# ---- alu_result_collector_flat ----
alu_result_collector_flat/closeup.png
The bar under the picture is 10 um long. Region (73, 39) to (98, 64) um. Cells in grey, sequential cells in the stronger grey; small squares are vias.
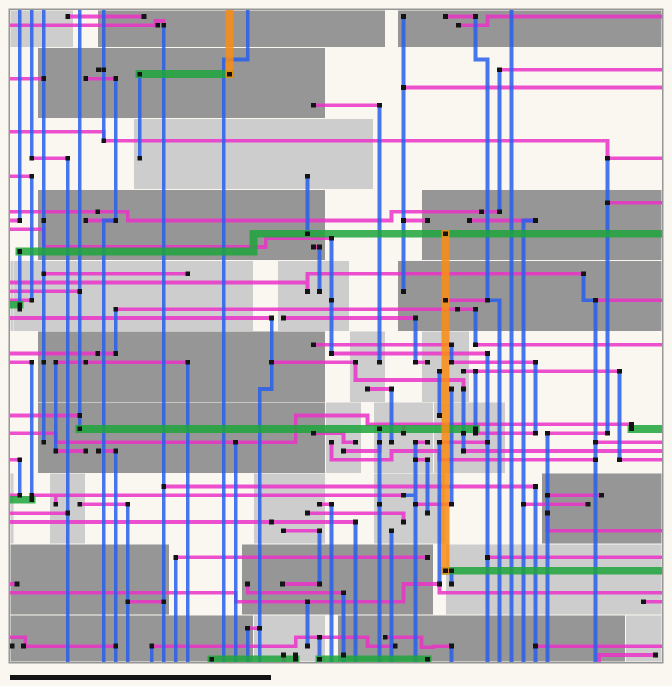

--- src/rtl/alu_result_collector_if.sv ---
// rtl/alu_result_collector_if.sv - ALU result lanes and common data bus signal bundle

interface alu_result_collector_if #(
   parameter int NUM_FU = 3,
   parameter int DATA_W = 32,
   parameter int PREG_W = 6,
   parameter int ROB_W  = 4
);
   logic [NUM_FU-1:0]        fu_valid;
   logic [NUM_FU-1:0]        fu_ready;
   logic [NUM_FU*DATA_W-1:0] fu_data;
   logic [NUM_FU*PREG_W-1:0] fu_preg;
   logic [NUM_FU*ROB_W-1:0]  fu_rob;

   logic                     cdb_valid;
   logic [DATA_W-1:0]        cdb_data;
   logic [PREG_W-1:0]        cdb_preg;
   logic [ROB_W-1:0]         cdb_rob;
   logic [1:0]               cdb_fu_id;
   logic                     busy;

   // ALU side: presents results, observes the broadcast bus
   modport master (
      output fu_valid, fu_data, fu_preg, fu_rob,
      input  fu_ready, cdb_valid, cdb_data, cdb_preg, cdb_rob, cdb_fu_id, busy
   );

   // Collector side: accepts results, drives the broadcast bus
   modport slave (
      input  fu_valid, fu_data, fu_preg, fu_rob,
      output fu_ready, cdb_valid, cdb_data, cdb_preg, cdb_rob, cdb_fu_id, busy
   );
endinterface

--- src/rtl/alu_result_collector.sv ---
// rtl/alu_result_collector.sv - per-lane result FIFOs with round-robin arbitration onto a registered CDB

module alu_result_collector #(
   parameter int NUM_FU     = 3,
   parameter int DATA_W     = 32,
   parameter int PREG_W     = 6,
   parameter int ROB_W      = 4,
   parameter int FIFO_DEPTH = 2
) (
   input  logic                 clk,
   input  logic                 rstn,
   input  logic                 flush,
   alu_result_collector_if.slave bus
);

   localparam int ENT_W = DATA_W + PREG_W + ROB_W;
   localparam int PTR_W = $clog2(FIFO_DEPTH);
   localparam int CNT_W = $clog2(FIFO_DEPTH + 1);
   localparam int ID_W  = 2;

   // Per-lane FIFO storage and bookkeeping
   logic [ENT_W-1:0] mem_q    [NUM_FU][FIFO_DEPTH];
   logic [PTR_W-1:0] wr_ptr_q [NUM_FU];
   logic [PTR_W-1:0] wr_ptr_d [NUM_FU];
   logic [PTR_W-1:0] rd_ptr_q [NUM_FU];
   logic [PTR_W-1:0] rd_ptr_d [NUM_FU];
   logic [CNT_W-1:0] count_q  [NUM_FU];
   logic [CNT_W-1:0] count_d  [NUM_FU];
   logic [ENT_W-1:0] wr_entry [NUM_FU];

   logic [NUM_FU-1:0] ready;
   logic [NUM_FU-1:0] nonempty;
   logic [NUM_FU-1:0] push;
   logic [NUM_FU-1:0] pop;

   // Arbitration state
   logic [ID_W-1:0]  rr_ptr_q;
   logic [ID_W-1:0]  rr_ptr_d;
   logic             grant_vld;
   logic [ID_W-1:0]  grant_idx;
   int               arb_idx;

   // Head of the granted lane
   logic [ENT_W-1:0]  head;
   logic [DATA_W-1:0] head_data;
   logic [PREG_W-1:0] head_preg;
   logic [ROB_W-1:0]  head_rob;

   // Registered CDB
   logic              cdb_valid_q, cdb_valid_d;
   logic [DATA_W-1:0] cdb_data_q,  cdb_data_d;
   logic [PREG_W-1:0] cdb_preg_q,  cdb_preg_d;
   logic [ROB_W-1:0]  cdb_rob_q,   cdb_rob_d;
   logic [ID_W-1:0]   cdb_fu_id_q, cdb_fu_id_d;

   // Lane status and handshake: ready depends only on the registered count, so a full lane
   // stays stalled even when it is about to pop
   always_comb begin
      ready    = '0;
      nonempty = '0;
      push     = '0;
      for (int i = 0; i < NUM_FU; i++) begin
         ready[i]    = (count_q[i] < CNT_W'(FIFO_DEPTH));
         nonempty[i] = (count_q[i] != '0);
         push[i]     = bus.fu_valid[i] && ready[i] && !flush;
         wr_entry[i] = {bus.fu_data[i*DATA_W +: DATA_W],
                        bus.fu_preg[i*PREG_W +: PREG_W],
                        bus.fu_rob[i*ROB_W +: ROB_W]};
      end
   end

   // Round-robin search starting one past the last granted lane
   always_comb begin
      grant_vld = 1'b0;
      grant_idx = '0;
      arb_idx   = 0;
      for (int k = 1; k <= NUM_FU; k++) begin
         arb_idx = (int'(rr_ptr_q) + k) % NUM_FU;
         if (!grant_vld && nonempty[ID_W'(arb_idx)]) begin
            grant_vld = 1'b1;
            grant_idx = ID_W'(arb_idx);
         end
      end
   end

   // Head entry of the granted lane and per-lane pop strobes
   always_comb begin
      head      = mem_q[grant_idx][rd_ptr_q[grant_idx]];
      head_data = head[ENT_W-1 -: DATA_W];
      head_preg = head[PREG_W+ROB_W-1 -: PREG_W];
      head_rob  = head[ROB_W-1:0];
      pop       = '0;
      for (int i = 0; i < NUM_FU; i++) begin
         pop[i] = grant_vld && (grant_idx == ID_W'(i)) && !flush;
      end
   end

   // FIFO pointer/count next state; flush empties every lane
   always_comb begin
      for (int i = 0; i < NUM_FU; i++) begin
         wr_ptr_d[i] = wr_ptr_q[i];
         rd_ptr_d[i] = rd_ptr_q[i];
         count_d[i]  = count_q[i];
         if (flush) begin
            wr_ptr_d[i] = '0;
            rd_ptr_d[i] = '0;
            count_d[i]  = '0;
         end else begin
            if (push[i]) wr_ptr_d[i] = wr_ptr_q[i] + PTR_W'(1);
            if (pop[i])  rd_ptr_d[i] = rd_ptr_q[i] + PTR_W'(1);
            case ({push[i], pop[i]})
               2'b10:   count_d[i] = count_q[i] + CNT_W'(1);
               2'b01:   count_d[i] = count_q[i] - CNT_W'(1);
               default: count_d[i] = count_q[i];
            endcase
         end
      end
   end

   // Arbiter pointer and CDB next state; a preg-0 head is consumed without a broadcast
   always_comb begin
      rr_ptr_d    = rr_ptr_q;
      cdb_valid_d = 1'b0;
      cdb_data_d  = cdb_data_q;
      cdb_preg_d  = cdb_preg_q;
      cdb_rob_d   = cdb_rob_q;
      cdb_fu_id_d = cdb_fu_id_q;
      if (flush) begin
         rr_ptr_d = ID_W'(NUM_FU - 1);
      end else if (grant_vld) begin
         rr_ptr_d    = grant_idx;
         cdb_valid_d = (head_preg != '0);
         cdb_data_d  = head_data;
         cdb_preg_d  = head_preg;
         cdb_rob_d   = head_rob;
         cdb_fu_id_d = grant_idx;
      end
   end

   // FIFO payload write; storage needs no reset since the pointers gate what is visible
   always_ff @(posedge clk) begin
      for (int i = 0; i < NUM_FU; i++) begin
         if (rstn && push[i]) begin
            mem_q[i][wr_ptr_q[i]] <= wr_entry[i];
         end
      end
   end

   // Control and CDB state registers
   always_ff @(posedge clk) begin
      if (!rstn) begin
         for (int i = 0; i < NUM_FU; i++) begin
            wr_ptr_q[i] <= '0;
            rd_ptr_q[i] <= '0;
            count_q[i]  <= '0;
         end
         rr_ptr_q    <= ID_W'(NUM_FU - 1);
         cdb_valid_q <= 1'b0;
         cdb_data_q  <= '0;
         cdb_preg_q  <= '0;
         cdb_rob_q   <= '0;
         cdb_fu_id_q <= '0;
      end else begin
         for (int i = 0; i < NUM_FU; i++) begin
            wr_ptr_q[i] <= wr_ptr_d[i];
            rd_ptr_q[i] <= rd_ptr_d[i];
            count_q[i]  <= count_d[i];
         end
         rr_ptr_q    <= rr_ptr_d;
         cdb_valid_q <= cdb_valid_d;
         cdb_data_q  <= cdb_data_d;
         cdb_preg_q  <= cdb_preg_d;
         cdb_rob_q   <= cdb_rob_d;
         cdb_fu_id_q <= cdb_fu_id_d;
      end
   end

   assign bus.fu_ready  = ready;
   assign bus.busy      = |nonempty;
   assign bus.cdb_valid = cdb_valid_q;
   assign bus.cdb_data  = cdb_data_q;
   assign bus.cdb_preg  = cdb_preg_q;
   assign bus.cdb_rob   = cdb_rob_q;
   assign bus.cdb_fu_id = cdb_fu_id_q;

endmodule

--- src/flat_wrapper.sv ---
// flat-port wrapper written by rule: the top's interface ports become plain ports
module alu_result_collector_flat 
#(
   parameter int NUM_FU     = 3,
   parameter int DATA_W     = 32,
   parameter int PREG_W     = 6,
   parameter int ROB_W      = 4,
   parameter int FIFO_DEPTH = 2
)
  (clk, rstn, flush, bus_fu_valid, bus_fu_data, bus_fu_preg, bus_fu_rob, bus_fu_ready, bus_cdb_valid, bus_cdb_data, bus_cdb_preg, bus_cdb_rob, bus_cdb_fu_id, bus_busy);
  alu_result_collector_if #(.NUM_FU(NUM_FU), .DATA_W(DATA_W), .PREG_W(PREG_W), .ROB_W(ROB_W)) bus_i ();
  input  logic clk;
  input  logic rstn;
  input  logic flush;
  input wire logic [$bits(bus_i.fu_valid)-1:0] bus_fu_valid;
  input wire logic [$bits(bus_i.fu_data)-1:0] bus_fu_data;
  input wire logic [$bits(bus_i.fu_preg)-1:0] bus_fu_preg;
  input wire logic [$bits(bus_i.fu_rob)-1:0] bus_fu_rob;
  output wire logic [$bits(bus_i.fu_ready)-1:0] bus_fu_ready;
  output wire logic [$bits(bus_i.cdb_valid)-1:0] bus_cdb_valid;
  output wire logic [$bits(bus_i.cdb_data)-1:0] bus_cdb_data;
  output wire logic [$bits(bus_i.cdb_preg)-1:0] bus_cdb_preg;
  output wire logic [$bits(bus_i.cdb_rob)-1:0] bus_cdb_rob;
  output wire logic [$bits(bus_i.cdb_fu_id)-1:0] bus_cdb_fu_id;
  output wire logic [$bits(bus_i.busy)-1:0] bus_busy;
  assign bus_i.fu_valid = bus_fu_valid;
  assign bus_i.fu_data = bus_fu_data;
  assign bus_i.fu_preg = bus_fu_preg;
  assign bus_i.fu_rob = bus_fu_rob;
  assign bus_fu_ready = bus_i.fu_ready;
  assign bus_cdb_valid = bus_i.cdb_valid;
  assign bus_cdb_data = bus_i.cdb_data;
  assign bus_cdb_preg = bus_i.cdb_preg;
  assign bus_cdb_rob = bus_i.cdb_rob;
  assign bus_cdb_fu_id = bus_i.cdb_fu_id;
  assign bus_busy = bus_i.busy;
  alu_result_collector #(.NUM_FU(NUM_FU), .DATA_W(DATA_W), .PREG_W(PREG_W), .ROB_W(ROB_W), .FIFO_DEPTH(FIFO_DEPTH)) u_core (.clk(clk), .rstn(rstn), .flush(flush), .bus(bus_i));
endmodule
--- config.mk ---
export PLATFORM = sky130hd
export DESIGN_NAME = alu_result_collector_flat
export DESIGN_NICKNAME = d
export VERILOG_FILES = /design/src/rtl/alu_result_collector_if.sv /design/src/rtl/alu_result_collector.sv /design/src/flat_wrapper.sv
export SDC_FILE = /design/constraint.sdc
export NUM_CORES = 1
export LEC_CHECK = 0
export CAP_MARGIN = 20
export CELL_PAD_IN_SITES_DETAIL_PLACEMENT = 0
export CELL_PAD_IN_SITES_GLOBAL_PLACEMENT = 1
export CORE_AREA = 2 2 169 171
export CTS_CLUSTER_DIAMETER = 200
export DETAILED_ROUTE_END_ITERATION = 8
export DIE_AREA = 0 0 171 173
export GPL_ROUTABILITY_DRIVEN = 1
export HOLD_SLACK_MARGIN = 0.08
export PLACE_DENSITY = 0.86
export SYNTH_ARGS = -nofsm -noshare
export SYNTH_HDL_FRONTEND = slang
export SYNTH_SLANG_ARGS = --single-unit
--- constraint.sdc ---
create_clock -name clk -period 8.74 [get_ports clk]
set_clock_uncertainty 0.1 [all_clocks]
set_input_delay 2.622 -clock clk [delete_from_list [all_inputs] [get_ports clk]]
set_output_delay 2.622 -clock clk [all_outputs]
set_load 0.005 [all_outputs]
# ---- l2tlb_multi ----
$ cat config.mk
export PLATFORM = sky130hd
export DESIGN_NAME = l2tlb_multi
export DESIGN_NICKNAME = d
export VERILOG_FILES = /design/src/rtl/l2tlb_multi.sv
export SDC_FILE = /design/constraint.sdc
export NUM_CORES = 2
export LEC_CHECK = 0
export ABC_AREA = 1
export CAP_MARGIN = 10
export CORE_MARGIN = 4
export CORE_UTILIZATION = 30
export CTS_CLUSTER_SIZE = 30
export DETAILED_ROUTE_END_ITERATION = 6
export GPL_TIMING_DRIVEN = 1
export PLACE_DENSITY_LB_ADDON = 0.1
export SYNTH_ARGS = -nofsm -noshare
export SYNTH_HDL_FRONTEND = slang
export SYNTH_SLANG_ARGS = --single-unit
$ cat constraint.sdc
create_clock -name clk -period 7.5 [get_ports clk]
set_clock_uncertainty 0.2 [all_clocks]
set_input_delay 1.5 -clock clk [delete_from_list [all_inputs] [get_ports clk]]
set_output_delay 1.5 -clock clk [all_outputs]
set_load 0.05 [all_outputs]
$ cat src/rtl/l2tlb_multi.sv
// l2tlb_multi: parametrised, fully associative L2 TLB tagged by an SPTBR slot.
//
// Serves L1TLB lookups with a registered hit/miss response. Accepts fills from
// the page-walk path. On an SPTBR checkpoint it flushes every entry of one slot
// and then snoops the L1TLB with the flushed slot id.
//
// Ports
//   clk, reset                        clock, synchronous active-high reset
//   req_valid/req_retry               lookup handshake (req_vpn, req_sid, req_rid)
//   rsp_valid/rsp_retry               response handshake (rsp_hit, rsp_ppn, rsp_rid)
//   fill_valid/fill_retry             fill handshake (fill_vpn, fill_ppn, fill_sid)
//   inv_valid/inv_retry               slot-invalidate handshake (inv_sid)
//   snoop_valid/snoop_retry           L1TLB snoop handshake (snoop_sid)
//   stat_hits, stat_misses            32-bit lookup counters
//
// Configuration
//   L2TLB_STATS_EN  defined: hit/miss counters are built.
//                   undefined: counters are absent and tied to zero.

module l2tlb_multi #(
  parameter int NUM_ENTRIES = 16,
  parameter int NUM_SLOTS   = 4,
  parameter int VPN_W       = 27,
  parameter int PPN_W       = 19,
  parameter int RID_W       = 6,
  localparam int SID_W      = $clog2(NUM_SLOTS)
) (
  input  logic             clk,
  input  logic             reset,
  input  logic             req_valid,
  output logic             req_retry,
  input  logic [VPN_W-1:0] req_vpn,
  input  logic [SID_W-1:0] req_sid,
  input  logic [RID_W-1:0] req_rid,
  output logic             rsp_valid,
  input  logic             rsp_retry,
  output logic             rsp_hit,
  output logic [PPN_W-1:0] rsp_ppn,
  output logic [RID_W-1:0] rsp_rid,
  input  logic             fill_valid,
  output logic             fill_retry,
  input  logic [VPN_W-1:0] fill_vpn,
  input  logic [PPN_W-1:0] fill_ppn,
  input  logic [SID_W-1:0] fill_sid,
  input  logic             inv_valid,
  output logic             inv_retry,
  input  logic [SID_W-1:0] inv_sid,
  output logic             snoop_valid,
  input  logic             snoop_retry,
  output logic [SID_W-1:0] snoop_sid,
  output logic [31:0]      stat_hits,
  output logic [31:0]      stat_misses
);

  localparam int IDX_W = $clog2(NUM_ENTRIES);

  typedef enum logic [1:0] {ST_IDLE, ST_FLUSH, ST_SNOOP} state_e;

  typedef struct packed {
    logic [SID_W-1:0] sid;
    logic [VPN_W-1:0] vpn;
    logic [PPN_W-1:0] ppn;
  } entry_t;

  state_e                 state_q, state_d;
  logic [NUM_ENTRIES-1:0] valid_q, valid_d;
  entry_t                 ent_q [NUM_ENTRIES];
  entry_t                 ent_d [NUM_ENTRIES];
  logic [IDX_W-1:0]       rr_q, rr_d;
  logic [SID_W-1:0]       snoop_sid_q, snoop_sid_d;
  logic                   snoop_valid_q, snoop_valid_d;
  logic                   rsp_valid_q, rsp_valid_d;
  logic                   rsp_hit_q, rsp_hit_d;
  logic [PPN_W-1:0]       rsp_ppn_q, rsp_ppn_d;
  logic [RID_W-1:0]       rsp_rid_q, rsp_rid_d;

  logic             req_fire, fill_fire, inv_fire;
  logic             req_hit;
  logic [PPN_W-1:0] req_ppn;
  logic             fill_hit, free_found;
  logic [IDX_W-1:0] fill_hit_idx, free_idx;

  // Flow control. Reset forces every retry low; the invalidate wins over fill
  // and lookup in IDLE, and a stalled response blocks new lookups.
  always_comb begin
    // NOTE: every signal written in an always_comb gets a default first so no
    // path leaves it unassigned, which would otherwise infer a latch.
    inv_retry  = 1'b0;
    fill_retry = 1'b0;
    req_retry  = 1'b0;
    if (!reset) begin
      if (state_q == ST_IDLE) begin
        fill_retry = inv_valid;
        req_retry  = inv_valid | (rsp_valid_q & rsp_retry);
      end else begin
        inv_retry  = 1'b1;
        fill_retry = 1'b1;
        req_retry  = 1'b1;
      end
    end
  end

  assign req_fire  = req_valid  & ~req_retry  & (state_q == ST_IDLE) & ~reset;
  assign fill_fire = fill_valid & ~fill_retry & (state_q == ST_IDLE) & ~reset;
  assign inv_fire  = inv_valid  & ~inv_retry  & (state_q == ST_IDLE) & ~reset;

  // Lookup against the current (pre-fill) array. At most one entry matches,
  // so OR-ing the matching ppns yields the translation, or zero on a miss.
  always_comb begin
    req_hit = 1'b0;
    req_ppn = '0;
    for (int i = 0; i < NUM_ENTRIES; i++) begin
      if (valid_q[i] && ent_q[i].sid == req_sid && ent_q[i].vpn == req_vpn) begin
        req_hit = 1'b1;
        req_ppn = req_ppn | ent_q[i].ppn;
      end
    end
  end

  // Fill placement: existing sid+vpn entry, else lowest-index invalid entry.
  always_comb begin
    fill_hit     = 1'b0;
    fill_hit_idx = '0;
    free_found   = 1'b0;
    free_idx     = '0;
    for (int i = 0; i < NUM_ENTRIES; i++) begin
      if (valid_q[i] && ent_q[i].sid == fill_sid && ent_q[i].vpn == fill_vpn) begin
        fill_hit     = 1'b1;
        fill_hit_idx = IDX_W'(i);
      end
    end
    // Scanning downwards leaves the lowest free index as the final winner.
    for (int i = NUM_ENTRIES - 1; i >= 0; i--) begin
      if (!valid_q[i]) begin
        free_found = 1'b1;
        free_idx   = IDX_W'(i);
      end
    end
  end

  // Array next state: slot flush, then fill write.
  always_comb begin
    valid_d = valid_q;
    ent_d   = ent_q;
    rr_d    = rr_q;
    if (state_q == ST_FLUSH) begin
      for (int i = 0; i < NUM_ENTRIES; i++) begin
        if (ent_q[i].sid == snoop_sid_q) valid_d[i] = 1'b0;
      end
    end
    if (fill_fire) begin
      if (fill_hit) begin
        ent_d[fill_hit_idx].ppn = fill_ppn;
      end else if (free_found) begin
        valid_d[free_idx] = 1'b1;
        ent_d[free_idx]   = '{sid: fill_sid, vpn: fill_vpn, ppn: fill_ppn};
      end else begin
        ent_d[rr_q] = '{sid: fill_sid, vpn: fill_vpn, ppn: fill_ppn};
        rr_d        = rr_q + 1'b1;
      end
    end
  end

  // Response register: loads on an accepted lookup, clears once drained.
  // Payload is held after draining so it only changes on a new lookup.
  always_comb begin
    rsp_valid_d = rsp_valid_q;
    rsp_hit_d   = rsp_hit_q;
    rsp_ppn_d   = rsp_ppn_q;
    rsp_rid_d   = rsp_rid_q;
    if (req_fire) begin
      rsp_valid_d = 1'b1;
      rsp_hit_d   = req_hit;
      rsp_ppn_d   = req_ppn;
      rsp_rid_d   = req_rid;
    end else if (rsp_valid_q && !rsp_retry) begin
      rsp_valid_d = 1'b0;
    end
  end

  // Invalidate sequencer. snoop_sid_q doubles as the slot being flushed.
  always_comb begin
    state_d       = state_q;
    snoop_sid_d   = snoop_sid_q;
    snoop_valid_d = snoop_valid_q;
    unique case (state_q)
      ST_IDLE: begin
        if (inv_fire) begin
          state_d     = ST_FLUSH;
          snoop_sid_d = inv_sid;
        end
      end
      ST_FLUSH: begin
        state_d       = ST_SNOOP;
        snoop_valid_d = 1'b1;
      end
      ST_SNOOP: begin
        if (!snoop_retry) begin
          state_d       = ST_IDLE;
          snoop_valid_d = 1'b0;
        end
      end
      default: state_d = ST_IDLE;
    endcase
  end

  always_ff @(posedge clk) begin
    // NOTE: sequential state uses non-blocking assignments so every flop
    // samples its pre-edge inputs regardless of statement order.
    if (reset) begin
      state_q       <= ST_IDLE;
      valid_q       <= '0;
      rr_q          <= '0;
      snoop_sid_q   <= '0;
      snoop_valid_q <= 1'b0;
      rsp_valid_q   <= 1'b0;
      rsp_hit_q     <= 1'b0;
      rsp_ppn_q     <= '0;
      rsp_rid_q     <= '0;
    end else begin
      state_q       <= state_d;
      valid_q       <= valid_d;
      rr_q          <= rr_d;
      snoop_sid_q   <= snoop_sid_d;
      snoop_valid_q <= snoop_valid_d;
      rsp_valid_q   <= rsp_valid_d;
      rsp_hit_q     <= rsp_hit_d;
      rsp_ppn_q     <= rsp_ppn_d;
      rsp_rid_q     <= rsp_rid_d;
    end
  end

  // NOTE: entry payload is not reset; the valid bits alone gate its use, so
  // the array stays plain storage without a reset network.
  always_ff @(posedge clk) begin
    ent_q <= ent_d;
  end

`ifdef L2TLB_STATS_EN
  logic [31:0] stat_hits_q, stat_hits_d;
  logic [31:0] stat_misses_q, stat_misses_d;

  always_comb begin
    stat_hits_d   = stat_hits_q;
    stat_misses_d = stat_misses_q;
    if (req_fire) begin
      if (req_hit) stat_hits_d   = stat_hits_q + 32'd1;
      else         stat_misses_d = stat_misses_q + 32'd1;
    end
  end

  always_ff @(posedge clk) begin
    if (reset) begin
      stat_hits_q   <= '0;
      stat_misses_q <= '0;
    end else begin
      stat_hits_q   <= stat_hits_d;
      stat_misses_q <= stat_misses_d;
    end
  end

  assign stat_hits   = stat_hits_q;
  assign stat_misses = stat_misses_q;
`else
  assign stat_hits   = '0;
  assign stat_misses = '0;
`endif

  assign rsp_valid   = rsp_valid_q;
  assign rsp_hit     = rsp_hit_q;
  assign rsp_ppn     = rsp_ppn_q;
  assign rsp_rid     = rsp_rid_q;
  assign snoop_valid = snoop_valid_q;
  assign snoop_sid   = snoop_sid_q;

endmodule
# ---- riscv_fetch_stage ----
## config.mk

```make
export PLATFORM = sky130hd
export DESIGN_NAME = riscv_fetch_stage
export DESIGN_NICKNAME = d
export VERILOG_FILES = /design/src/rtl/riscv_pkg.sv /design/src/rtl/if_id_reg.sv /design/src/rtl/riscv_fetch_stage.sv
export SDC_FILE = /design/constraint.sdc
export NUM_CORES = 1
export LEC_CHECK = 0
export ABC_AREA = 1
export CAP_MARGIN = 20
export CORE_MARGIN = 8
export CORE_UTILIZATION = 49
export CTS_CLUSTER_DIAMETER = 30
export DETAILED_ROUTE_END_ITERATION = 10
export PLACE_DENSITY = 0.91
export SYNTH_ARGS = -nofsm -noshare
export SYNTH_HDL_FRONTEND = slang
export SYNTH_SLANG_ARGS = --single-unit
```

## constraint.sdc

```tcl
create_clock -name clk -period 6.4 [get_ports clk]
set_input_delay 0.64 -clock clk [delete_from_list [all_inputs] [get_ports clk]]
set_output_delay 0.64 -clock clk [all_outputs]
set_load 0.02 [all_outputs]
```

## src/rtl/riscv_pkg.sv

```systemverilog
// riscv_pkg: shared constants and types for the RV32I fetch stage.
package riscv_pkg;

    localparam logic [31:0] NOP_INSTR        = 32'h0000_0013;
    localparam logic [31:0] EBREAK_INSTR     = 32'h0010_0073;
    localparam logic [31:0] RESET_PC_DEFAULT = 32'h0000_0000;

    typedef enum logic {
        RUN,
        HALT
    } fetch_state_t;

    typedef struct packed {
        logic [31:0] instr;
        logic [31:0] pc;
        logic [31:0] pc_plus4;
        logic        valid;
    } if_id_t;

    localparam if_id_t IF_ID_BUBBLE = '{
        instr:    NOP_INSTR,
        pc:       32'h0,
        pc_plus4: 32'h0,
        valid:    1'b0
    };

endpackage

```

## src/rtl/if_id_reg.sv

```systemverilog
// if_id_reg: IF/ID pipeline register; clear beats enable, reset beats both.
module if_id_reg
    import riscv_pkg::*;
(
    input  logic   clk,
    input  logic   reset,
    input  logic   en,
    input  logic   clr,
    input  if_id_t d,
    output if_id_t q
);

    always_ff @(posedge clk) begin
        if (reset || clr)
            q <= IF_ID_BUBBLE;
        else if (en)
            q <= d;
    end

endmodule

```

## src/rtl/riscv_fetch_stage.sv

```systemverilog
// riscv_fetch_stage: PC, imem addressing, IF/ID capture, EBREAK halt and fetch counting.
module riscv_fetch_stage
    import riscv_pkg::*;
#(
    parameter logic [31:0] RESET_PC = RESET_PC_DEFAULT,
    parameter int          XLEN     = 32
) (
    input  logic            clk,
    input  logic            reset,
    output logic [XLEN-1:0] imem_a,
    input  logic [31:0]     imem_rd,
    input  logic            stall_f,
    input  logic            stall_d,
    input  logic            flush_d,
    input  logic            pc_src_e,
    input  logic [XLEN-1:0] pc_target_e,
    output logic [XLEN-1:0] pc_f,
    output logic [31:0]     instr_d,
    output logic [XLEN-1:0] pc_d,
    output logic [XLEN-1:0] pc_plus4_d,
    output logic            valid_d,
    output logic            halted,
    output logic            misalign_err,
    output logic [31:0]     fetch_count
);

    fetch_state_t    state, state_next;
    logic [XLEN-1:0] pc_next, pc_plus4_f;
    logic            squash, load_valid;
    if_id_t          if_id_next, if_id_q;

    assign pc_plus4_f = pc_f + XLEN'(4);
    assign imem_a     = pc_f;
    assign halted     = (state == HALT);

    always_ff @(posedge clk) begin
        if (reset)
            state <= RUN;
        else
            state <= state_next;
    end

    // A redirect squashes whatever sits in D, including a speculative EBREAK.
    always_comb begin
        squash     = flush_d | pc_src_e;
        load_valid = !squash && !stall_d && state == RUN;
        state_next = state;
        if (pc_src_e)
            state_next = RUN;
        else if (load_valid && imem_rd == EBREAK_INSTR)
            state_next = HALT;
        pc_next = pc_src_e ? {pc_target_e[XLEN-1:2], 2'b00}
                : (stall_f || state == HALT) ? pc_f : pc_plus4_f;
        if_id_next = (state == HALT) ? IF_ID_BUBBLE
                   : '{instr: imem_rd, pc: pc_f, pc_plus4: pc_plus4_f, valid: 1'b1};
    end

    always_ff @(posedge clk) begin
        if (reset) begin
            pc_f         <= RESET_PC;
            misalign_err <= 1'b0;
            fetch_count  <= 32'h0;
        end else begin
            pc_f         <= pc_next;
            misalign_err <= misalign_err | (pc_src_e && pc_target_e[1:0] != 2'b00);
            fetch_count  <= fetch_count + 32'(load_valid);
        end
    end

    if_id_reg u_if_id (
        .clk   (clk),
        .reset (reset),
        .en    (!stall_d),
        .clr   (squash),
        .d     (if_id_next),
        .q     (if_id_q)
    );

    assign instr_d    = if_id_q.instr;
    assign pc_d       = if_id_q.pc;
    assign pc_plus4_d = if_id_q.pc_plus4;
    assign valid_d    = if_id_q.valid;

endmodule

```

riscv_fetch_stage/route_heat.png
The die is cut into 28 by 28 equal tiles; black is low, pale yellow is high, scaled to the fullest tile. Values are wire area over tile area, all layers added.
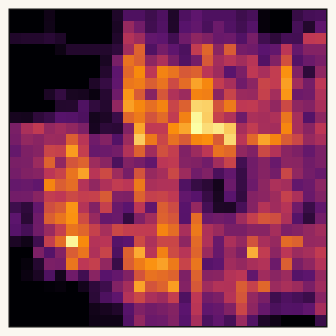
emptiest ninth of the die: upper left
tiles over half the peak: 26%
fullest tile: 0.63
mean over tiles: 0.22
nearly empty tiles: 12%

==> results.sh, riscv_fetch_stage <==
# source this file to load flow results
export IMPL_grt_pass1_wl_um=40400
export IMPL_status="completed"
export IMPL_gp_congestion=0.943
export IMPL_yosys_stat_area_um2=7350
export IMPL_dp_slack_ps=3100
export IMPL_synth_cell_types=34
export IMPL_die_area_um2=19200
export IMPL_drc_errors=0
export IMPL_wl_met3_um=2270
export IMPL_cts_tree="built"
export IMPL_io_pins=265
export IMPL_arrival_ps=3200
export IMPL_period_used_pct=45.6
export IMPL_ys_flops=157
export IMPL_grt_util_met3_pct=7.95
export IMPL_maxPowerGroup="sequential cells"
[riscv_fetch_stage: layout make-up]
type,count,share of cell area (%)
multi-input combinational,761,33.6
sequential,157,30.4
timing repair buffer,262,25.1
clock buffer,22,4.49
inverter,82,2.98
tap,184,2.23
clock inverter,10,1.10
antenna,1,0.0242
[riscv_fetch_stage: sequential cells by signal, indices dropped and copies added (netlist names)]
register	cells
fetch_count	32
halted	1
imem_a	30
misalign_err	1
u_if_id.q	93
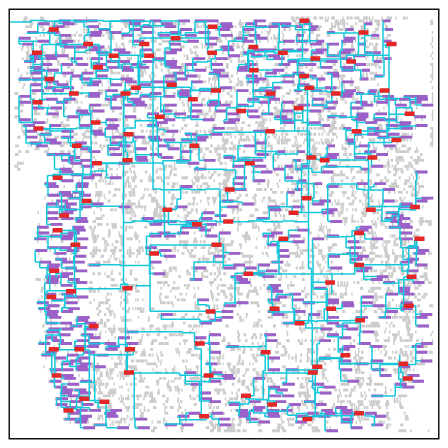
l2tlb_multi/clock_wires.png
legend:
  red:
    item: clock-net drivers
    count: 103
  purple:
    item: flip-flops
    count: 820
  cyan:
    item: clock wires
    length: 13900 um
flops lie: spread over the die

l2tlb_multi/closeup.png
The bar under the picture is 10 um long. Region (188, 108) to (213, 133) um. Cells in grey, sequential cells in the stronger grey; small squares are vias.
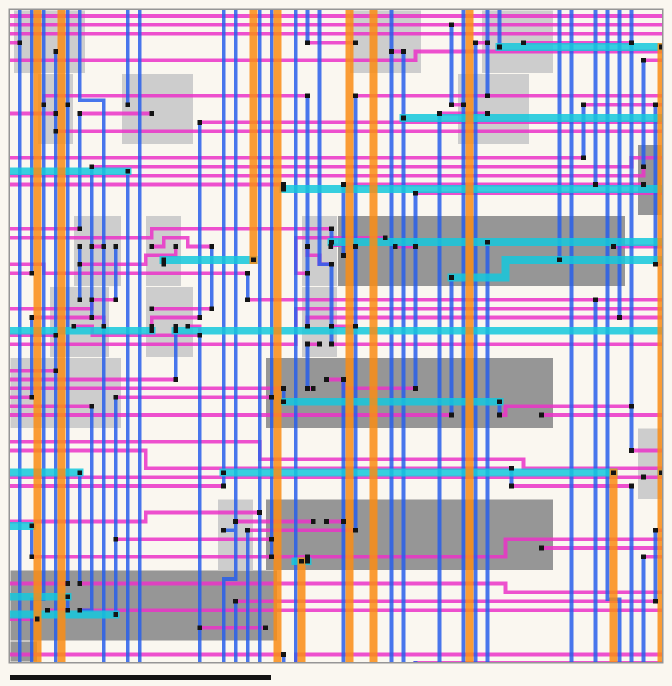
legend:
  orange:
    layer: M4
  magenta:
    layer: M1
  blue:
    layer: M2
  cyan:
    layer: M3
sequential cells in the window: 4
most frequent: buf_4 (5), nor2_1 (4), edfxtp_1 (4)
cells with their middle in the window: 17
netlist names of flops here include: `ent_q` (4)

==> results.sh, l2tlb_multi <==
# source this file to load flow results
export IMPL_vdd_ir_drop_max_uv=161
export IMPL_finalSetupTns_ps=0
export IMPL_arrival_ps=6120
export IMPL_seq_power_mw=4.98
export IMPL_flop_area_um2=24100
export IMPL_fmaxAchievable_mhz=168
export IMPL_slowest_delay_ps=920
export IMPL_r2r_cells=24
export IMPL_synth_cell_types=65
export IMPL_fin_crit_ps=5940
export IMPL_top_layer="met5"
export IMPL_synthesis_area_um2=46200
export IMPL_clockRootBuffer="clkbuf_16"
export IMPL_inverters_excl_clock=494
export IMPL_drt_initial_drc_count=7754
export IMPL_route_met2_wl_um=122000
export IMPL_yosysWarnings=0
export IMPL_cts_max_level=3
export IMPL_report_final_slew_viol_count=0
export IMPL_syn_avg_cell_area_um2=8.79
export IMPL_min_path_cells=2
export IMPL_clock_power_share_pct=44.4
export IMPL_design_area_um2=53900
export IMPL_routed_via_density=6.07
export IMPL_portBuffers=124
export IMPL_ys_sh_xor_pct=3.43
export IMPL_die_w_um=400
export IMPL_status="completed"
export IMPL_grt_setup_unrepaired="false"
export IMPL_io_pins=189
export IMPL_rows=143
export IMPL_wl_met3_um=38100
export IMPL_synthTopLogicFamily="simple AND/OR/NAND/NOR gates"
export IMPL_ant_nets=0
export IMPL_grt_util_met3_pct=10.7
export IMPL_ff_count=820
export IMPL_cts_tree="built"
export IMPL_cp_required_ps=7670
export IMPL_wl_per_cell_um=41.1
export IMPL_cp_cell_sequence="clkdlybuf4s50_1 -> inv_2 -> buf_4 -> o22ai_1 -> nor4_1 -> nand3_1 -> nor2_1 -> nor2_1 -> nand2_1 -> nand2_1 -> nand2_1 -> nand2_2 -> nor2_4 -> nand2_1 -> nand2_1 -> inv_1 -> nor2_2"
export IMPL_path_class="primary input to register"
export IMPL_n_clock_buffer=131
export IMPL_p_total_mw=11.4
export IMPL_mux_share_pct=0
[l2tlb_multi: critical path, delay by kind of cell]
family	cells	cell delay [ps]
AND-OR/OR-AND	1	140
buffers and inverters	4	1500
AND/OR/NAND/NOR	12	2930
[l2tlb_multi: flip-flops by register name, indices dropped and copies added (netlist names)]
signal	flops
ent_q	768
rsp_ppn	19
valid_q	16
rsp_rid	6
rr_q	4
snoop_sid	2
state_q	2
rsp_hit	1
rsp_valid	1
snoop_valid	1
alu_result_collector_flat/route_heat.png
The die is cut into 34 by 35 equal tiles; black is low, pale yellow is high, scaled to the fullest tile. Values are wire area over tile area, all layers added.
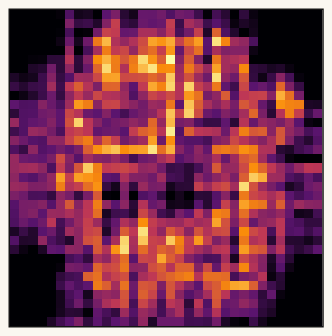
mean over tiles: 0.16
tiles over half the peak: 24%
fullest tile: 0.49

alu_result_collector_flat/clock_wires.png
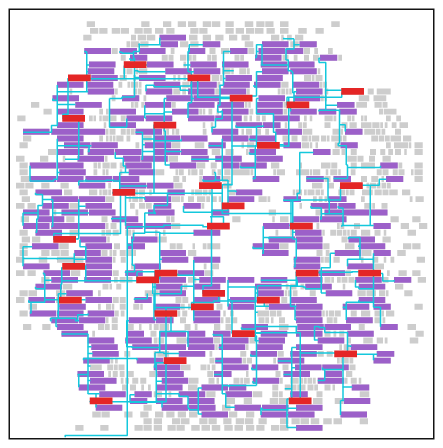
legend:
  purple:
    item: flip-flops
    count: 311
  cyan:
    item: clock wires
    length: 3240 um
  red:
    item: clock-net drivers
    count: 31
routed clock nets: 32

About alu_result_collector_flat/closeup.png:
legend:
  green:
    layer: M3
  blue:
    layer: M2
  orange:
    layer: M4
  magenta:
    layer: M1
most frequent: edfxtp_1 (10), nor3b_1 (4)
cells with their middle in the window: 27
netlist names of flops here include: `u_core.mem_q` (10), `u_core.bus.cdb_data` (2)
sequential cells in the window: 12

==> results.sh, alu_result_collector_flat <==
# source this file to load flow results
export IMPL_grt_util_met3_pct=2.61
export IMPL_drt_wl_total_um=29800
export IMPL_p_comb_share_pct=11.1
export IMPL_top_cells_by_count="252 x edfxtp_1, 130 x nand2_1, 59 x dfxtp_1"
export IMPL_grt_pass1_vias=7856
export IMPL_fin_cells=1470
export IMPL_most_common_cell="edfxtp_1"
export IMPL_clock_latency_ps=550
export IMPL_clock_sinks=311
export IMPL_antenna_found_initial=1
export IMPL_clkTransAtPathRegs_ps=60
export IMPL_seq_power_share_pct=51.0
export IMPL_p_clk_mw=1.24
export IMPL_lay_top_count="edfxtp_1"
export IMPL_final_layout_size_suffix_gt1_share_pct=9.35
export IMPL_cp_endpoint="u_core.mem_q[2][56]$_DFFE_PP_"
export IMPL_synth_nets=1043
export IMPL_cts_buffer_depth=3
export IMPL_status="completed"
export IMPL_drc_errors=0
export IMPL_synthToLayoutAreaGrowth_pct=25.1
export IMPL_p_leak_nw=5.11
export IMPL_nets=1206
export IMPL_arrival_ps=5010
export IMPL_wl_per_cell_um=20.3
export IMPL_yosys_stat_area_um2=12300
export IMPL_logic_area_um2=3340
export IMPL_slowest_delay_ps=620
export IMPL_placed_cell_area_um2=14500
export IMPL_cts_resized=0
export IMPL_grt_pass1_wl_um=44900
export IMPL_die_w_um=171
export IMPL_synth_edff_count=252
export IMPL_vdd_ir_drop_max_uv=143
export IMPL_clock_power_share_pct=37.9
export IMPL_dp_slack_ps=3230
export IMPL_grt_busiest_layer="met2"
export IMPL_cp_depth=5
-- alu_result_collector_flat: area by class of cell --
cell class | instances | share of cell area (%)
clock buffers | 49 | 5.72
flip-flops and latches | 311 | 56.6
clock inverters | 8 | 0.502
well taps | 378 | 3.06
inverters | 8 | 0.194
repair buffers | 193 | 12.3
multi-input cells | 522 | 21.6
diodes | 1 | 0.0162
-- alu_result_collector_flat: kinds of logic after synthesis --
family          count (synthesis)  synth area share, %
compound gates                218                 11.6
xor+xnor                       12                0.851
fa+ha+maj                       7                0.709
buf+inv                        71                 2.61
flops                         311                 70.8
mux                            42                 3.70
simple gates                  243                 9.67

# ---- bus_control_sequencer ----
bus_control_sequencer/route_heat.png
The die is cut into 17 by 17 equal tiles; black is low, pale yellow is high, scaled to the fullest tile. Values are wire area over tile area, all layers added.
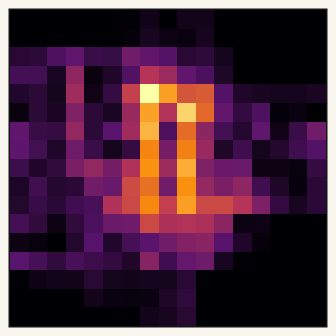

--- src/rtl/bus_control_sequencer.sv ---
// bus_control_sequencer: clocked PIC bus-control front end.
// Synchronises the CPU strobes, A0 and data, detects one write event per access,
// runs the ICW1->ICW2->[ICW3]->[ICW4] init sequence and emits one-cycle decoded
// ICW/OCW pulses together with the captured data word.
// Optional feature macro: BUS_CONTROL_SEQ_ERROR_EN adds a sticky seq_error output
// that flags writes dropped because they do not fit the current sequence state.
module bus_control_sequencer #(
    parameter int DATA_WIDTH  = 8,
    parameter int SYNC_STAGES = 2
) (
    input  logic                  clock,
    input  logic                  reset,
    input  logic                  chip_select_n,
    input  logic                  read_enable_n,
    input  logic                  write_enable_n,
    input  logic                  A0,
    input  logic [DATA_WIDTH-1:0] data_bus_in,
    output logic [DATA_WIDTH-1:0] internal_data_bus,
    output logic                  write_icw1,
    output logic                  write_icw2,
    output logic                  write_icw3,
    output logic                  write_icw4,
    output logic                  write_ocw1,
    output logic                  write_ocw2,
    output logic                  write_ocw3,
    output logic                  read,
    output logic                  init_done,
    output logic                  single_mode,
    output logic                  icw4_needed
`ifdef BUS_CONTROL_SEQ_ERROR_EN
    ,
    output logic                  seq_error
`endif
);

    localparam int SW = DATA_WIDTH + 3;

    typedef enum logic [2:0] {
        IDLE,
        WAIT_ICW2,
        WAIT_ICW3,
        WAIT_ICW4,
        READY
    } state_t;

    state_t                  state;
    logic [SW-1:0]           raw_bus;
    logic [SW-1:0]           sync_bus;
    logic                    wr_q;
    logic                    rd_q;
    logic                    a0_q;
    logic [DATA_WIDTH-1:0]   data_q;
    logic                    wr_prev;
    logic                    wr_event;

    // Strobes are qualified by chip select before synchronising so that the
    // strobe, A0 and data all travel through the same stage count together.
    assign raw_bus = {~chip_select_n & ~write_enable_n,
                      ~chip_select_n & ~read_enable_n,
                      A0, data_bus_in};

    generate
        if (SYNC_STAGES == 0) begin : g_nosync
            assign sync_bus = raw_bus;
        end else begin : g_sync
            logic [SYNC_STAGES-1:0][SW-1:0] stage;

            // Input synchroniser shift register for strobes, A0 and data.
            always_ff @(posedge clock) begin
                if (reset) begin
                    stage <= '0;
                end else begin
                    stage[0] <= raw_bus;
                    for (int unsigned i = 1; i < SYNC_STAGES; i++) begin
                        stage[i] <= stage[i-1];
                    end
                end
            end

            assign sync_bus = stage[SYNC_STAGES-1];
        end
    endgenerate

    assign {wr_q, rd_q, a0_q, data_q} = sync_bus;
    assign wr_event = wr_q & ~wr_prev;

    // Init-sequence FSM with registered decode pulses, read level and status.
    always_ff @(posedge clock) begin
        if (reset) begin
            state             <= IDLE;
            wr_prev           <= 1'b0;
            read              <= 1'b0;
            init_done         <= 1'b0;
            single_mode       <= 1'b0;
            icw4_needed       <= 1'b0;
            internal_data_bus <= '0;
            write_icw1        <= 1'b0;
            write_icw2        <= 1'b0;
            write_icw3        <= 1'b0;
            write_icw4        <= 1'b0;
            write_ocw1        <= 1'b0;
            write_ocw2        <= 1'b0;
            write_ocw3        <= 1'b0;
`ifdef BUS_CONTROL_SEQ_ERROR_EN
            seq_error         <= 1'b0;
`endif
        end else begin
            wr_prev    <= wr_q;
            read       <= rd_q & ~wr_q;
            init_done  <= (state == READY);
            write_icw1 <= 1'b0;
            write_icw2 <= 1'b0;
            write_icw3 <= 1'b0;
            write_icw4 <= 1'b0;
            write_ocw1 <= 1'b0;
            write_ocw2 <= 1'b0;
            write_ocw3 <= 1'b0;
            if (wr_event) begin
                if (!a0_q && data_q[4]) begin
                    write_icw1        <= 1'b1;
                    single_mode       <= data_q[1];
                    icw4_needed       <= data_q[0];
                    internal_data_bus <= data_q;
                    state             <= WAIT_ICW2;
`ifdef BUS_CONTROL_SEQ_ERROR_EN
                    seq_error         <= 1'b0;
`endif
                end else if (a0_q) begin
                    case (state)
                        WAIT_ICW2: begin
                            write_icw2        <= 1'b1;
                            internal_data_bus <= data_q;
                            state <= !single_mode ? WAIT_ICW3 :
                                     icw4_needed  ? WAIT_ICW4 : READY;
                        end
                        WAIT_ICW3: begin
                            write_icw3        <= 1'b1;
                            internal_data_bus <= data_q;
                            state <= icw4_needed ? WAIT_ICW4 : READY;
                        end
                        WAIT_ICW4: begin
                            write_icw4        <= 1'b1;
                            internal_data_bus <= data_q;
                            state             <= READY;
                        end
                        READY: begin
                            write_ocw1        <= 1'b1;
                            internal_data_bus <= data_q;
                        end
                        default: begin
`ifdef BUS_CONTROL_SEQ_ERROR_EN
                            seq_error <= 1'b1;
`endif
                        end
                    endcase
                end else if (state == READY) begin
                    write_ocw2        <= ~data_q[3];
                    write_ocw3        <= data_q[3];
                    internal_data_bus <= data_q;
                end else begin
`ifdef BUS_CONTROL_SEQ_ERROR_EN
                    seq_error <= 1'b1;
`endif
                end
            end
        end
    end

endmodule

--- config.mk ---
export PLATFORM = sky130hd
export DESIGN_NAME = bus_control_sequencer
export DESIGN_NICKNAME = d
export VERILOG_FILES = /design/src/rtl/bus_control_sequencer.sv
export SDC_FILE = /design/constraint.sdc
export NUM_CORES = 1
export LEC_CHECK = 0
export CORE_MARGIN = 2
export CORE_UTILIZATION = 28
export CTS_CLUSTER_SIZE = 10
export DETAILED_ROUTE_END_ITERATION = 8
export GPL_TIMING_DRIVEN = 0
export PLACE_DENSITY_LB_ADDON = 0.2
export SETUP_SLACK_MARGIN = 0.05
export SYNTH_ARGS = -nofsm -noshare
export SYNTH_HDL_FRONTEND = slang
export SYNTH_SLANG_ARGS = --single-unit
export TNS_END_PERCENT = 100
--- constraint.sdc ---
create_clock -name clock -period 1.9 [get_ports clock]
set_clock_uncertainty 0.15 [all_clocks]
set_input_delay 0.38 -clock clock [delete_from_list [all_inputs] [get_ports clock]]
set_output_delay 0.38 -clock clock [all_outputs]
set_load 0.05 [all_outputs]
# ---- psum_drain_flat ----
File: src/rtl/psum_drain_pkg.sv
// psum_drain_pkg: shared widths, tag/config payload and the requantization
// function used by the drain lanes (and reusable by later bias/scale units).
package psum_drain_pkg;

    localparam int unsigned SUM_W   = 24;
    localparam int unsigned ACT_W   = 8;
    localparam int unsigned SHIFT_W = 5;

    // Saturation bounds expressed at accumulator width for signed compares.
    localparam logic signed [SUM_W-1:0] ACT_MAX = SUM_W'((2 ** (ACT_W - 1)) - 1);
    localparam logic signed [SUM_W-1:0] ACT_MIN = SUM_W'(-(2 ** (ACT_W - 1)));

    // Row tag plus the per-row config that travels with it.
    typedef struct packed {
        logic               valid;
        logic [SHIFT_W-1:0] shift;
        logic               relu;
    } tag_t;

    // Arithmetic right shift (floor), optional ReLU, saturate to ACT_W signed.
    function automatic logic [ACT_W-1:0] requant(
        input logic [SUM_W-1:0]   sum,
        input logic [SHIFT_W-1:0] shift,
        input logic               relu
    );
        logic signed [SUM_W-1:0] x;
        x = $signed(sum) >>> shift;
        if (relu && x[SUM_W-1]) begin
            x = '0;
        end
        if (x > ACT_MAX) begin
            requant = ACT_W'(ACT_MAX);
        end else if (x < ACT_MIN) begin
            requant = ACT_W'(ACT_MIN);
        end else begin
            requant = ACT_W'(x);
        end
    endfunction

endpackage

File: src/rtl/psum_drain_if.sv
// psum_drain_if: input partial-sum bus and valid/ready activation output.
//   i_valid/i_sums/i_shift/i_relu : skewed partial sums from the array
//   o_valid/o_ready/o_act         : FIFO head row handshake
//   o_count/o_overflow            : FIFO occupancy and sticky drop flag
// slave = drain block, master = array/consumer side.
interface psum_drain_if
    import psum_drain_pkg::*;
#(
    parameter int unsigned COLS  = 4,
    parameter int unsigned DEPTH = 4
);
    localparam int unsigned COUNT_W = $clog2(DEPTH + 1);

    logic                     i_valid;
    logic [COLS*SUM_W-1:0]    i_sums;
    logic [SHIFT_W-1:0]       i_shift;
    logic                     i_relu;
    logic                     o_valid;
    logic                     o_ready;
    logic [COLS*ACT_W-1:0]    o_act;
    logic [COUNT_W-1:0]       o_count;
    logic                     o_overflow;

    modport master (
        output i_valid, i_sums, i_shift, i_relu, o_ready,
        input  o_valid, o_act, o_count, o_overflow
    );

    modport slave (
        input  i_valid, i_sums, i_shift, i_relu, o_ready,
        output o_valid, o_act, o_count, o_overflow
    );
endinterface

File: src/rtl/psum_drain_row_fifo.sv
// psum_drain_row_fifo: synchronous row FIFO, power-of-two DEPTH.
//   push_i/data_i : write request (accepted when not full, or full with a pop)
//   pop_i         : read request (ignored when empty)
//   data_o        : head row; full_o/empty_o/count_o : registered status
module psum_drain_row_fifo #(
    parameter int unsigned WIDTH = 32,
    parameter int unsigned DEPTH = 4
) (
    input  logic                         clock,
    input  logic                         reset,
    input  logic                         push_i,
    input  logic [WIDTH-1:0]             data_i,
    input  logic                         pop_i,
    output logic [WIDTH-1:0]             data_o,
    output logic                         full_o,
    output logic                         empty_o,
    output logic [$clog2(DEPTH+1)-1:0]   count_o
);
    localparam int unsigned AW = $clog2(DEPTH);
    localparam int unsigned CW = $clog2(DEPTH + 1);

    logic [WIDTH-1:0] mem_q [DEPTH];
    logic [AW-1:0]    wr_ptr_q;
    logic [AW-1:0]    rd_ptr_q;
    logic [CW-1:0]    count_q;
    logic [CW-1:0]    count_d;
    logic             full_q;
    logic             empty_q;
    logic             do_push;
    logic             do_pop;

    // A pop frees the slot the same edge, so a full FIFO can still accept.
    always_comb begin
        do_pop  = pop_i & ~empty_q;
        do_push = push_i & (~full_q | do_pop);
        count_d = count_q;
        if (do_push && !do_pop) begin
            count_d = count_q + CW'(1);
        end else if (do_pop && !do_push) begin
            count_d = count_q - CW'(1);
        end
    end

    // Storage, pointers and status flags.
    always_ff @(posedge clock) begin
        if (reset) begin
            for (int unsigned k = 0; k < DEPTH; k++) begin
                mem_q[k] <= '0;
            end
            wr_ptr_q <= '0;
            rd_ptr_q <= '0;
            count_q  <= '0;
            full_q   <= 1'b0;
            empty_q  <= 1'b1;
        end else begin
            if (do_push) begin
                mem_q[wr_ptr_q] <= data_i;
                wr_ptr_q        <= wr_ptr_q + AW'(1);
            end
            if (do_pop) begin
                rd_ptr_q <= rd_ptr_q + AW'(1);
            end
            count_q <= count_d;
            full_q  <= (count_d == CW'(DEPTH));
            empty_q <= (count_d == '0);
        end
    end

    assign data_o  = mem_q[rd_ptr_q];
    assign full_o  = full_q;
    assign empty_o = empty_q;
    assign count_o = count_q;
endmodule

File: src/rtl/psum_drain.sv
// psum_drain: deskews the array's bottom-row partial sums into aligned rows,
// requantizes each column to 8-bit activations and buffers rows in a FIFO.
//   clock/reset : system clock, synchronous active-high reset
//   bus (slave) : skewed sums in, valid/ready activations out, count, overflow
module psum_drain
    import psum_drain_pkg::*;
#(
    parameter int unsigned COLS  = 4,
    parameter int unsigned DEPTH = 4
) (
    input  logic        clock,
    input  logic        reset,
    psum_drain_if.slave bus
);
    localparam int unsigned ROW_W   = COLS * ACT_W;
    localparam int unsigned COUNT_W = $clog2(DEPTH + 1);

    tag_t                        in_tag;
    tag_t                        aligned_tag;
    logic [COLS-1:0][SUM_W-1:0]  aligned_sum;
    logic [ROW_W-1:0]            row_act_c;
    logic [ROW_W-1:0]            head_row;
    logic [COUNT_W-1:0]          fifo_count;
    logic                        fifo_full;
    logic                        fifo_empty;
    logic                        pop;
    logic                        drop;
    logic                        overflow_q;
    logic                        overflow_d;

    assign in_tag = '{valid: bus.i_valid, shift: bus.i_shift, relu: bus.i_relu};

    // Column j arrives j cycles after its tag; COLS-1-j registers line it up
    // with the last column, and the FIFO write is the final stage for all.
    for (genvar j = 0; j < COLS; j++) begin : g_col
        localparam int unsigned STAGES = COLS - 1 - j;
        if (STAGES == 0) begin : g_direct
            assign aligned_sum[j] = bus.i_sums[j*SUM_W +: SUM_W];
        end else begin : g_chain
            logic [SUM_W-1:0] chain_q [STAGES];
            always_ff @(posedge clock) begin
                if (reset) begin
                    for (int unsigned k = 0; k < STAGES; k++) begin
                        chain_q[k] <= '0;
                    end
                end else begin
                    chain_q[0] <= bus.i_sums[j*SUM_W +: SUM_W];
                    for (int unsigned k = 1; k < STAGES; k++) begin
                        chain_q[k] <= chain_q[k-1];
                    end
                end
            end
            assign aligned_sum[j] = chain_q[STAGES-1];
        end
    end

    // Tag and row config ride alongside column 0 so they are frozen at tag time.
    if (COLS == 1) begin : g_tag_direct
        assign aligned_tag = in_tag;
    end else begin : g_tag_pipe
        tag_t tag_q [COLS-1];
        always_ff @(posedge clock) begin
            if (reset) begin
                for (int unsigned k = 0; k < COLS - 1; k++) begin
                    tag_q[k] <= '0;
                end
            end else begin
                tag_q[0] <= in_tag;
                for (int unsigned k = 1; k < COLS - 1; k++) begin
                    tag_q[k] <= tag_q[k-1];
                end
            end
        end
        assign aligned_tag = tag_q[COLS-2];
    end

    // Requant lanes on the aligned stage.
    always_comb begin
        row_act_c = '0;
        for (int unsigned j = 0; j < COLS; j++) begin
            row_act_c[j*ACT_W +: ACT_W] = requant(aligned_sum[j], aligned_tag.shift,
                                                  aligned_tag.relu);
        end
    end

    assign pop = bus.o_ready & ~fifo_empty;

    psum_drain_row_fifo #(
        .WIDTH (ROW_W),
        .DEPTH (DEPTH)
    ) u_row_fifo (
        .clock   (clock),
        .reset   (reset),
        .push_i  (aligned_tag.valid),
        .data_i  (row_act_c),
        .pop_i   (pop),
        .data_o  (head_row),
        .full_o  (fifo_full),
        .empty_o (fifo_empty),
        .count_o (fifo_count)
    );

    // Sticky drop flag: aligned row with a full FIFO and no pop that cycle.
    always_comb begin
        drop       = aligned_tag.valid & fifo_full & ~pop;
        overflow_d = overflow_q | drop;
    end

    always_ff @(posedge clock) begin
        if (reset) begin
            overflow_q <= 1'b0;
        end else begin
            overflow_q <= overflow_d;
        end
    end

    assign bus.o_valid    = ~fifo_empty;
    assign bus.o_act      = head_row;
    assign bus.o_count    = fifo_count;
    assign bus.o_overflow = overflow_q;
endmodule

File: src/flat_wrapper.sv
// flat-port wrapper written by rule: the top's interface ports become plain ports
module psum_drain_flat import psum_drain_pkg::*;
#(
    parameter int unsigned COLS  = 4,
    parameter int unsigned DEPTH = 4
)
  (clock, reset, bus_i_valid, bus_i_sums, bus_i_shift, bus_i_relu, bus_o_ready, bus_o_valid, bus_o_act, bus_o_count, bus_o_overflow);
  psum_drain_if #(.COLS(COLS), .DEPTH(DEPTH)) bus_i ();
  input  logic clock;
  input  logic reset;
  input wire logic [$bits(bus_i.i_valid)-1:0] bus_i_valid;
  input wire logic [$bits(bus_i.i_sums)-1:0] bus_i_sums;
  input wire logic [$bits(bus_i.i_shift)-1:0] bus_i_shift;
  input wire logic [$bits(bus_i.i_relu)-1:0] bus_i_relu;
  input wire logic [$bits(bus_i.o_ready)-1:0] bus_o_ready;
  output wire logic [$bits(bus_i.o_valid)-1:0] bus_o_valid;
  output wire logic [$bits(bus_i.o_act)-1:0] bus_o_act;
  output wire logic [$bits(bus_i.o_count)-1:0] bus_o_count;
  output wire logic [$bits(bus_i.o_overflow)-1:0] bus_o_overflow;
  assign bus_i.i_valid = bus_i_valid;
  assign bus_i.i_sums = bus_i_sums;
  assign bus_i.i_shift = bus_i_shift;
  assign bus_i.i_relu = bus_i_relu;
  assign bus_i.o_ready = bus_o_ready;
  assign bus_o_valid = bus_i.o_valid;
  assign bus_o_act = bus_i.o_act;
  assign bus_o_count = bus_i.o_count;
  assign bus_o_overflow = bus_i.o_overflow;
  psum_drain #(.COLS(COLS), .DEPTH(DEPTH)) u_core (.clock(clock), .reset(reset), .bus(bus_i));
endmodule
File: config.mk
export PLATFORM = sky130hd
export DESIGN_NAME = psum_drain_flat
export DESIGN_NICKNAME = d
export VERILOG_FILES = /design/src/rtl/psum_drain_pkg.sv /design/src/rtl/psum_drain_if.sv /design/src/rtl/psum_drain_row_fifo.sv /design/src/rtl/psum_drain.sv /design/src/flat_wrapper.sv
export SDC_FILE = /design/constraint.sdc
export NUM_CORES = 1
export LEC_CHECK = 0
export CELL_PAD_IN_SITES_DETAIL_PLACEMENT = 1
export CELL_PAD_IN_SITES_GLOBAL_PLACEMENT = 2
export CORE_MARGIN = 2
export CORE_UTILIZATION = 40
export CTS_CLUSTER_SIZE = 20
export DETAILED_ROUTE_END_ITERATION = 8
export GPL_TIMING_DRIVEN = 0
export PLACE_DENSITY_LB_ADDON = 0.1
export SLEW_MARGIN = 15
export SYNTH_ARGS = -nofsm -noshare
export SYNTH_HDL_FRONTEND = slang
export SYNTH_HIERARCHICAL = 1
export SYNTH_SLANG_ARGS = --single-unit
File: constraint.sdc
create_clock -name clock -period 7.6 [get_ports clock]
set_input_delay 1.52 -clock clock [delete_from_list [all_inputs] [get_ports clock]]
set_output_delay 1.52 -clock clock [all_outputs]
set_load 0.03 [all_outputs]
# ---- imm_gen ----
--- config.mk ---
export PLATFORM = sky130hd
export DESIGN_NAME = imm_gen
export DESIGN_NICKNAME = d
export VERILOG_FILES = /design/src/rtl/imm_gen.sv
export SDC_FILE = /design/constraint.sdc
export NUM_CORES = 1
export LEC_CHECK = 0
export CAP_MARGIN = 10
export CORE_ASPECT_RATIO = 0.8
export CORE_UTILIZATION = 30
export CTS_CLUSTER_DIAMETER = 200
export CTS_CLUSTER_SIZE = 10
export DETAILED_ROUTE_END_ITERATION = 10
export HOLD_SLACK_MARGIN = 0.03
export PLACE_DENSITY = 0.72
export SLEW_MARGIN = 20
export SYNTH_ARGS = -nofsm -noshare
export SYNTH_HDL_FRONTEND = slang
export SYNTH_SLANG_ARGS = --single-unit
--- constraint.sdc ---
create_clock -name clk -period 5.5 [get_ports clk]
set_clock_uncertainty 0.1 [all_clocks]
set_input_delay 1.1 -clock clk [delete_from_list [all_inputs] [get_ports clk]]
set_output_delay 1.1 -clock clk [all_outputs]
set_load 0.005 [all_outputs]
--- src/rtl/imm_gen.sv ---
// RV64I immediate generator: decodes the major opcode and sign-extends the
// instruction immediate, with a registered copy for the decode/execute boundary.
module imm_gen #(
    parameter int unsigned XLEN = 64
) (
    input  logic            clk,
    input  logic            rst,
    input  logic [31:0]     instruction,
    input  logic            valid_in,
    output logic [XLEN-1:0] imm,
    output logic [2:0]      imm_type,
    output logic [XLEN-1:0] imm_q,
    output logic [2:0]      imm_type_q,
    output logic            valid_q
);

    typedef enum logic [2:0] {
        FMT_NONE = 3'd0,
        FMT_I    = 3'd1,
        FMT_S    = 3'd2,
        FMT_B    = 3'd3,
        FMT_U    = 3'd4,
        FMT_J    = 3'd5
    } imm_fmt_e;

    localparam logic [6:0] OP_LOAD     = 7'b0000011;
    localparam logic [6:0] OP_IMM      = 7'b0010011;
    localparam logic [6:0] OP_IMM_32   = 7'b0011011;
    localparam logic [6:0] OP_JALR     = 7'b1100111;
    localparam logic [6:0] OP_STORE    = 7'b0100011;
    localparam logic [6:0] OP_BRANCH   = 7'b1100011;
    localparam logic [6:0] OP_LUI      = 7'b0110111;
    localparam logic [6:0] OP_AUIPC    = 7'b0010111;
    localparam logic [6:0] OP_JAL      = 7'b1101111;

    logic            sign;
    imm_fmt_e        fmt_d;
    logic [XLEN-1:0] imm_d;

    assign sign = instruction[31];

    always_comb begin
        unique case (instruction[6:0])
            OP_LOAD, OP_IMM, OP_IMM_32, OP_JALR: fmt_d = FMT_I;
            OP_STORE:                             fmt_d = FMT_S;
            OP_BRANCH:                            fmt_d = FMT_B;
            OP_LUI, OP_AUIPC:                     fmt_d = FMT_U;
            OP_JAL:                               fmt_d = FMT_J;
            default:                              fmt_d = FMT_NONE;
        endcase
    end

    always_comb begin
        imm_d = '0;
        unique case (fmt_d)
            FMT_I: imm_d = {{(XLEN-12){sign}}, instruction[31:20]};
            FMT_S: imm_d = {{(XLEN-12){sign}}, instruction[31:25], instruction[11:7]};
            FMT_B: imm_d = {{(XLEN-12){sign}}, instruction[7], instruction[30:25],
                            instruction[11:8], 1'b0};
            FMT_U: imm_d = {{(XLEN-32){sign}}, instruction[31:12], 12'h000};
            FMT_J: imm_d = {{(XLEN-20){sign}}, instruction[19:12], instruction[20],
                            instruction[30:21], 1'b0};
            default: imm_d = '0;
        endcase
    end

    assign imm      = imm_d;
    assign imm_type = fmt_d;

    // Immediate and format only advance on valid instructions; valid tracks every edge.
    always_ff @(posedge clk or posedge rst) begin
        if (rst) begin
            imm_q      <= '0;
            imm_type_q <= FMT_NONE;
            valid_q    <= 1'b0;
        end else begin
            valid_q <= valid_in;
            if (valid_in) begin
                imm_q      <= imm_d;
                imm_type_q <= fmt_d;
            end
        end
    end

endmodule

# ---- wb_arbiter ----
[config.mk]
export PLATFORM = sky130hd
export DESIGN_NAME = wb_arbiter
export DESIGN_NICKNAME = d
export VERILOG_FILES = /design/src/rtl/wb_arbiter.sv
export SDC_FILE = /design/constraint.sdc
export NUM_CORES = 1
export LEC_CHECK = 0
export CORE_ASPECT_RATIO = 1.2
export CORE_MARGIN = 3
export CORE_UTILIZATION = 33
export DETAILED_ROUTE_END_ITERATION = 16
export HOLD_SLACK_MARGIN = 0.05
export PLACE_DENSITY_LB_ADDON = 0.15
export RECOVER_POWER = 100
export SKIP_LAST_GASP = 1
export SYNTH_ARGS = -nofsm -noshare
export SYNTH_HDL_FRONTEND = slang
export SYNTH_SLANG_ARGS = --single-unit
export TNS_END_PERCENT = 1
[constraint.sdc]
create_clock -name clk -period 3.6 [get_ports clk]
set_input_delay 0.36 -clock clk [delete_from_list [all_inputs] [get_ports clk]]
set_output_delay 0.36 -clock clk [all_outputs]
set_load 0.01 [all_outputs]
[src/rtl/wb_arbiter.sv]
// wb_arbiter: round-robin arbiter merging several write-back sources onto
// regfile write port 0.
//
// Ports:
//   clk        - single clock, all state updates on posedge
//   rst        - asynchronous active-high reset
//   req_valid  - [REQUESTERS] source i holds a pending register write
//   req_addr   - [REQUESTERS*5] packed destination registers (source i at bits i*5 +: 5)
//   req_data   - [REQUESTERS*32] packed write data (source i at bits i*32 +: 32)
//   req_ready  - [REQUESTERS] write of source i accepted this cycle (one-hot or zero)
//   wb_addr    - registered write address (0 when idle or when x0 was targeted)
//   wb_data    - registered write data (0 when idle or when x0 was targeted)
//   wb_valid   - wb_addr/wb_data carry a real write
//   grant_id   - index of the source whose write is on wb_*
module wb_arbiter #(
   parameter int REQUESTERS = 3,
   parameter int IDX_W      = $clog2(REQUESTERS)
) (
   input  logic                     clk,
   input  logic                     rst,
   input  logic [REQUESTERS-1:0]    req_valid,
   input  logic [REQUESTERS*5-1:0]  req_addr,
   input  logic [REQUESTERS*32-1:0] req_data,
   output logic [REQUESTERS-1:0]    req_ready,
   output logic [4:0]               wb_addr,
   output logic [31:0]              wb_data,
   output logic                     wb_valid,
   output logic [IDX_W-1:0]         grant_id
);

   logic [IDX_W-1:0]      ptr;
   logic [REQUESTERS-1:0] rot;
   logic                  found;
   logic [IDX_W:0]        off;
   logic [IDX_W:0]        sum;
   logic [IDX_W-1:0]      gnt_idx;
   logic [4:0]            sel_addr;
   logic [31:0]           sel_data;

   // Rotate the request vector so that bit 0 is the source at ptr; the first
   // set bit is then the offset of the winner from ptr.
   always_comb begin
      rot      = REQUESTERS'({req_valid, req_valid} >> ptr);
      found    = 1'b0;
      off      = '0;
      sum      = '0;
      gnt_idx  = '0;
      req_ready = '0;
      for (int unsigned j = 0; j < REQUESTERS; j++) begin
         if (!found && rot[j]) begin
            found = 1'b1;
            off   = (IDX_W+1)'(j);
         end
      end
      sum = {1'b0, ptr} + off;
      if (sum >= (IDX_W+1)'(REQUESTERS))
         sum = sum - (IDX_W+1)'(REQUESTERS);
      gnt_idx = sum[IDX_W-1:0];
      // No transfers are allowed while reset is held.
      if (found && !rst)
         req_ready = REQUESTERS'(1) << gnt_idx;
   end

   assign sel_addr = req_addr[int'(gnt_idx)*5 +: 5];
   assign sel_data = req_data[int'(gnt_idx)*32 +: 32];

   always_ff @(posedge clk or posedge rst) begin
      if (rst) begin
         ptr      <= '0;
         wb_valid <= 1'b0;
         wb_addr  <= '0;
         wb_data  <= '0;
         grant_id <= '0;
      end else begin
         wb_valid <= 1'b0;
         wb_addr  <= '0;
         wb_data  <= '0;
         grant_id <= '0;
         if (found) begin
            ptr <= (gnt_idx == IDX_W'(REQUESTERS-1)) ? '0 : gnt_idx + 1'b1;
            // A write to x0 is consumed but suppressed so it never feeds back.
            if (sel_addr != 5'd0) begin
               wb_valid <= 1'b1;
               wb_addr  <= sel_addr;
               wb_data  <= sel_data;
               grant_id <= gnt_idx;
            end
         end
      end
   end

endmodule

# ---- modn_updown_counter_chain ----
File: src/rtl/modn_updown_counter_chain.sv
// Cascaded modulo-MOD up/down counter of DIGITS digits with lookahead carry/borrow,
// synchronous clamped load, saturate mode, terminal-count flag and registered wrap pulse.
module modn_updown_counter_chain #(
  parameter int MOD    = 10,
  parameter int DW     = 4,
  parameter int DIGITS = 2
) (
  input  logic                 clk,
  input  logic                 rst,
  input  logic                 en,
  input  logic                 up_dn,
  input  logic                 sat,
  input  logic                 load,
  input  logic [DIGITS*DW-1:0] load_val,
  output logic [DIGITS*DW-1:0] count,
  output logic                 tc,
  output logic                 wrap
);

  localparam logic [DW-1:0] MAX_VAL = DW'(MOD - 1);
  localparam logic [DW:0]   MOD_EXT = (DW + 1)'(MOD);

  logic [DW-1:0]     digit      [DIGITS];
  logic [DW-1:0]     next_digit [DIGITS];
  logic [DW-1:0]     load_digit [DIGITS];
  logic [DIGITS-1:0] at_max;
  logic [DIGITS-1:0] at_zero;
  logic [DIGITS-1:0] carry_in;
  logic [DIGITS-1:0] borrow_in;

  // Per-digit terminal detection and load clamping.
  always_comb begin
    for (int k = 0; k < DIGITS; k++) begin
      at_max[k]     = (digit[k] == MAX_VAL);
      at_zero[k]    = (digit[k] == '0);
      load_digit[k] = ({1'b0, load_val[k*DW +: DW]} >= MOD_EXT) ? MAX_VAL
                                                                : load_val[k*DW +: DW];
    end
  end

  // Lookahead enables: digit k steps when every lower digit sits at its terminal value.
  always_comb begin
    logic run_up;
    logic run_dn;
    run_up    = 1'b1;
    run_dn    = 1'b1;
    carry_in  = '0;
    borrow_in = '0;
    for (int k = 0; k < DIGITS; k++) begin
      carry_in[k]  = run_up;
      borrow_in[k] = run_dn;
      run_up       = run_up & at_max[k];
      run_dn       = run_dn & at_zero[k];
    end
  end

  always_comb begin
    for (int k = 0; k < DIGITS; k++) begin
      next_digit[k] = digit[k];
      if (up_dn) begin
        if (carry_in[k])
          next_digit[k] = at_max[k] ? '0 : digit[k] + 1'b1;
      end else begin
        if (borrow_in[k])
          next_digit[k] = at_zero[k] ? MAX_VAL : digit[k] - 1'b1;
      end
    end
  end

  assign tc = up_dn ? (&at_max) : (&at_zero);

  always_comb begin
    count = '0;
    for (int k = 0; k < DIGITS; k++)
      count[k*DW +: DW] = digit[k];
  end

  // A full-chain rollover is exactly an enabled step taken while tc is high.
  always_ff @(posedge clk or posedge rst) begin
    if (rst) begin
      for (int k = 0; k < DIGITS; k++)
        digit[k] <= '0;
      wrap <= 1'b0;
    end else if (load) begin
      for (int k = 0; k < DIGITS; k++)
        digit[k] <= load_digit[k];
      wrap <= 1'b0;
    end else if (en) begin
      if (tc && sat) begin
        wrap <= 1'b0;
      end else begin
        for (int k = 0; k < DIGITS; k++)
          digit[k] <= next_digit[k];
        wrap <= tc;
      end
    end else begin
      wrap <= 1'b0;
    end
  end

endmodule

File: config.mk
export PLATFORM = sky130hd
export DESIGN_NAME = modn_updown_counter_chain
export DESIGN_NICKNAME = d
export VERILOG_FILES = /design/src/rtl/modn_updown_counter_chain.sv
export SDC_FILE = /design/constraint.sdc
export NUM_CORES = 1
export LEC_CHECK = 0
export ABC_AREA = 0
export CAP_MARGIN = 0
export CORE_MARGIN = 2
export CORE_UTILIZATION = 45
export DETAILED_ROUTE_END_ITERATION = 12
export GPL_ROUTABILITY_DRIVEN = 1
export GPL_TIMING_DRIVEN = 0
export PLACE_DENSITY = 0.76
export SYNTH_ARGS = -nofsm -noshare
export SYNTH_HDL_FRONTEND = slang
export SYNTH_SLANG_ARGS = --single-unit
File: constraint.sdc
create_clock -name clk -period 2 [get_ports clk]
set_input_delay 0.5 -clock clk [delete_from_list [all_inputs] [get_ports clk]]
set_output_delay 0.5 -clock clk [all_outputs]
set_load 0.1 [all_outputs]

==> notes/layouts.md <==
Pictures saved along the way, in no particular order.

Routed metal per tile.
shot_01.png
The die is cut into 21 by 21 equal tiles; black is low, pale yellow is high, scaled to the fullest tile. Values are wire area over tile area, all layers added.
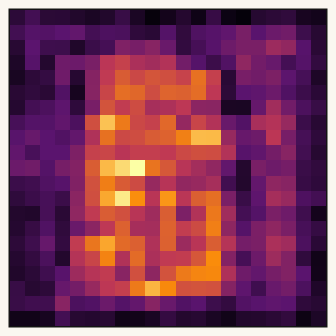
shot_02.png
The die is cut into 10 by 10 equal tiles; black is low, pale yellow is high, scaled to the fullest tile. Values are wire area over tile area, all layers added.
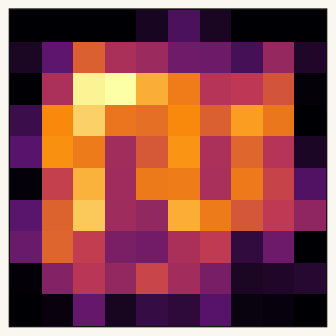
shot_03.png
The die is cut into 20 by 16 equal tiles; black is low, pale yellow is high, scaled to the fullest tile. Values are wire area over tile area, all layers added.
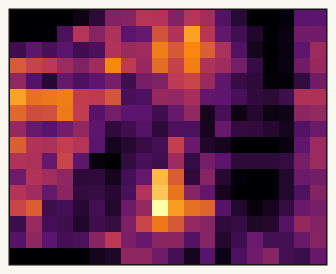
shot_04.png
The die is cut into 17 by 20 equal tiles; black is low, pale yellow is high, scaled to the fullest tile. Values are wire area over tile area, all layers added.
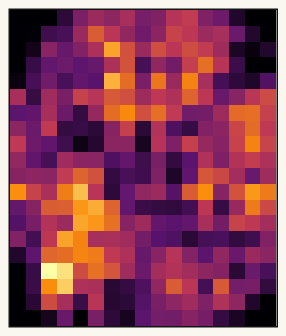
shot_02.png is modn_updown_counter_chain.
shot_04.png is wb_arbiter.
shot_01.png is psum_drain_flat.
shot_03.png is imm_gen.

modn_updown_counter_chain/closeup.png
The bar under the picture is 10 um long. Region (11, 2) to (36, 27) um. Cells in grey, sequential cells in the stronger grey; small squares are vias.
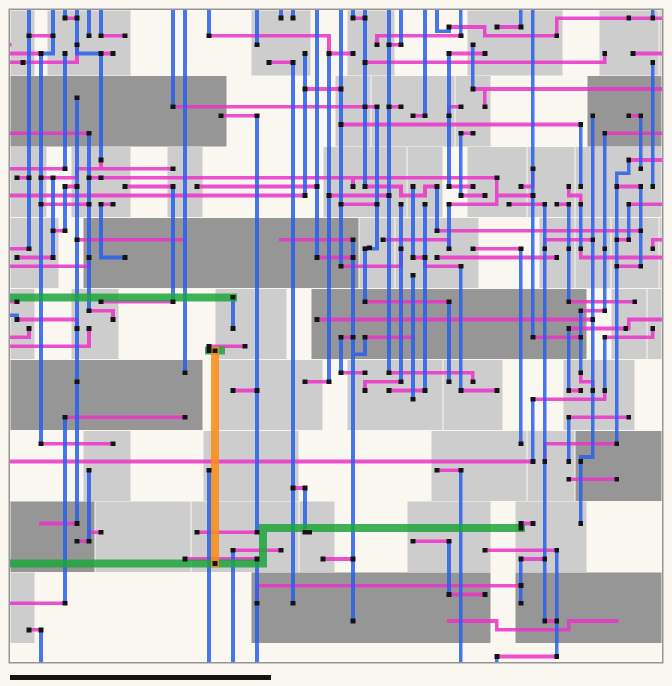
legend:
  green:
    layer: M3
  orange:
    layer: M4
  blue:
    layer: M2
  magenta:
    layer: M1
sequential cells in the window: 6
cells with their middle in the window: 46
netlist names of flops here include: `count` (5), `wrap` (1)
most frequent: inv_1 (4), dfrtp_4 (4), nor2_1 (3)

modn_updown_counter_chain/gates.png
The bar under the picture is 10 um long.
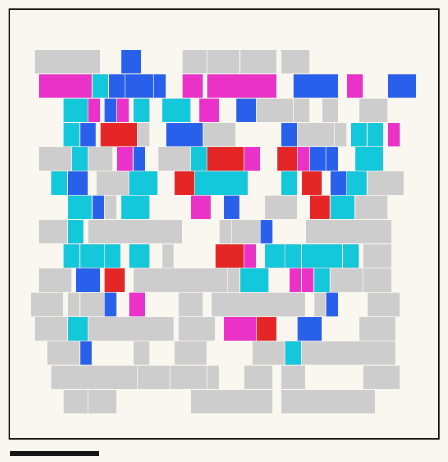
legend:
  cyan:
    family: aoi and oai cells
    cells: 31
    most_used: o21ai_0
  red:
    family: and/or cells
    cells: 9
    most_used: or3_1
  magenta:
    family: nor cells
    cells: 17
    most_used: nor2_1
  blue:
    family: nand cells
    cells: 24
    most_used: nand2_1
most frequent logic cell in the layout: clkdlybuf4s50_1
tally of non-filler cells in the final layout: 166

==> results.sh, modn_updown_counter_chain <==
# source this file to load flow results
export IMPL_status="complete, but fails checks"
export IMPL_violations="setup timing"
export IMPL_grt_setup_unrepaired="true"
export IMPL_clock_power_share_pct=17.9
export IMPL_inverters_excl_clock=6
export IMPL_synthAdderAreaFrac_pct=0
export IMPL_path_max_fanout=5
export IMPL_whs_ps=497
export IMPL_cp_endpoint="tc"
export IMPL_setup_violations=4
export IMPL_yosysWarnings=0
export IMPL_ff_count=9
export IMPL_reg2reg_from="count[4]$_DFFE_PP0P_"
export IMPL_synth_nets=127
export IMPL_buffers=33
export IMPL_p_total_mw=0.803
export IMPL_final_clk_cell_share_pct=2.11
export IMPL_top_cell_area_share_pct=25.9
export IMPL_p_comb_share_pct=52.7
export IMPL_swShare_pct=47.2
export IMPL_drt_wl_total_um=2320
export IMPL_portBuffers=23
export IMPL_fin_ws_ps=-173
-- modn_updown_counter_chain: routing by layer --
metal,up-vias,share of wire (%),global-route usage [%]
met2,28,52,42.9
met5,-,0,0
met3,4,4.2,6.42
met4,0,0.99,7.57
li1,476,-,-
met1,461,42,26.3
-- modn_updown_counter_chain: sequential cells by signal (all words and copies together) (netlist names) --
| name | flops |
|---|---|
| wrap | 1 |
| count | 8 |
-- modn_updown_counter_chain: worst max-delay path, delay by kind of cell --
| family | cells | cell delay, ps |
|---|---|---|
| buffers and inverters | 2 | 550 |
| and+or+nand+nor | 4 | 620 |
imm_gen/clock_wires.png
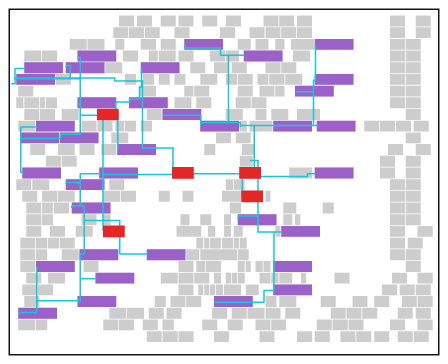
legend:
  red:
    item: clock-net drivers
    count: 5
  cyan:
    item: clock wires
    length: 508 um
  purple:
    item: flip-flops
    count: 36
flops lie: spread over the die
routed clock nets: 6
clock power share: 31.8%
Late-Pin Clk Latency: 280 ps
clk pwr: 0.188 mW

==> results.sh, imm_gen <==
# source this file to load flow results
export IMPL_status="completed"
export IMPL_initial_utilization_pct=30.9
export IMPL_finalSetupTns_ps=0
export IMPL_cp_slowest_cell="clkdlybuf4s50_1"
export IMPL_largest_area_cell="dfrtp_1"
export IMPL_clkTransAtPathRegs_ps=80
export IMPL_n_tap_cell=105
export IMPL_grt_pass1_vias=1710
export IMPL_postCtsHoldBufs=0
export IMPL_cp_start_kind="primary input"
export IMPL_grt_busiest_layer="met2"
export IMPL_ff_count=36
export IMPL_fmaxAchievable_mhz=212
export IMPL_top_layer="met4"
export IMPL_vdd_ir_drop_max_uv=102
export IMPL_core_um2=7390
export IMPL_synthCells=211
export IMPL_most_common_cell="buf_4"
export IMPL_path_class="primary input to output port"
export IMPL_swShare_pct=25.3
export IMPL_whs_ps=408
export IMPL_die_w_um=99.6
export IMPL_portBuffers=169
export IMPL_cp_depth=8
export IMPL_antenna_found_initial=0
export IMPL_io_pins=170
export IMPL_rows=28
export IMPL_nonClkBufAreaFrac_pct=46.4
imm_gen: power by group through the flow:
stage          Sequential [mW]  Combinational [mW]  Clock (mW)
2_1_floorplan            0.283              0.0551           0
3_3_place_gp             0.282               0.124           0
3_5_place_dp             0.283               0.125           0
4_1_cts                  0.278               0.126       0.197
5_1_grt                  0.279               0.133       0.211
6_report                 0.277               0.124       0.188
imm_gen: flip-flops by register name, indices dropped and copies added (netlist names):
| signal | flops |
|---|---|
| imm_type_q | 3 |
| imm_q | 32 |
| valid_q | 1 |
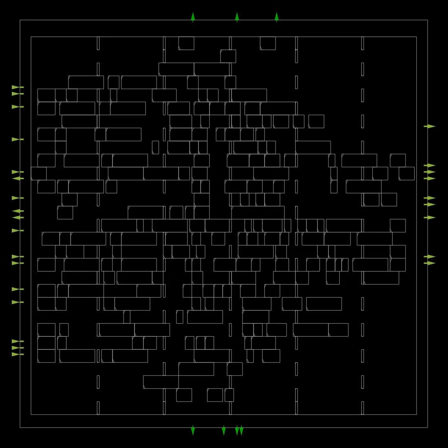
bus_control_sequencer/placed.png
core area: 6350 um^2
fill count: 661

bus_control_sequencer/clock_wires.png
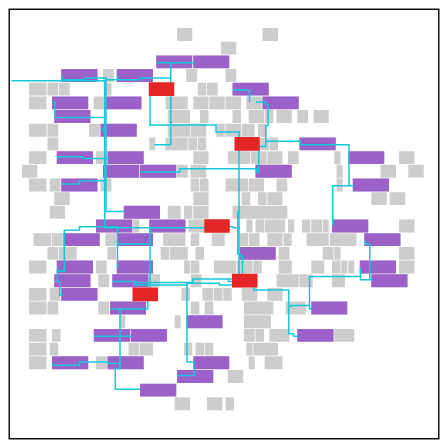
legend:
  red:
    item: clock-net drivers
    count: 5
  purple:
    item: flip-flops
    count: 45
  cyan:
    item: clock wires
    length: 588 um
routed clock nets: 6
flops lie: spread over the die

## Picture notes: bus_control_sequencer/route_heat.png
nearly empty tiles: 30%
emptiest ninth of the die: lower right
fullest tile: 0.50
mean over tiles: 0.084
tiles over half the peak: 8.3%

==> results.sh, bus_control_sequencer <==
# source this file to load flow results
export IMPL_ff_type="dfxtp_1"
export IMPL_final_layout_size_suffix_gt1_share_pct=16.7
export IMPL_grt_max_degree=15
export IMPL_postCtsHoldBufs=0
export IMPL_status="completed"
export IMPL_dp_slack_ps=-329
export IMPL_post_dp_hpwl_um=2680
export IMPL_wl_met1_um=1930
export IMPL_topCellsByArea="dfxtp_1 49%, nor2b_1 10%, and4bb_2 4.8%"
export IMPL_route_met2_wl_um=1740
export IMPL_synthesis_area_um2=1840
export IMPL_grt_overflow=0
export IMPL_cp_top_family="buffers and inverters"
export IMPL_cp_endpoint="single_mode"
export IMPL_vdd_ir_drop_max_uv=359
export IMPL_die_w_um=85.1
-- bus_control_sequencer: logic make-up (layout without fill, tap and decap cells) --
group                  Yosys count  in the layout  synth area share [%]
and+or+nand+nor                 78             78                  28.8
buffers and inverters           20             60                  5.64
DFF                             45             45                  48.9
muxes                            2              2                  1.15
AOI/OAI and AO/OA               36             36                  15.5
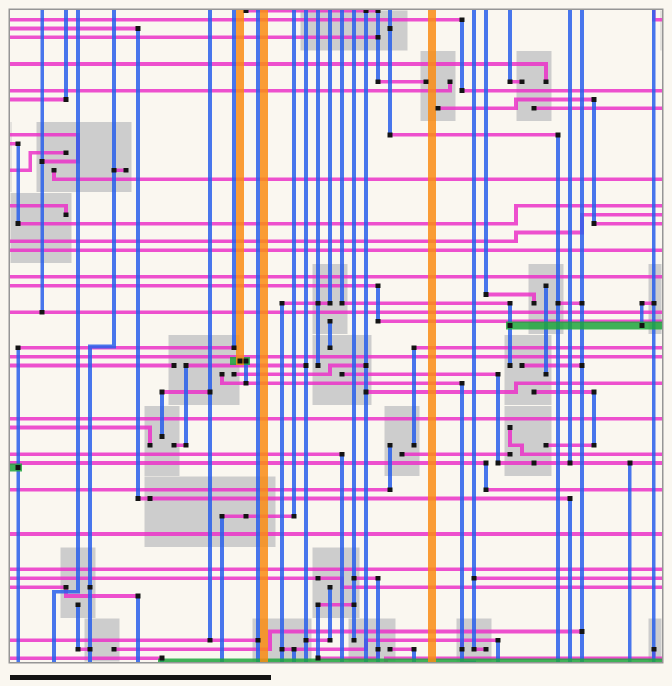
psum_drain_flat/closeup.png
The bar under the picture is 10 um long. Region (91, 50) to (116, 75) um. Cells in grey, sequential cells in the stronger grey; small squares are vias.
legend:
  orange:
    layer: M4
  blue:
    layer: M2
  green:
    layer: M3
  magenta:
    layer: M1
sequential cells in the window: 0
cells with their middle in the window: 20
most frequent: nand2_1 (6), nor2_1 (3)

==> results.sh, psum_drain_flat <==
# source this file to load flow results
export IMPL_tightest_slew_ps=1100
export IMPL_dp_cells=2137
export IMPL_p_int_mw=2.92
export IMPL_fin_crit_ps=4510
export IMPL_r2r_end="u_core/u_row_fifo/mem_q[2][11]$_SDFFCE_PN0P_"
export IMPL_die_w_um=208
export IMPL_relSlewSlack_pct=26.8
export IMPL_report_final_slew_viol_count=0
export IMPL_clock_sinks=305
export IMPL_reg2reg_from="u_core/g_tag_pipe.tag_q[0][15]$_SDFF_PP0_"
export IMPL_synthAdderAreaFrac_pct=0.151
export IMPL_powerDensity_nw_per_um2=196
export IMPL_ff_type="dfxtp_1"
export IMPL_cp_cell_sequence="clkdlybuf4s50_1 -> mux2_2 -> a222oi_1 -> o2111ai_1 -> a211oi_1 -> o21ai_0 -> a31oi_2 -> a31oi_1 -> and2_1"
export IMPL_status="completed"
export IMPL_io_pins=143
==> psum_drain_flat: state kept, by name, summed over array words and instances (netlist names), named ones only <==
signal,count
u_core/u_row_fifo/rd_ptr_q,2
u_core/bus.o_overflow,1
u_core/g_col.g_chain.chain_q,144
u_core/g_tag_pipe.tag_q,21
u_core/u_row_fifo/mem_q,128
u_core/u_row_fifo/wr_ptr_q,2
u_core/u_row_fifo/full_o,1
u_core/u_row_fifo/empty_o,1
u_core/u_row_fifo/count_o,3
wb_arbiter/gates.png
The bar under the picture is 20 um long.
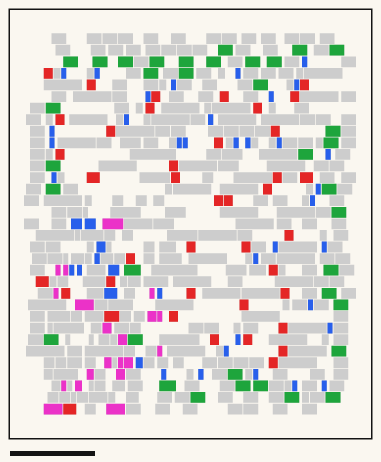
legend:
  blue:
    family: nand cells
    cells: 43
    most_used: nand2_1
    where: spread over the die
  green:
    family: mux cells
    cells: 36
    most_used: mux2i_1
    where: spread over the die
  magenta:
    family: nor cells
    cells: 20
    most_used: nor2_1
  red:
    family: and/or cells
    cells: 40
    most_used: and2_1
most frequent logic cell in the layout: clkdlybuf4s50_1
multi-input gate share of total cell area: 30.2%

wb_arbiter/clock_wires.png
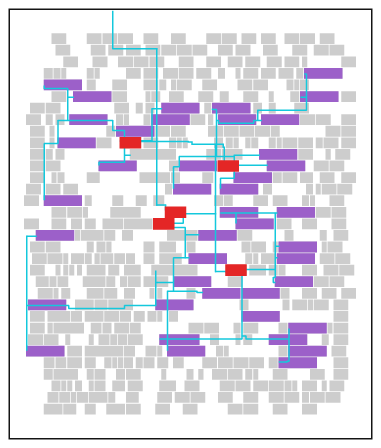
legend:
  purple:
    item: flip-flops
    count: 42
  red:
    item: clock-net drivers
    count: 5
  cyan:
    item: clock wires
    length: 541 um
routed clock nets: 6
clock power share: 7.8%
Worst Clk Skew: 6.63 ps

==> results.sh, wb_arbiter <==
# source this file to load flow results
export IMPL_grt_max_degree=43
export IMPL_synthCells=266
export IMPL_report_final_slew_viol_count=43
export IMPL_topCellsByArea="dfrtp_1 43%, mux2i_1 14%, and2_1 8.6%"
export IMPL_violations="capacitance limit, slew limit"
export IMPL_seq_power_share_pct=14.0
export IMPL_path_class="register to register"
export IMPL_gp_congestion=0.827
export IMPL_yosys_area_share_simple_pct=21.9
export IMPL_drt_initial_drc_count=67
export IMPL_antenna_found_initial=0
export IMPL_status="complete, but fails checks"
export IMPL_fillers=605
export IMPL_clock_sinks=42
export IMPL_ff_type="dfrtp_1"
export IMPL_maxCapViolCount=1
export IMPL_hold_viol=0
export IMPL_yosysWarnings=0
export IMPL_finalSetupTns_ps=0
export IMPL_top_cell_area_share_pct=42.7
export IMPL_r2r_end="grant_id[1]$_DFF_PP0_"
export IMPL_seq_area_share_pct=22.7
-- wb_arbiter: per-layer routing --
metal	up-vias	part of all wire, %	track usage [%]
met4	0	1.6	4.87
met5	-	0	0
met2	81	54	35.2
li1	1285	-	-
met1	1219	39	21.1
met3	11	4.9	3.76
-- wb_arbiter: worst max-delay path, stage by stage, from the launching register on --
cell       delay [ps]
dfrtp_1           410
inv_2              80
nor4_2            270
a311o_1           170
ha_2              170
inv_2              40
fa_1              560
inv_2              50
ha_4              170
nor2b_1           280
or3_1             240
o2111ai_2         160
a22oi_2           240
a41oi_2           180
buf_4             190
buf_8             130
and2_1            150

# ---- gabor_window_scheduler_flat ----
gabor_window_scheduler_flat/clock_wires.png
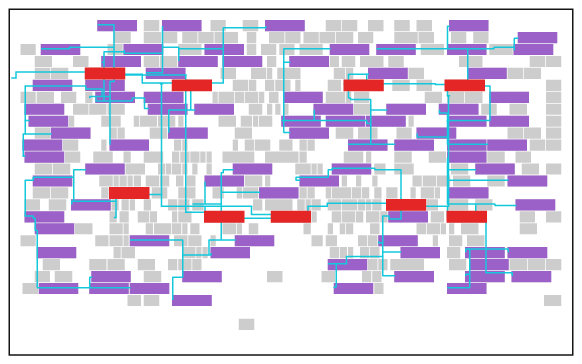

File: src/rtl/gabor_window_scheduler_pkg.sv
// Shared state encoding, orientation index type and SUM_W -> OUT_W reduction for the Gabor scheduler.
// GABOR_SCHED_SAT_EN selects saturation; otherwise the low OUT_W bits are kept (two's-complement wrap).
package gabor_sched_pkg;

    localparam int NUM_ORIENT_DEF = 4;

    typedef enum logic [2:0] {IDLE, STREAM, ORIENT, FLUSH, DONE} state_t;

    typedef logic [$clog2(NUM_ORIENT_DEF)-1:0] orient_t;

    // Operates on a sign-extended 64-bit value so one function serves any SUM_W/OUT_W pair.
    function automatic logic signed [63:0] reduce_sum(input logic signed [63:0] s, input int out_w);
`ifdef GABOR_SCHED_SAT_EN
        logic signed [63:0] hi;
        logic signed [63:0] lo;
        hi = (64'sd1 <<< (out_w - 1)) - 64'sd1;
        lo = -(64'sd1 <<< (out_w - 1));
        if (s > hi)
            return hi;
        else if (s < lo)
            return lo;
        else
            return s;
`else
        return (s <<< (64 - out_w)) >>> (64 - out_w);
`endif
    endfunction

endpackage

File: src/rtl/gabor_window_scheduler_if.sv
// Pixel stream, convolution core and feature-map output signals of the Gabor window scheduler.
// master = scheduler side, slave = surrounding datapath / testbench side.
interface gabor_window_scheduler_if #(
    parameter int IMG_W      = 516,
    parameter int IMG_H      = 516,
    parameter int NUM_ORIENT = 4,
    parameter int SUM_W      = 26,
    parameter int OUT_W      = 16
);
    logic                          pix_valid;
    logic                          pix_ready;
    logic                          win_shift;
    logic [$clog2(NUM_ORIENT)-1:0] coeff_sel;
    logic signed [SUM_W-1:0]       conv_sum;
    logic                          out_valid;
    logic                          out_ready;
    logic signed [OUT_W-1:0]       out_data;
    logic [$clog2(NUM_ORIENT)-1:0] out_orient;
    logic [$clog2(IMG_H)-1:0]      out_row;
    logic [$clog2(IMG_W)-1:0]      out_col;

    modport master (
        input  pix_valid, conv_sum, out_ready,
        output pix_ready, win_shift, coeff_sel,
               out_valid, out_data, out_orient, out_row, out_col
    );

    modport slave (
        output pix_valid, conv_sum, out_ready,
        input  pix_ready, win_shift, coeff_sel,
               out_valid, out_data, out_orient, out_row, out_col
    );
endinterface

File: src/rtl/gabor_out_reg.sv
// Single-entry valid/ready output register: load lands next cycle; contents hold while valid && !ready.
// free = !valid || ready, so a consume and a new load may share one cycle without losing data.
module gabor_out_reg #(
    parameter int DW = 16,
    parameter int OW = 2,
    parameter int RW = 10,
    parameter int CW = 10
)(
    input  logic                 clk,
    input  logic                 rst_n,
    input  logic                 load,
    input  logic signed [DW-1:0] in_data,
    input  logic [OW-1:0]        in_orient,
    input  logic [RW-1:0]        in_row,
    input  logic [CW-1:0]        in_col,
    input  logic                 ready,
    output logic                 valid,
    output logic signed [DW-1:0] out_data,
    output logic [OW-1:0]        out_orient,
    output logic [RW-1:0]        out_row,
    output logic [CW-1:0]        out_col,
    output logic                 free
);
    assign free = !valid || ready;

    always_ff @(posedge clk or negedge rst_n) begin
        if (!rst_n) begin
            valid      <= 1'b0;
            out_data   <= '0;
            out_orient <= '0;
            out_row    <= '0;
            out_col    <= '0;
        end else if (load) begin
            valid      <= 1'b1;
            out_data   <= in_data;
            out_orient <= in_orient;
            out_row    <= in_row;
            out_col    <= in_col;
        end else if (ready) begin
            valid      <= 1'b0;
        end
    end
endmodule

File: src/rtl/gabor_window_scheduler.sv
// Time-shares one 5x5 Gabor core: 1 accept cycle per pixel plus NUM_ORIENT core cycles per valid window (GABOR_SCHED_SAT_EN: saturate out_data).
// Outputs appear one cycle after coeff_sel presents o; a full output register holds coeff_sel and keeps pix_ready low.
module gabor_window_scheduler
    import gabor_sched_pkg::*;
#(
    parameter int IMG_W       = 516,
    parameter int IMG_H       = 516,
    parameter int KERNEL_SIZE = 5,
    parameter int NUM_ORIENT  = 4,
    parameter int SUM_W       = 26,
    parameter int OUT_W       = 16
)(
    input  logic clk,
    input  logic rst_n,
    input  logic start,
    output logic busy,
    output logic done,
    gabor_window_scheduler_if.master bus
);
    localparam int RW = $clog2(IMG_H);
    localparam int CW = $clog2(IMG_W);
    localparam int OW = $clog2(NUM_ORIENT);

    localparam logic [RW-1:0] ROW_LAST  = RW'(IMG_H - 1);
    localparam logic [CW-1:0] COL_LAST  = CW'(IMG_W - 1);
    localparam logic [RW-1:0] ROW_FIRST = RW'(KERNEL_SIZE - 1);
    localparam logic [CW-1:0] COL_FIRST = CW'(KERNEL_SIZE - 1);
    localparam logic [RW-1:0] ROW_OFF   = RW'((KERNEL_SIZE - 1) / 2);
    localparam logic [CW-1:0] COL_OFF   = CW'((KERNEL_SIZE - 1) / 2);
    localparam logic [OW-1:0] O_LAST    = OW'(NUM_ORIENT - 1);

    state_t                  state;
    logic [RW-1:0]           row;
    logic [CW-1:0]           col;
    logic [RW-1:0]           win_row;
    logic [CW-1:0]           win_col;
    logic [OW-1:0]           orient;
    logic                    last_win;
    logic                    accept;
    logic                    win_done;
    logic                    is_last;
    logic                    free;
    logic                    load;
    logic signed [SUM_W-1:0] sum;

    assign bus.pix_ready = (state == STREAM);
    assign accept        = bus.pix_valid && bus.pix_ready;
    assign bus.win_shift = accept;
    assign bus.coeff_sel = orient;
    assign busy          = (state == STREAM) || (state == ORIENT) || (state == FLUSH);
    assign done          = (state == DONE);
    assign win_done      = (row >= ROW_FIRST) && (col >= COL_FIRST);
    assign is_last       = (row == ROW_LAST) && (col == COL_LAST);
    assign load          = (state == ORIENT) && free;
    assign sum           = bus.conv_sum;

    always_ff @(posedge clk or negedge rst_n) begin
        if (!rst_n) begin
            state    <= IDLE;
            row      <= '0;
            col      <= '0;
            win_row  <= '0;
            win_col  <= '0;
            orient   <= '0;
            last_win <= 1'b0;
        end else begin
            case (state)
                IDLE: if (start) begin
                    state <= STREAM;
                    row   <= '0;
                    col   <= '0;
                end
                STREAM: if (accept) begin
                    if (col == COL_LAST) begin
                        col <= '0;
                        row <= (row == ROW_LAST) ? '0 : row + 1'b1;
                    end else begin
                        col <= col + 1'b1;
                    end
                    // Coordinates are those of the pixel that completed the window, recentred.
                    if (win_done) begin
                        state    <= ORIENT;
                        orient   <= '0;
                        win_row  <= row - ROW_OFF;
                        win_col  <= col - COL_OFF;
                        last_win <= is_last;
                    end else if (is_last) begin
                        state <= FLUSH;
                    end
                end
                ORIENT: if (free) begin
                    if (orient == O_LAST) begin
                        orient <= '0;
                        state  <= last_win ? FLUSH : STREAM;
                    end else begin
                        orient <= orient + 1'b1;
                    end
                end
                FLUSH: if (!bus.out_valid) state <= DONE;
                DONE:  state <= IDLE;
                default: state <= IDLE;
            endcase
        end
    end

    gabor_out_reg #(.DW(OUT_W), .OW(OW), .RW(RW), .CW(CW)) u_out_reg (
        .clk        (clk),
        .rst_n      (rst_n),
        .load       (load),
        .in_data    (OUT_W'(reduce_sum(64'(sum), OUT_W))),
        .in_orient  (orient),
        .in_row     (win_row),
        .in_col     (win_col),
        .ready      (bus.out_ready),
        .valid      (bus.out_valid),
        .out_data   (bus.out_data),
        .out_orient (bus.out_orient),
        .out_row    (bus.out_row),
        .out_col    (bus.out_col),
        .free       (free)
    );
endmodule

File: src/flat_wrapper.sv
// flat-port wrapper written by rule: the top's interface ports become plain ports
module gabor_window_scheduler_flat import gabor_sched_pkg::*;
#(
    parameter int IMG_W       = 516,
    parameter int IMG_H       = 516,
    parameter int KERNEL_SIZE = 5,
    parameter int NUM_ORIENT  = 4,
    parameter int SUM_W       = 26,
    parameter int OUT_W       = 16
)
  (clk, rst_n, start, busy, done, bus_pix_valid, bus_conv_sum, bus_out_ready, bus_pix_ready, bus_win_shift, bus_coeff_sel, bus_out_valid, bus_out_data, bus_out_orient, bus_out_row, bus_out_col);
  gabor_window_scheduler_if #(.IMG_W(IMG_W), .IMG_H(IMG_H), .NUM_ORIENT(NUM_ORIENT), .SUM_W(SUM_W), .OUT_W(OUT_W)) bus_i ();
  input  logic clk;
  input  logic rst_n;
  input  logic start;
  output logic busy;
  output logic done;
  input wire logic [$bits(bus_i.pix_valid)-1:0] bus_pix_valid;
  input wire logic [$bits(bus_i.conv_sum)-1:0] bus_conv_sum;
  input wire logic [$bits(bus_i.out_ready)-1:0] bus_out_ready;
  output wire logic [$bits(bus_i.pix_ready)-1:0] bus_pix_ready;
  output wire logic [$bits(bus_i.win_shift)-1:0] bus_win_shift;
  output wire logic [$bits(bus_i.coeff_sel)-1:0] bus_coeff_sel;
  output wire logic [$bits(bus_i.out_valid)-1:0] bus_out_valid;
  output wire logic [$bits(bus_i.out_data)-1:0] bus_out_data;
  output wire logic [$bits(bus_i.out_orient)-1:0] bus_out_orient;
  output wire logic [$bits(bus_i.out_row)-1:0] bus_out_row;
  output wire logic [$bits(bus_i.out_col)-1:0] bus_out_col;
  assign bus_i.pix_valid = bus_pix_valid;
  assign bus_i.conv_sum = bus_conv_sum;
  assign bus_i.out_ready = bus_out_ready;
  assign bus_pix_ready = bus_i.pix_ready;
  assign bus_win_shift = bus_i.win_shift;
  assign bus_coeff_sel = bus_i.coeff_sel;
  assign bus_out_valid = bus_i.out_valid;
  assign bus_out_data = bus_i.out_data;
  assign bus_out_orient = bus_i.out_orient;
  assign bus_out_row = bus_i.out_row;
  assign bus_out_col = bus_i.out_col;
  gabor_window_scheduler #(.IMG_W(IMG_W), .IMG_H(IMG_H), .KERNEL_SIZE(KERNEL_SIZE), .NUM_ORIENT(NUM_ORIENT), .SUM_W(SUM_W), .OUT_W(OUT_W)) u_core (.clk(clk), .rst_n(rst_n), .start(start), .busy(busy), .done(done), .bus(bus_i));
endmodule
File: config.mk
export PLATFORM = sky130hd
export DESIGN_NAME = gabor_window_scheduler_flat
export DESIGN_NICKNAME = d
export VERILOG_FILES = /design/src/rtl/gabor_window_scheduler_pkg.sv /design/src/rtl/gabor_window_scheduler_if.sv /design/src/rtl/gabor_out_reg.sv /design/src/rtl/gabor_window_scheduler.sv /design/src/flat_wrapper.sv
export SDC_FILE = /design/constraint.sdc
export NUM_CORES = 1
export LEC_CHECK = 0
export CORE_ASPECT_RATIO = 0.6
export CORE_MARGIN = 2
export CORE_UTILIZATION = 45
export DETAILED_ROUTE_END_ITERATION = 10
export PLACE_DENSITY = 0.72
export SLEW_MARGIN = 20
export SYNTH_ARGS = -nofsm -noshare
export SYNTH_HDL_FRONTEND = slang
export SYNTH_HIERARCHICAL = 1
export SYNTH_SLANG_ARGS = --single-unit
File: constraint.sdc
create_clock -name clk -period 3.9 [get_ports clk]
set_input_delay 0.39 -clock clk [delete_from_list [all_inputs] [get_ports clk]]
set_output_delay 0.39 -clock clk [all_outputs]
set_load 0.05 [all_outputs]
# ---- tone_period_meter ----
File: src/rtl/tone_period_meter.sv
// Measures the period of a 1-bit square-wave line in clock cycles, averaged over
// 2^AVG_LOG2 rising edges, with silence (timeout) and glitch (short period) flags.
module tone_period_meter #(
  parameter int CNT_W    = 24,
  parameter int AVG_LOG2 = 2,
  parameter int TIMEOUT  = 2000000,
  parameter int MIN_PER  = 4
) (
  input  logic             clock,
  input  logic             reset,
  input  logic             sound_in,
  input  logic             enable,
  output logic [CNT_W-1:0] period_out,
  output logic             period_valid,
  output logic             silent,
  output logic             glitch
);

  localparam int ACC_W = CNT_W + AVG_LOG2;

  typedef enum logic [1:0] {
    IDLE,
    ARM,
    MEAS
  } state_t;

  state_t               r_state, w_state_nxt;
  logic                 r_s1, r_s2, r_s3;
  logic                 w_rise;
  logic [CNT_W-1:0]     r_cnt, w_cnt_nxt;
  logic [ACC_W-1:0]     r_acc, w_acc_nxt;
  logic [ACC_W-1:0]     w_sum;
  logic [AVG_LOG2-1:0]  r_n, w_n_nxt;
  logic [CNT_W-1:0]     r_per, w_per_nxt;
  logic                 r_silent, w_silent_nxt;
  logic                 r_valid, w_valid_nxt;
  logic                 r_glitch, w_glitch_nxt;
  logic                 w_timeout;
  logic                 w_short;

  // Two-flop synchronizer plus a third flop for rising-edge detection.
  always_ff @(posedge clock or posedge reset) begin
    if (reset) begin
      r_s1 <= 1'b0;
      r_s2 <= 1'b0;
      r_s3 <= 1'b0;
    end else begin
      r_s1 <= sound_in;
      r_s2 <= r_s1;
      r_s3 <= r_s2;
    end
  end

  assign w_rise    = r_s2 & ~r_s3;
  assign w_timeout = (r_cnt == CNT_W'(TIMEOUT));
  assign w_short   = (r_cnt < CNT_W'(MIN_PER));
  assign w_sum     = r_acc + ACC_W'(r_cnt);

  always_comb begin
    w_state_nxt  = r_state;
    w_cnt_nxt    = r_cnt;
    w_acc_nxt    = r_acc;
    w_n_nxt      = r_n;
    w_per_nxt    = r_per;
    w_silent_nxt = r_silent;
    w_valid_nxt  = 1'b0;
    w_glitch_nxt = 1'b0;
    if (!enable) begin
      w_state_nxt = IDLE;
      w_cnt_nxt   = '0;
      w_acc_nxt   = '0;
      w_n_nxt     = '0;
    end else begin
      unique case (r_state)
        IDLE: begin
          w_state_nxt = ARM;
          w_cnt_nxt   = '0;
          w_acc_nxt   = '0;
          w_n_nxt     = '0;
        end
        ARM: begin
          if (w_rise) begin
            w_state_nxt  = MEAS;
            w_cnt_nxt    = CNT_W'(1);
            w_acc_nxt    = '0;
            w_n_nxt      = '0;
            w_silent_nxt = 1'b0;
          end else if (w_timeout) begin
            w_silent_nxt = 1'b1;
            w_cnt_nxt    = '0;
          end else begin
            w_cnt_nxt = r_cnt + CNT_W'(1);
          end
        end
        MEAS: begin
          // A rise always closes a period, even on the timeout cycle.
          if (w_rise) begin
            w_cnt_nxt = CNT_W'(1);
            if (w_short) begin
              w_glitch_nxt = 1'b1;
              w_acc_nxt    = '0;
              w_n_nxt      = '0;
            end else if (r_n == '1) begin
              w_per_nxt   = w_sum[ACC_W-1:AVG_LOG2];
              w_valid_nxt = 1'b1;
              w_acc_nxt   = '0;
              w_n_nxt     = '0;
            end else begin
              w_acc_nxt = w_sum;
              w_n_nxt   = r_n + 1'b1;
            end
          end else if (w_timeout) begin
            w_state_nxt  = ARM;
            w_silent_nxt = 1'b1;
            w_cnt_nxt    = '0;
            w_acc_nxt    = '0;
            w_n_nxt      = '0;
          end else begin
            w_cnt_nxt = r_cnt + CNT_W'(1);
          end
        end
        default: w_state_nxt = IDLE;
      endcase
    end
  end

  always_ff @(posedge clock or posedge reset) begin
    if (reset) begin
      r_state  <= IDLE;
      r_cnt    <= '0;
      r_acc    <= '0;
      r_n      <= '0;
      r_per    <= '0;
      r_silent <= 1'b1;
      r_valid  <= 1'b0;
      r_glitch <= 1'b0;
    end else begin
      r_state  <= w_state_nxt;
      r_cnt    <= w_cnt_nxt;
      r_acc    <= w_acc_nxt;
      r_n      <= w_n_nxt;
      r_per    <= w_per_nxt;
      r_silent <= w_silent_nxt;
      r_valid  <= w_valid_nxt;
      r_glitch <= w_glitch_nxt;
    end
  end

  assign period_out   = r_per;
  assign period_valid = r_valid;
  assign silent       = r_silent;
  assign glitch       = r_glitch;

endmodule
File: config.mk
export PLATFORM = sky130hd
export DESIGN_NAME = tone_period_meter
export DESIGN_NICKNAME = d
export VERILOG_FILES = /design/src/rtl/tone_period_meter.sv
export SDC_FILE = /design/constraint.sdc
export NUM_CORES = 1
export LEC_CHECK = 0
export CAP_MARGIN = 0
export CORE_AREA = 4 4 114 116
export CTS_CLUSTER_SIZE = 12
export DETAILED_ROUTE_END_ITERATION = 6
export DIE_AREA = 0 0 118 120
export PLACE_DENSITY = 0.61
export SETUP_SLACK_MARGIN = 0.15
export SLEW_MARGIN = 20
export SYNTH_ARGS = -nofsm -noshare
export SYNTH_HDL_FRONTEND = slang
export SYNTH_SLANG_ARGS = --single-unit
File: constraint.sdc
create_clock -name clock -period 3.5 [get_ports clock]
set_clock_uncertainty 0.15 [all_clocks]
set_input_delay 0.525 -clock clock [delete_from_list [all_inputs] [get_ports clock]]
set_output_delay 0.525 -clock clock [all_outputs]
set_load 0.005 [all_outputs]
# ---- parity_gen_chk_pipe ----
`src/rtl/parity_gen_chk_pipe.sv`:
```
// parity_gen_chk_pipe
// Single-stage registered parity generator/checker on a valid/ready word
// stream. Each beat gets its word parity generated and checked against the
// received parity bit. A small frame FSM accumulates parity and beat count
// across a frame delimited by in_last. Mismatches are counted in a
// saturating error counter with a sticky flag.
//
// The output stage is one skid-less register: a new beat is accepted
// whenever the register is empty or is being drained in the same cycle, so
// the only combinational path is out_ready -> in_ready.

module parity_gen_chk_pipe #(
    parameter int N     = 8,
    parameter int ERR_W = 8,
    parameter int LEN_W = 8
) (
    input  logic             clk,
    input  logic             rst,
    input  logic             odd_mode,
    input  logic             clr_err,
    input  logic             in_valid,
    output logic             in_ready,
    input  logic [N-1:0]     in_data,
    input  logic             in_parity,
    input  logic             in_last,
    output logic             out_valid,
    input  logic             out_ready,
    output logic [N-1:0]     out_data,
    output logic             out_parity,
    output logic             out_err,
    output logic             out_last,
    output logic             out_frame_parity,
    output logic [LEN_W-1:0] out_frame_len,
    output logic [ERR_W-1:0] err_count,
    output logic             sticky_err
);

    typedef enum logic [0:0] {
        IDLE     = 1'b0,
        IN_FRAME = 1'b1
    } state_t;

    localparam logic [LEN_W-1:0] LEN_MAX = '1;
    localparam logic [ERR_W-1:0] ERR_MAX = '1;
    localparam logic [LEN_W-1:0] LEN_ONE = LEN_W'(1);
    localparam logic [ERR_W-1:0] ERR_ONE = ERR_W'(1);

    // ------------------------------------------------------------------
    // State
    // ------------------------------------------------------------------
    state_t           state_q, state_d;
    logic             acc_q, acc_d;            // running XOR of data bits in frame
    logic [LEN_W-1:0] len_q, len_d;            // beats seen so far in frame

    logic             out_valid_q, out_valid_d;
    logic [N-1:0]     out_data_q, out_data_d;
    logic             out_parity_q, out_parity_d;
    logic             out_err_q, out_err_d;
    logic             out_last_q, out_last_d;
    logic             out_fpar_q, out_fpar_d;
    logic [LEN_W-1:0] out_flen_q, out_flen_d;

    logic [ERR_W-1:0] err_count_q, err_count_d;
    logic             sticky_q, sticky_d;

    // ------------------------------------------------------------------
    // Beat-level combinational terms
    // ------------------------------------------------------------------
    logic             accept;
    logic             word_par;                // plain XOR of the data word
    logic             gen_par;                 // word parity in the selected mode
    logic             mismatch;
    logic [LEN_W-1:0] len_inc;                 // saturating len_q + 1
    logic             frame_par_nxt;
    logic [LEN_W-1:0] frame_len_nxt;

    // Handshake and per-word parity; in_ready only looks at the output register
    // and out_ready, never at in_valid, so no loop forms through upstream.
    always_comb begin
        in_ready = !out_valid_q || out_ready;
        accept   = in_valid && in_ready;
        word_par = ^in_data;
        gen_par  = word_par ^ odd_mode;
        mismatch = in_parity ^ gen_par;
        len_inc  = (len_q == LEN_MAX) ? len_q : len_q + LEN_ONE;
    end

    // Frame FSM next state: advances only on accepted beats; also yields the
    // frame summary that the output register captures with a last beat.
    always_comb begin
        state_d       = state_q;
        acc_d         = acc_q;
        len_d         = len_q;
        frame_par_nxt = 1'b0;
        frame_len_nxt = '0;
        if (accept) begin
            case (state_q)
                IDLE: begin
                    if (in_last) begin
                        // Single-beat frame: nothing accumulated yet.
                        frame_par_nxt = gen_par;
                        frame_len_nxt = LEN_ONE;
                    end else begin
                        state_d = IN_FRAME;
                        acc_d   = word_par;
                        len_d   = LEN_ONE;
                    end
                end
                IN_FRAME: begin
                    if (in_last) begin
                        // Mode of the closing beat decides the frame parity sense.
                        frame_par_nxt = acc_q ^ gen_par;
                        frame_len_nxt = len_inc;
                        state_d       = IDLE;
                        acc_d         = 1'b0;
                        len_d         = '0;
                    end else begin
                        acc_d = acc_q ^ word_par;
                        len_d = len_inc;
                    end
                end
                default: begin
                    state_d = IDLE;
                    acc_d   = 1'b0;
                    len_d   = '0;
                end
            endcase
        end
    end

    // Frame FSM and accumulator registers.
    always_ff @(posedge clk or posedge rst) begin
        if (rst) begin
            state_q <= IDLE;
            acc_q   <= 1'b0;
            len_q   <= '0;
        end else begin
            state_q <= state_d;
            acc_q   <= acc_d;
            len_q   <= len_d;
        end
    end

    // Output register next state: load on accept, otherwise hold the beat
    // until it is taken, then drop valid. Payload is left in place once taken.
    always_comb begin
        out_valid_d  = out_valid_q;
        out_data_d   = out_data_q;
        out_parity_d = out_parity_q;
        out_err_d    = out_err_q;
        out_last_d   = out_last_q;
        out_fpar_d   = out_fpar_q;
        out_flen_d   = out_flen_q;
        if (accept) begin
            out_valid_d  = 1'b1;
            out_data_d   = in_data;
            out_parity_d = gen_par;
            out_err_d    = mismatch;
            out_last_d   = in_last;
            out_fpar_d   = frame_par_nxt;
            out_flen_d   = frame_len_nxt;
        end else if (out_ready) begin
            out_valid_d = 1'b0;
        end
    end

    // Output register.
    always_ff @(posedge clk or posedge rst) begin
        if (rst) begin
            out_valid_q  <= 1'b0;
            out_data_q   <= '0;
            out_parity_q <= 1'b0;
            out_err_q    <= 1'b0;
            out_last_q   <= 1'b0;
            out_fpar_q   <= 1'b0;
            out_flen_q   <= '0;
        end else begin
            out_valid_q  <= out_valid_d;
            out_data_q   <= out_data_d;
            out_parity_q <= out_parity_d;
            out_err_q    <= out_err_d;
            out_last_q   <= out_last_d;
            out_fpar_q   <= out_fpar_d;
            out_flen_q   <= out_flen_d;
        end
    end

    // Error statistics next state: a clear in the same cycle as a bad beat
    // wins, so that beat is not counted (its out_err still flags it).
    always_comb begin
        err_count_d = err_count_q;
        sticky_d    = sticky_q;
        if (clr_err) begin
            err_count_d = '0;
            sticky_d    = 1'b0;
        end else if (accept && mismatch) begin
            err_count_d = (err_count_q == ERR_MAX) ? err_count_q : err_count_q + ERR_ONE;
            sticky_d    = 1'b1;
        end
    end

    // Error statistics registers.
    always_ff @(posedge clk or posedge rst) begin
        if (rst) begin
            err_count_q <= '0;
            sticky_q    <= 1'b0;
        end else begin
            err_count_q <= err_count_d;
            sticky_q    <= sticky_d;
        end
    end

    assign out_valid        = out_valid_q;
    assign out_data         = out_data_q;
    assign out_parity       = out_parity_q;
    assign out_err          = out_err_q;
    assign out_last         = out_last_q;
    assign out_frame_parity = out_fpar_q;
    assign out_frame_len    = out_flen_q;
    assign err_count        = err_count_q;
    assign sticky_err       = sticky_q;

endmodule

```
`config.mk`:
```
export PLATFORM = sky130hd
export DESIGN_NAME = parity_gen_chk_pipe
export DESIGN_NICKNAME = d
export VERILOG_FILES = /design/src/rtl/parity_gen_chk_pipe.sv
export SDC_FILE = /design/constraint.sdc
export NUM_CORES = 1
export LEC_CHECK = 0
export CORE_UTILIZATION = 50
export CTS_BUF_LIST = sky130_fd_sc_hd__clkbuf_4
export CTS_CLUSTER_DIAMETER = 30
export DETAILED_ROUTE_END_ITERATION = 8
export HOLD_SLACK_MARGIN = 0.05
export PLACE_DENSITY = 0.83
export REMOVE_ABC_BUFFERS = 1
export SETUP_SLACK_MARGIN = 0.4
export SYNTH_ARGS = -nofsm -noshare
export SYNTH_HDL_FRONTEND = slang
export SYNTH_SLANG_ARGS = --single-unit
```
`constraint.sdc`:
```
create_clock -name clk -period 2.93 [get_ports clk]
set_clock_uncertainty 0.2 [all_clocks]
set_input_delay 0.4395 -clock clk [delete_from_list [all_inputs] [get_ports clk]]
set_output_delay 0.4395 -clock clk [all_outputs]
set_load 0.1 [all_outputs]
```
parity_gen_chk_pipe/gates.png
The bar under the picture is 20 um long.
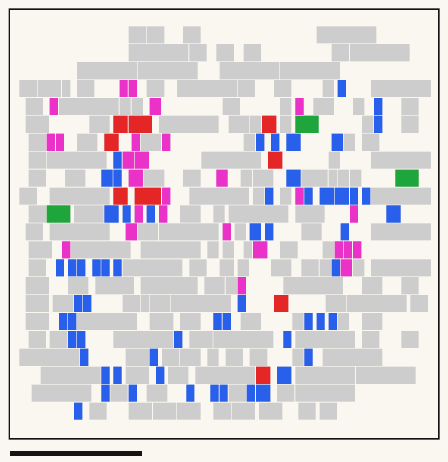
legend:
  magenta:
    family: nor cells
    cells: 27
    most_used: nor2_1
  blue:
    family: nand cells
    cells: 60
    most_used: nand2_1
  green:
    family: mux cells
    cells: 3
    most_used: mux2i_1
  red:
    family: and/or cells
    cells: 9
    most_used: and3_1
multi-input gate share of total cell area: 37.9%
tally of non-filler cells in the final layout: 310

parity_gen_chk_pipe/closeup.png
The bar under the picture is 10 um long. Region (20, 7) to (45, 32) um. Cells in grey, sequential cells in the stronger grey; small squares are vias.
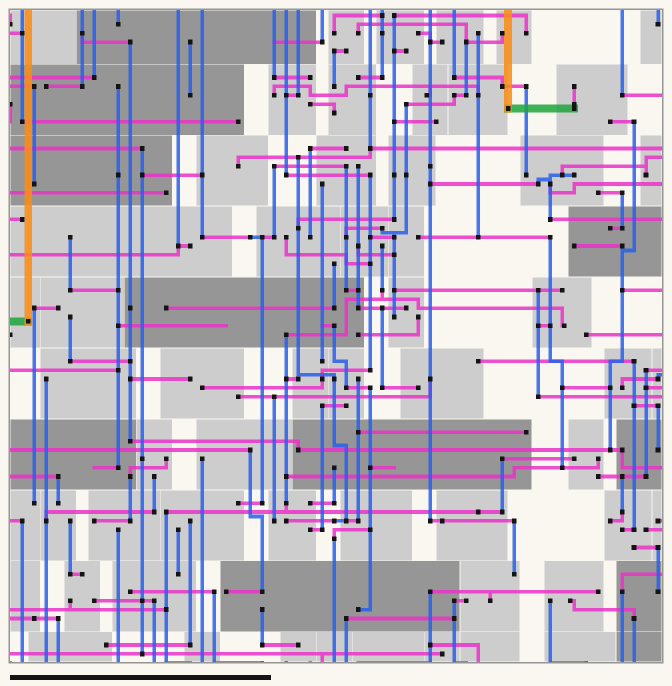
legend:
  magenta:
    layer: M1
  orange:
    layer: M4
  green:
    layer: M3
  blue:
    layer: M2
netlist names of flops here include: `out_data` (3), `err_count` (2)
sequential cells in the window: 7
cells with their middle in the window: 49
most frequent: nand2_1 (8), dfrtp_1 (7)

==> results.sh, parity_gen_chk_pipe <==
# source this file to load flow results
export IMPL_status="completed"
export IMPL_drt_pass1_iter_count=4
export IMPL_mux_share_pct=1.52
export IMPL_synth_edff_count=0
export IMPL_core_um2=3740
export IMPL_drt_initial_drc_count=122
export IMPL_antenna_cells=0
export IMPL_largest_area_cell="dfrtp_1"
export IMPL_vdd_ir_drop_max_uv=346
export IMPL_synth_cell_types=31
export IMPL_fin_crit_ps=2360
export IMPL_arrival_ps=2400
export IMPL_most_common_cell="nand2_1"
export IMPL_dp_cells=302
export IMPL_clock_sinks=40
export IMPL_wl_met1_um=1870
export IMPL_powerDensity_nw_per_um2=645
export IMPL_crit_top_cell="xnor2_1"
export IMPL_fillers=344
export IMPL_yosysWarnings=0
export IMPL_rows=22
export IMPL_r2r_end="err_count[5]$_DFFE_PP0P_"
==> parity_gen_chk_pipe: where the power goes <==
part	internal, mW	switching, mW
combinational	0.170	0.488
sequential	0.611	0.0505
clock	0.0881	0.180
==> parity_gen_chk_pipe: flip-flops by register name, summed over array words and instances (netlist names) <==
signal / count
out_frame_parity: 1
len_q: 8
out_err: 1
out_parity: 1
state_q: 1
out_frame_len: 8
sticky_err: 1
out_data: 8
out_valid: 1
acc_q: 1
out_last: 1
err_count: 8
gabor_window_scheduler_flat/placed.png
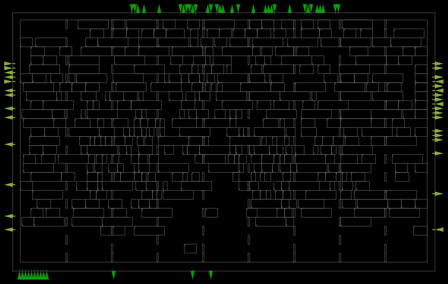
Post-Route Utilization: 56.3%
Flops: 85

## Picture notes: gabor_window_scheduler_flat/clock_wires.png
legend:
  cyan:
    item: clock wires
    length: 1050 um
  red:
    item: clock-net drivers
    count: 9
  purple:
    item: flip-flops
    count: 85
routed clock nets: 10
flops lie: spread over the die
clock power share: 16.6%
Late-Pin Clk Latency: 330 ps
clk pwr: 0.772 mW
Worst Clk Skew: 4.37 ps

==> results.sh, gabor_window_scheduler_flat <==
# source this file to load flow results
export IMPL_ys_cells=345
export IMPL_n_clock_buffer=11
export IMPL_final_clk_cell_share_pct=5.25
export IMPL_async_flop_share_pct=100
export IMPL_synthTopLogicFamily="multiplexers"
export IMPL_fin_ws_ps=1170
export IMPL_buffers=66
export IMPL_cts_tree="built"
export IMPL_logic_gate_count=225
export IMPL_mostFrequentLayoutCells="85 x dfrtp_1, 64 x clkdlybuf4s50_1, 49 x mux2_2"
export IMPL_final_layout_size_suffix_gt1_share_pct=20.6
export IMPL_postCtsHoldBufs=0
export IMPL_period_used_pct=70.1
export IMPL_hp_class="primary input to async pin"
export IMPL_crit_buf_inv=2
export IMPL_status="completed"
export IMPL_ys_sh_xor_pct=3.80
export IMPL_placed_cell_area_um2=4830
export IMPL_cts_max_level=3
export IMPL_vdd_ir_drop_max_uv=455
export IMPL_slowest_delay_ps=820
export IMPL_drt_initial_drc_count=140
export IMPL_core_um2=9050
export IMPL_p_int_mw=2.61
export IMPL_grt_pass1_vias=2834
export IMPL_p_comb_share_pct=51.4
export IMPL_yosysWarnings=6
export IMPL_p_leak_nw=2.21
export IMPL_maxPowerGroup="combinational logic"
export IMPL_powerDensity_nw_per_um2=910
export IMPL_wl_per_cell_um=16.2
export IMPL_syn_avg_cell_area_um2=12.0
export IMPL_die_y_um=78.4
export IMPL_gp_congestion=0.875
export IMPL_rows=27
export IMPL_vias=2908
export IMPL_drc_errors=0
export IMPL_lay_top_count="dfrtp_1"
export IMPL_arrival_ps=2340
export IMPL_nets=444
export IMPL_synth_nets=385
export IMPL_seq_area_share_pct=41.7
[gabor_window_scheduler_flat: registers in the layout, summed over array words and instances, names as in the netlist, 3 cells and up]
register,cells
u_core/row,10
u_core/u_out_reg/out_data,16
u_core/col,10
u_core/u_out_reg/out_row,10
u_core/win_col,10
u_core/state,3
u_core/u_out_reg/out_col,10
u_core/win_row,10
[gabor_window_scheduler_flat: routing by layer]
layer / wire [um] / vias up / global-route usage (%)
li1: - / 1349 / -
met1: 3950 / 1450 / 23.6
met2: 3960 / 100 / 28.1
met3: 488 / 9 / 6.07
met4: 93 / 0 / 5.16
met5: 0 / - / 0
tone_period_meter/placed.png
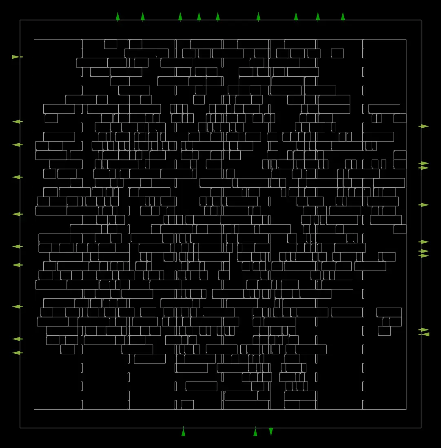
standard-cell rows: 40
core area: 11900 um^2

tone_period_meter/clock_wires.png
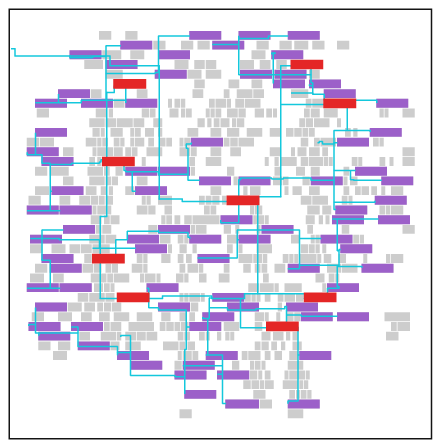
legend:
  cyan:
    item: clock wires
    length: 1220 um
  purple:
    item: flip-flops
    count: 84
  red:
    item: clock-net drivers
    count: 9
routed clock nets: 10

==> results.sh, tone_period_meter <==
# source this file to load flow results
export IMPL_fmaxAchievable_mhz=323
export IMPL_yosys_area_share_simple_pct=18.1
export IMPL_wl_met1_um=5710
export IMPL_gp_congestion=0.926
export IMPL_status="completed"
export IMPL_synth_edff_count=0
export IMPL_grt_setup_unrepaired="false"
export IMPL_flop_area_um2=2100
export IMPL_grt_pass1_wl_um=20100
export IMPL_antenna_found_initial=0
export IMPL_fin_crit_ps=3100
export IMPL_post_dp_hpwl_um=8370
export IMPL_async_flop_share_pct=100
export IMPL_r2r_end="period_out[16]$_DFFE_PP0P_"
export IMPL_yosys_stat_area_um2=4900
export IMPL_io_pins=31
export IMPL_logic_area_um2=2700
export IMPL_cts_buffer_depth=2
export IMPL_fin_util_pct=47.7
tone_period_meter: metrics by stage:
step | std cells | worst slack, ps
floorplan | 504 | 662
global placement | 674 | 447
detailed placement | 674 | 433
CTS | 690 | 404
global route | 690 | 153
finish | 690 | 401
tone_period_meter: area by class of cell:
type / instances / share of cell area, %
multi-input cells: 395 / 47.4
flip-flops and latches: 84 / 37.0
repair buffers: 37 / 6.43
clock buffers: 15 / 5.06
well taps: 147 / 3.24
inverters: 11 / 0.792
clock inverters: 1 / 0.0880


==> gallery <==
Zoomed window.
(a)
The bar under the picture is 10 um long. Region (46, 24) to (71, 49) um. Cells in grey, sequential cells in the stronger grey; small squares are vias.
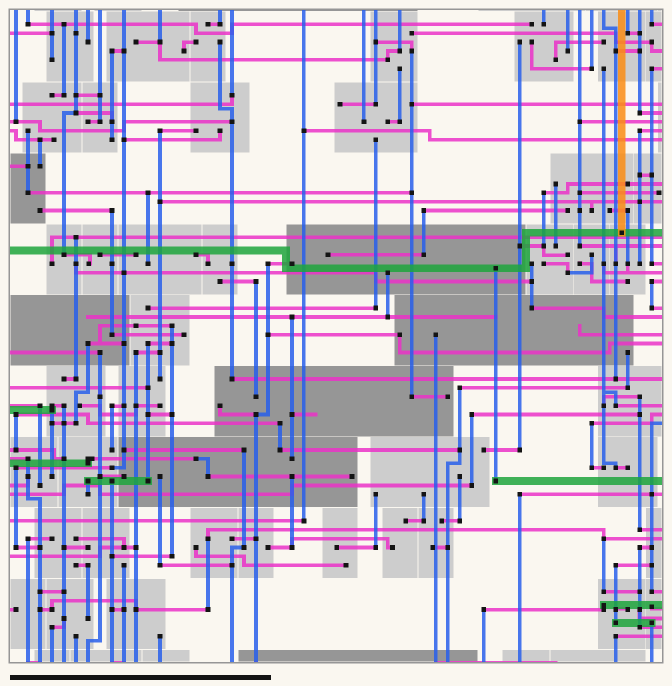
(b)
The bar under the picture is 10 um long. Region (51, 11) to (76, 36) um. Cells in grey, sequential cells in the stronger grey; small squares are vias.
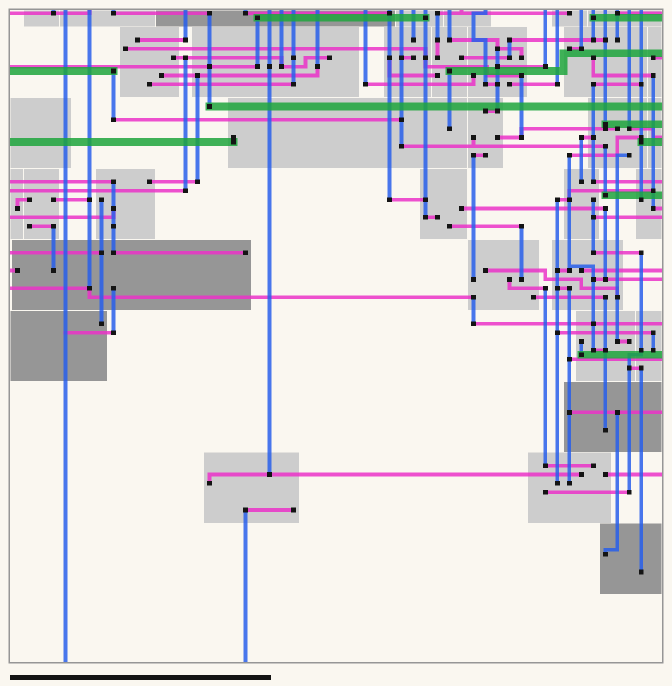
(c)
The bar under the picture is 10 um long. Region (30, 18) to (55, 43) um. Cells in grey, sequential cells in the stronger grey; small squares are vias.
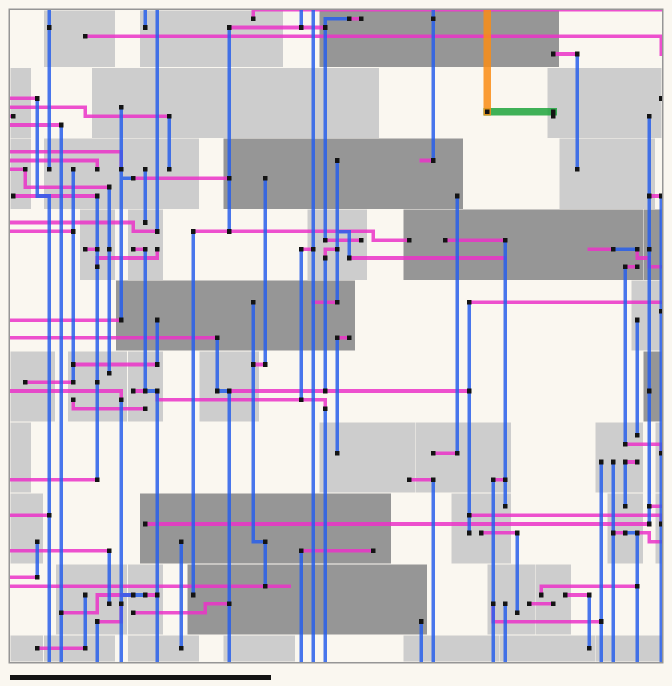
(d)
The bar under the picture is 10 um long. Region (30, 13) to (55, 38) um. Cells in grey, sequential cells in the stronger grey; small squares are vias.
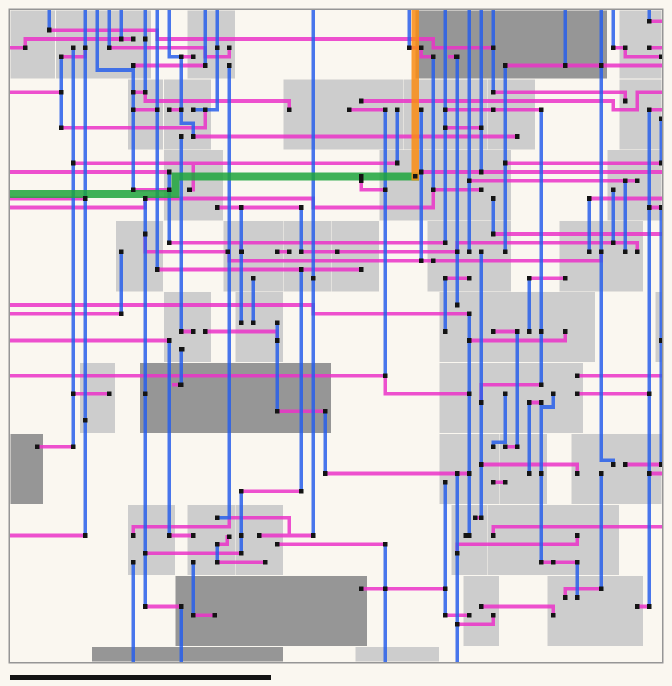
(e)
The bar under the picture is 10 um long. Region (57, 29) to (82, 54) um. Cells in grey, sequential cells in the stronger grey; small squares are vias.
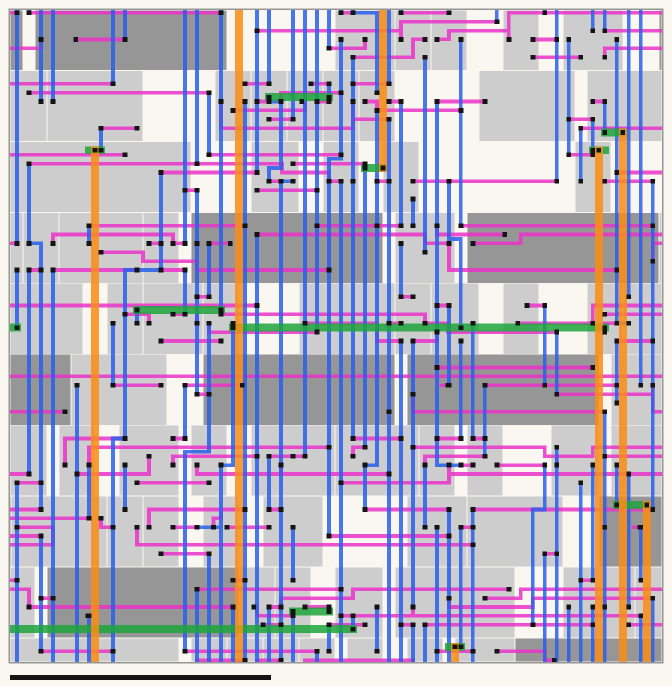
(f)
The bar under the picture is 10 um long. Region (37, 12) to (62, 37) um. Cells in grey, sequential cells in the stronger grey; small squares are vias.
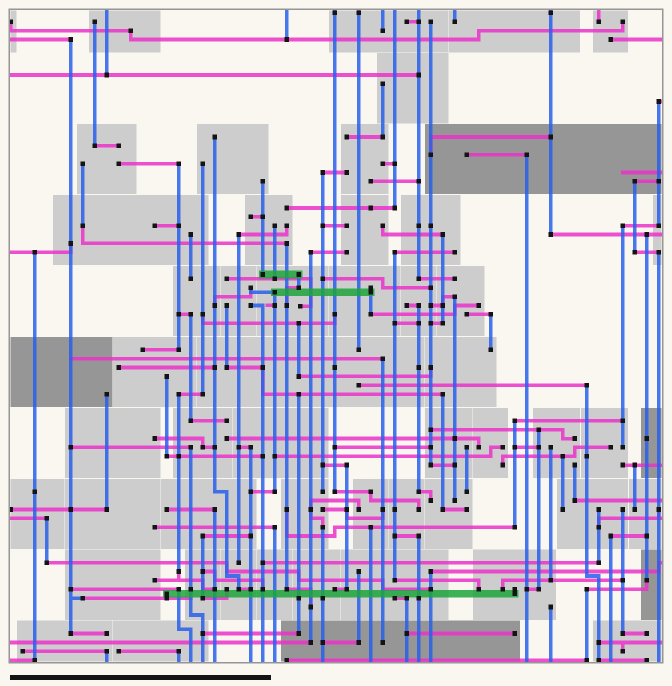
| from | picture |
|---|---|
| riscv_fetch_stage | (e) |
| bus_control_sequencer | (d) |
| wb_arbiter | (c) |
| imm_gen | (f) |
| gabor_window_scheduler_flat | (b) |
| tone_period_meter | (a) |


==> screenshots <==
Routed clock nets over the placement.
panel A
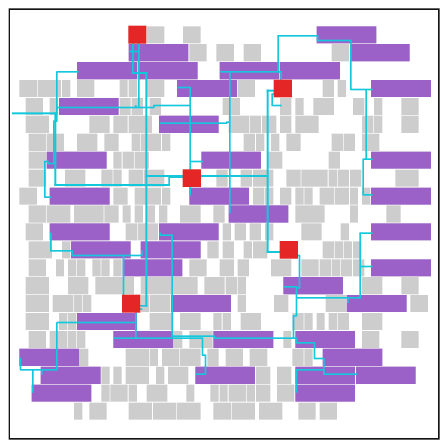
panel B
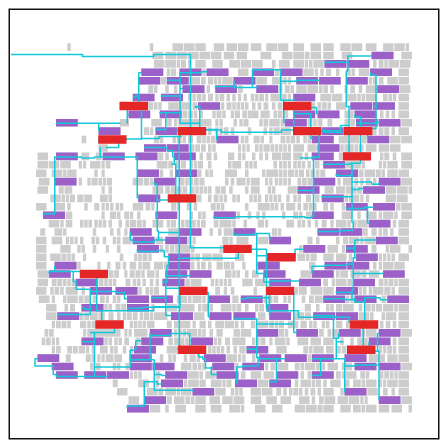
panel C
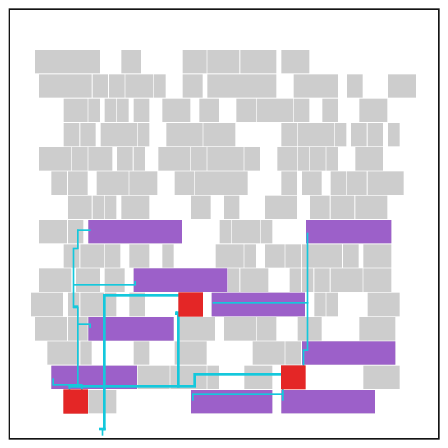
panel D
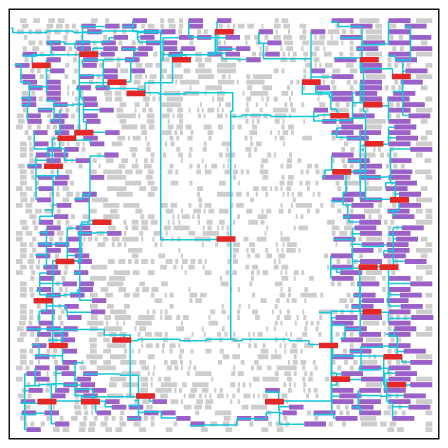
| picture | from |
|---|---|
| panel B | riscv_fetch_stage |
| panel D | psum_drain_flat |
| panel C | modn_updown_counter_chain |
| panel A | parity_gen_chk_pipe |
Of these, most sequential cells: panel D

Power and IR drop assume default switching activity.
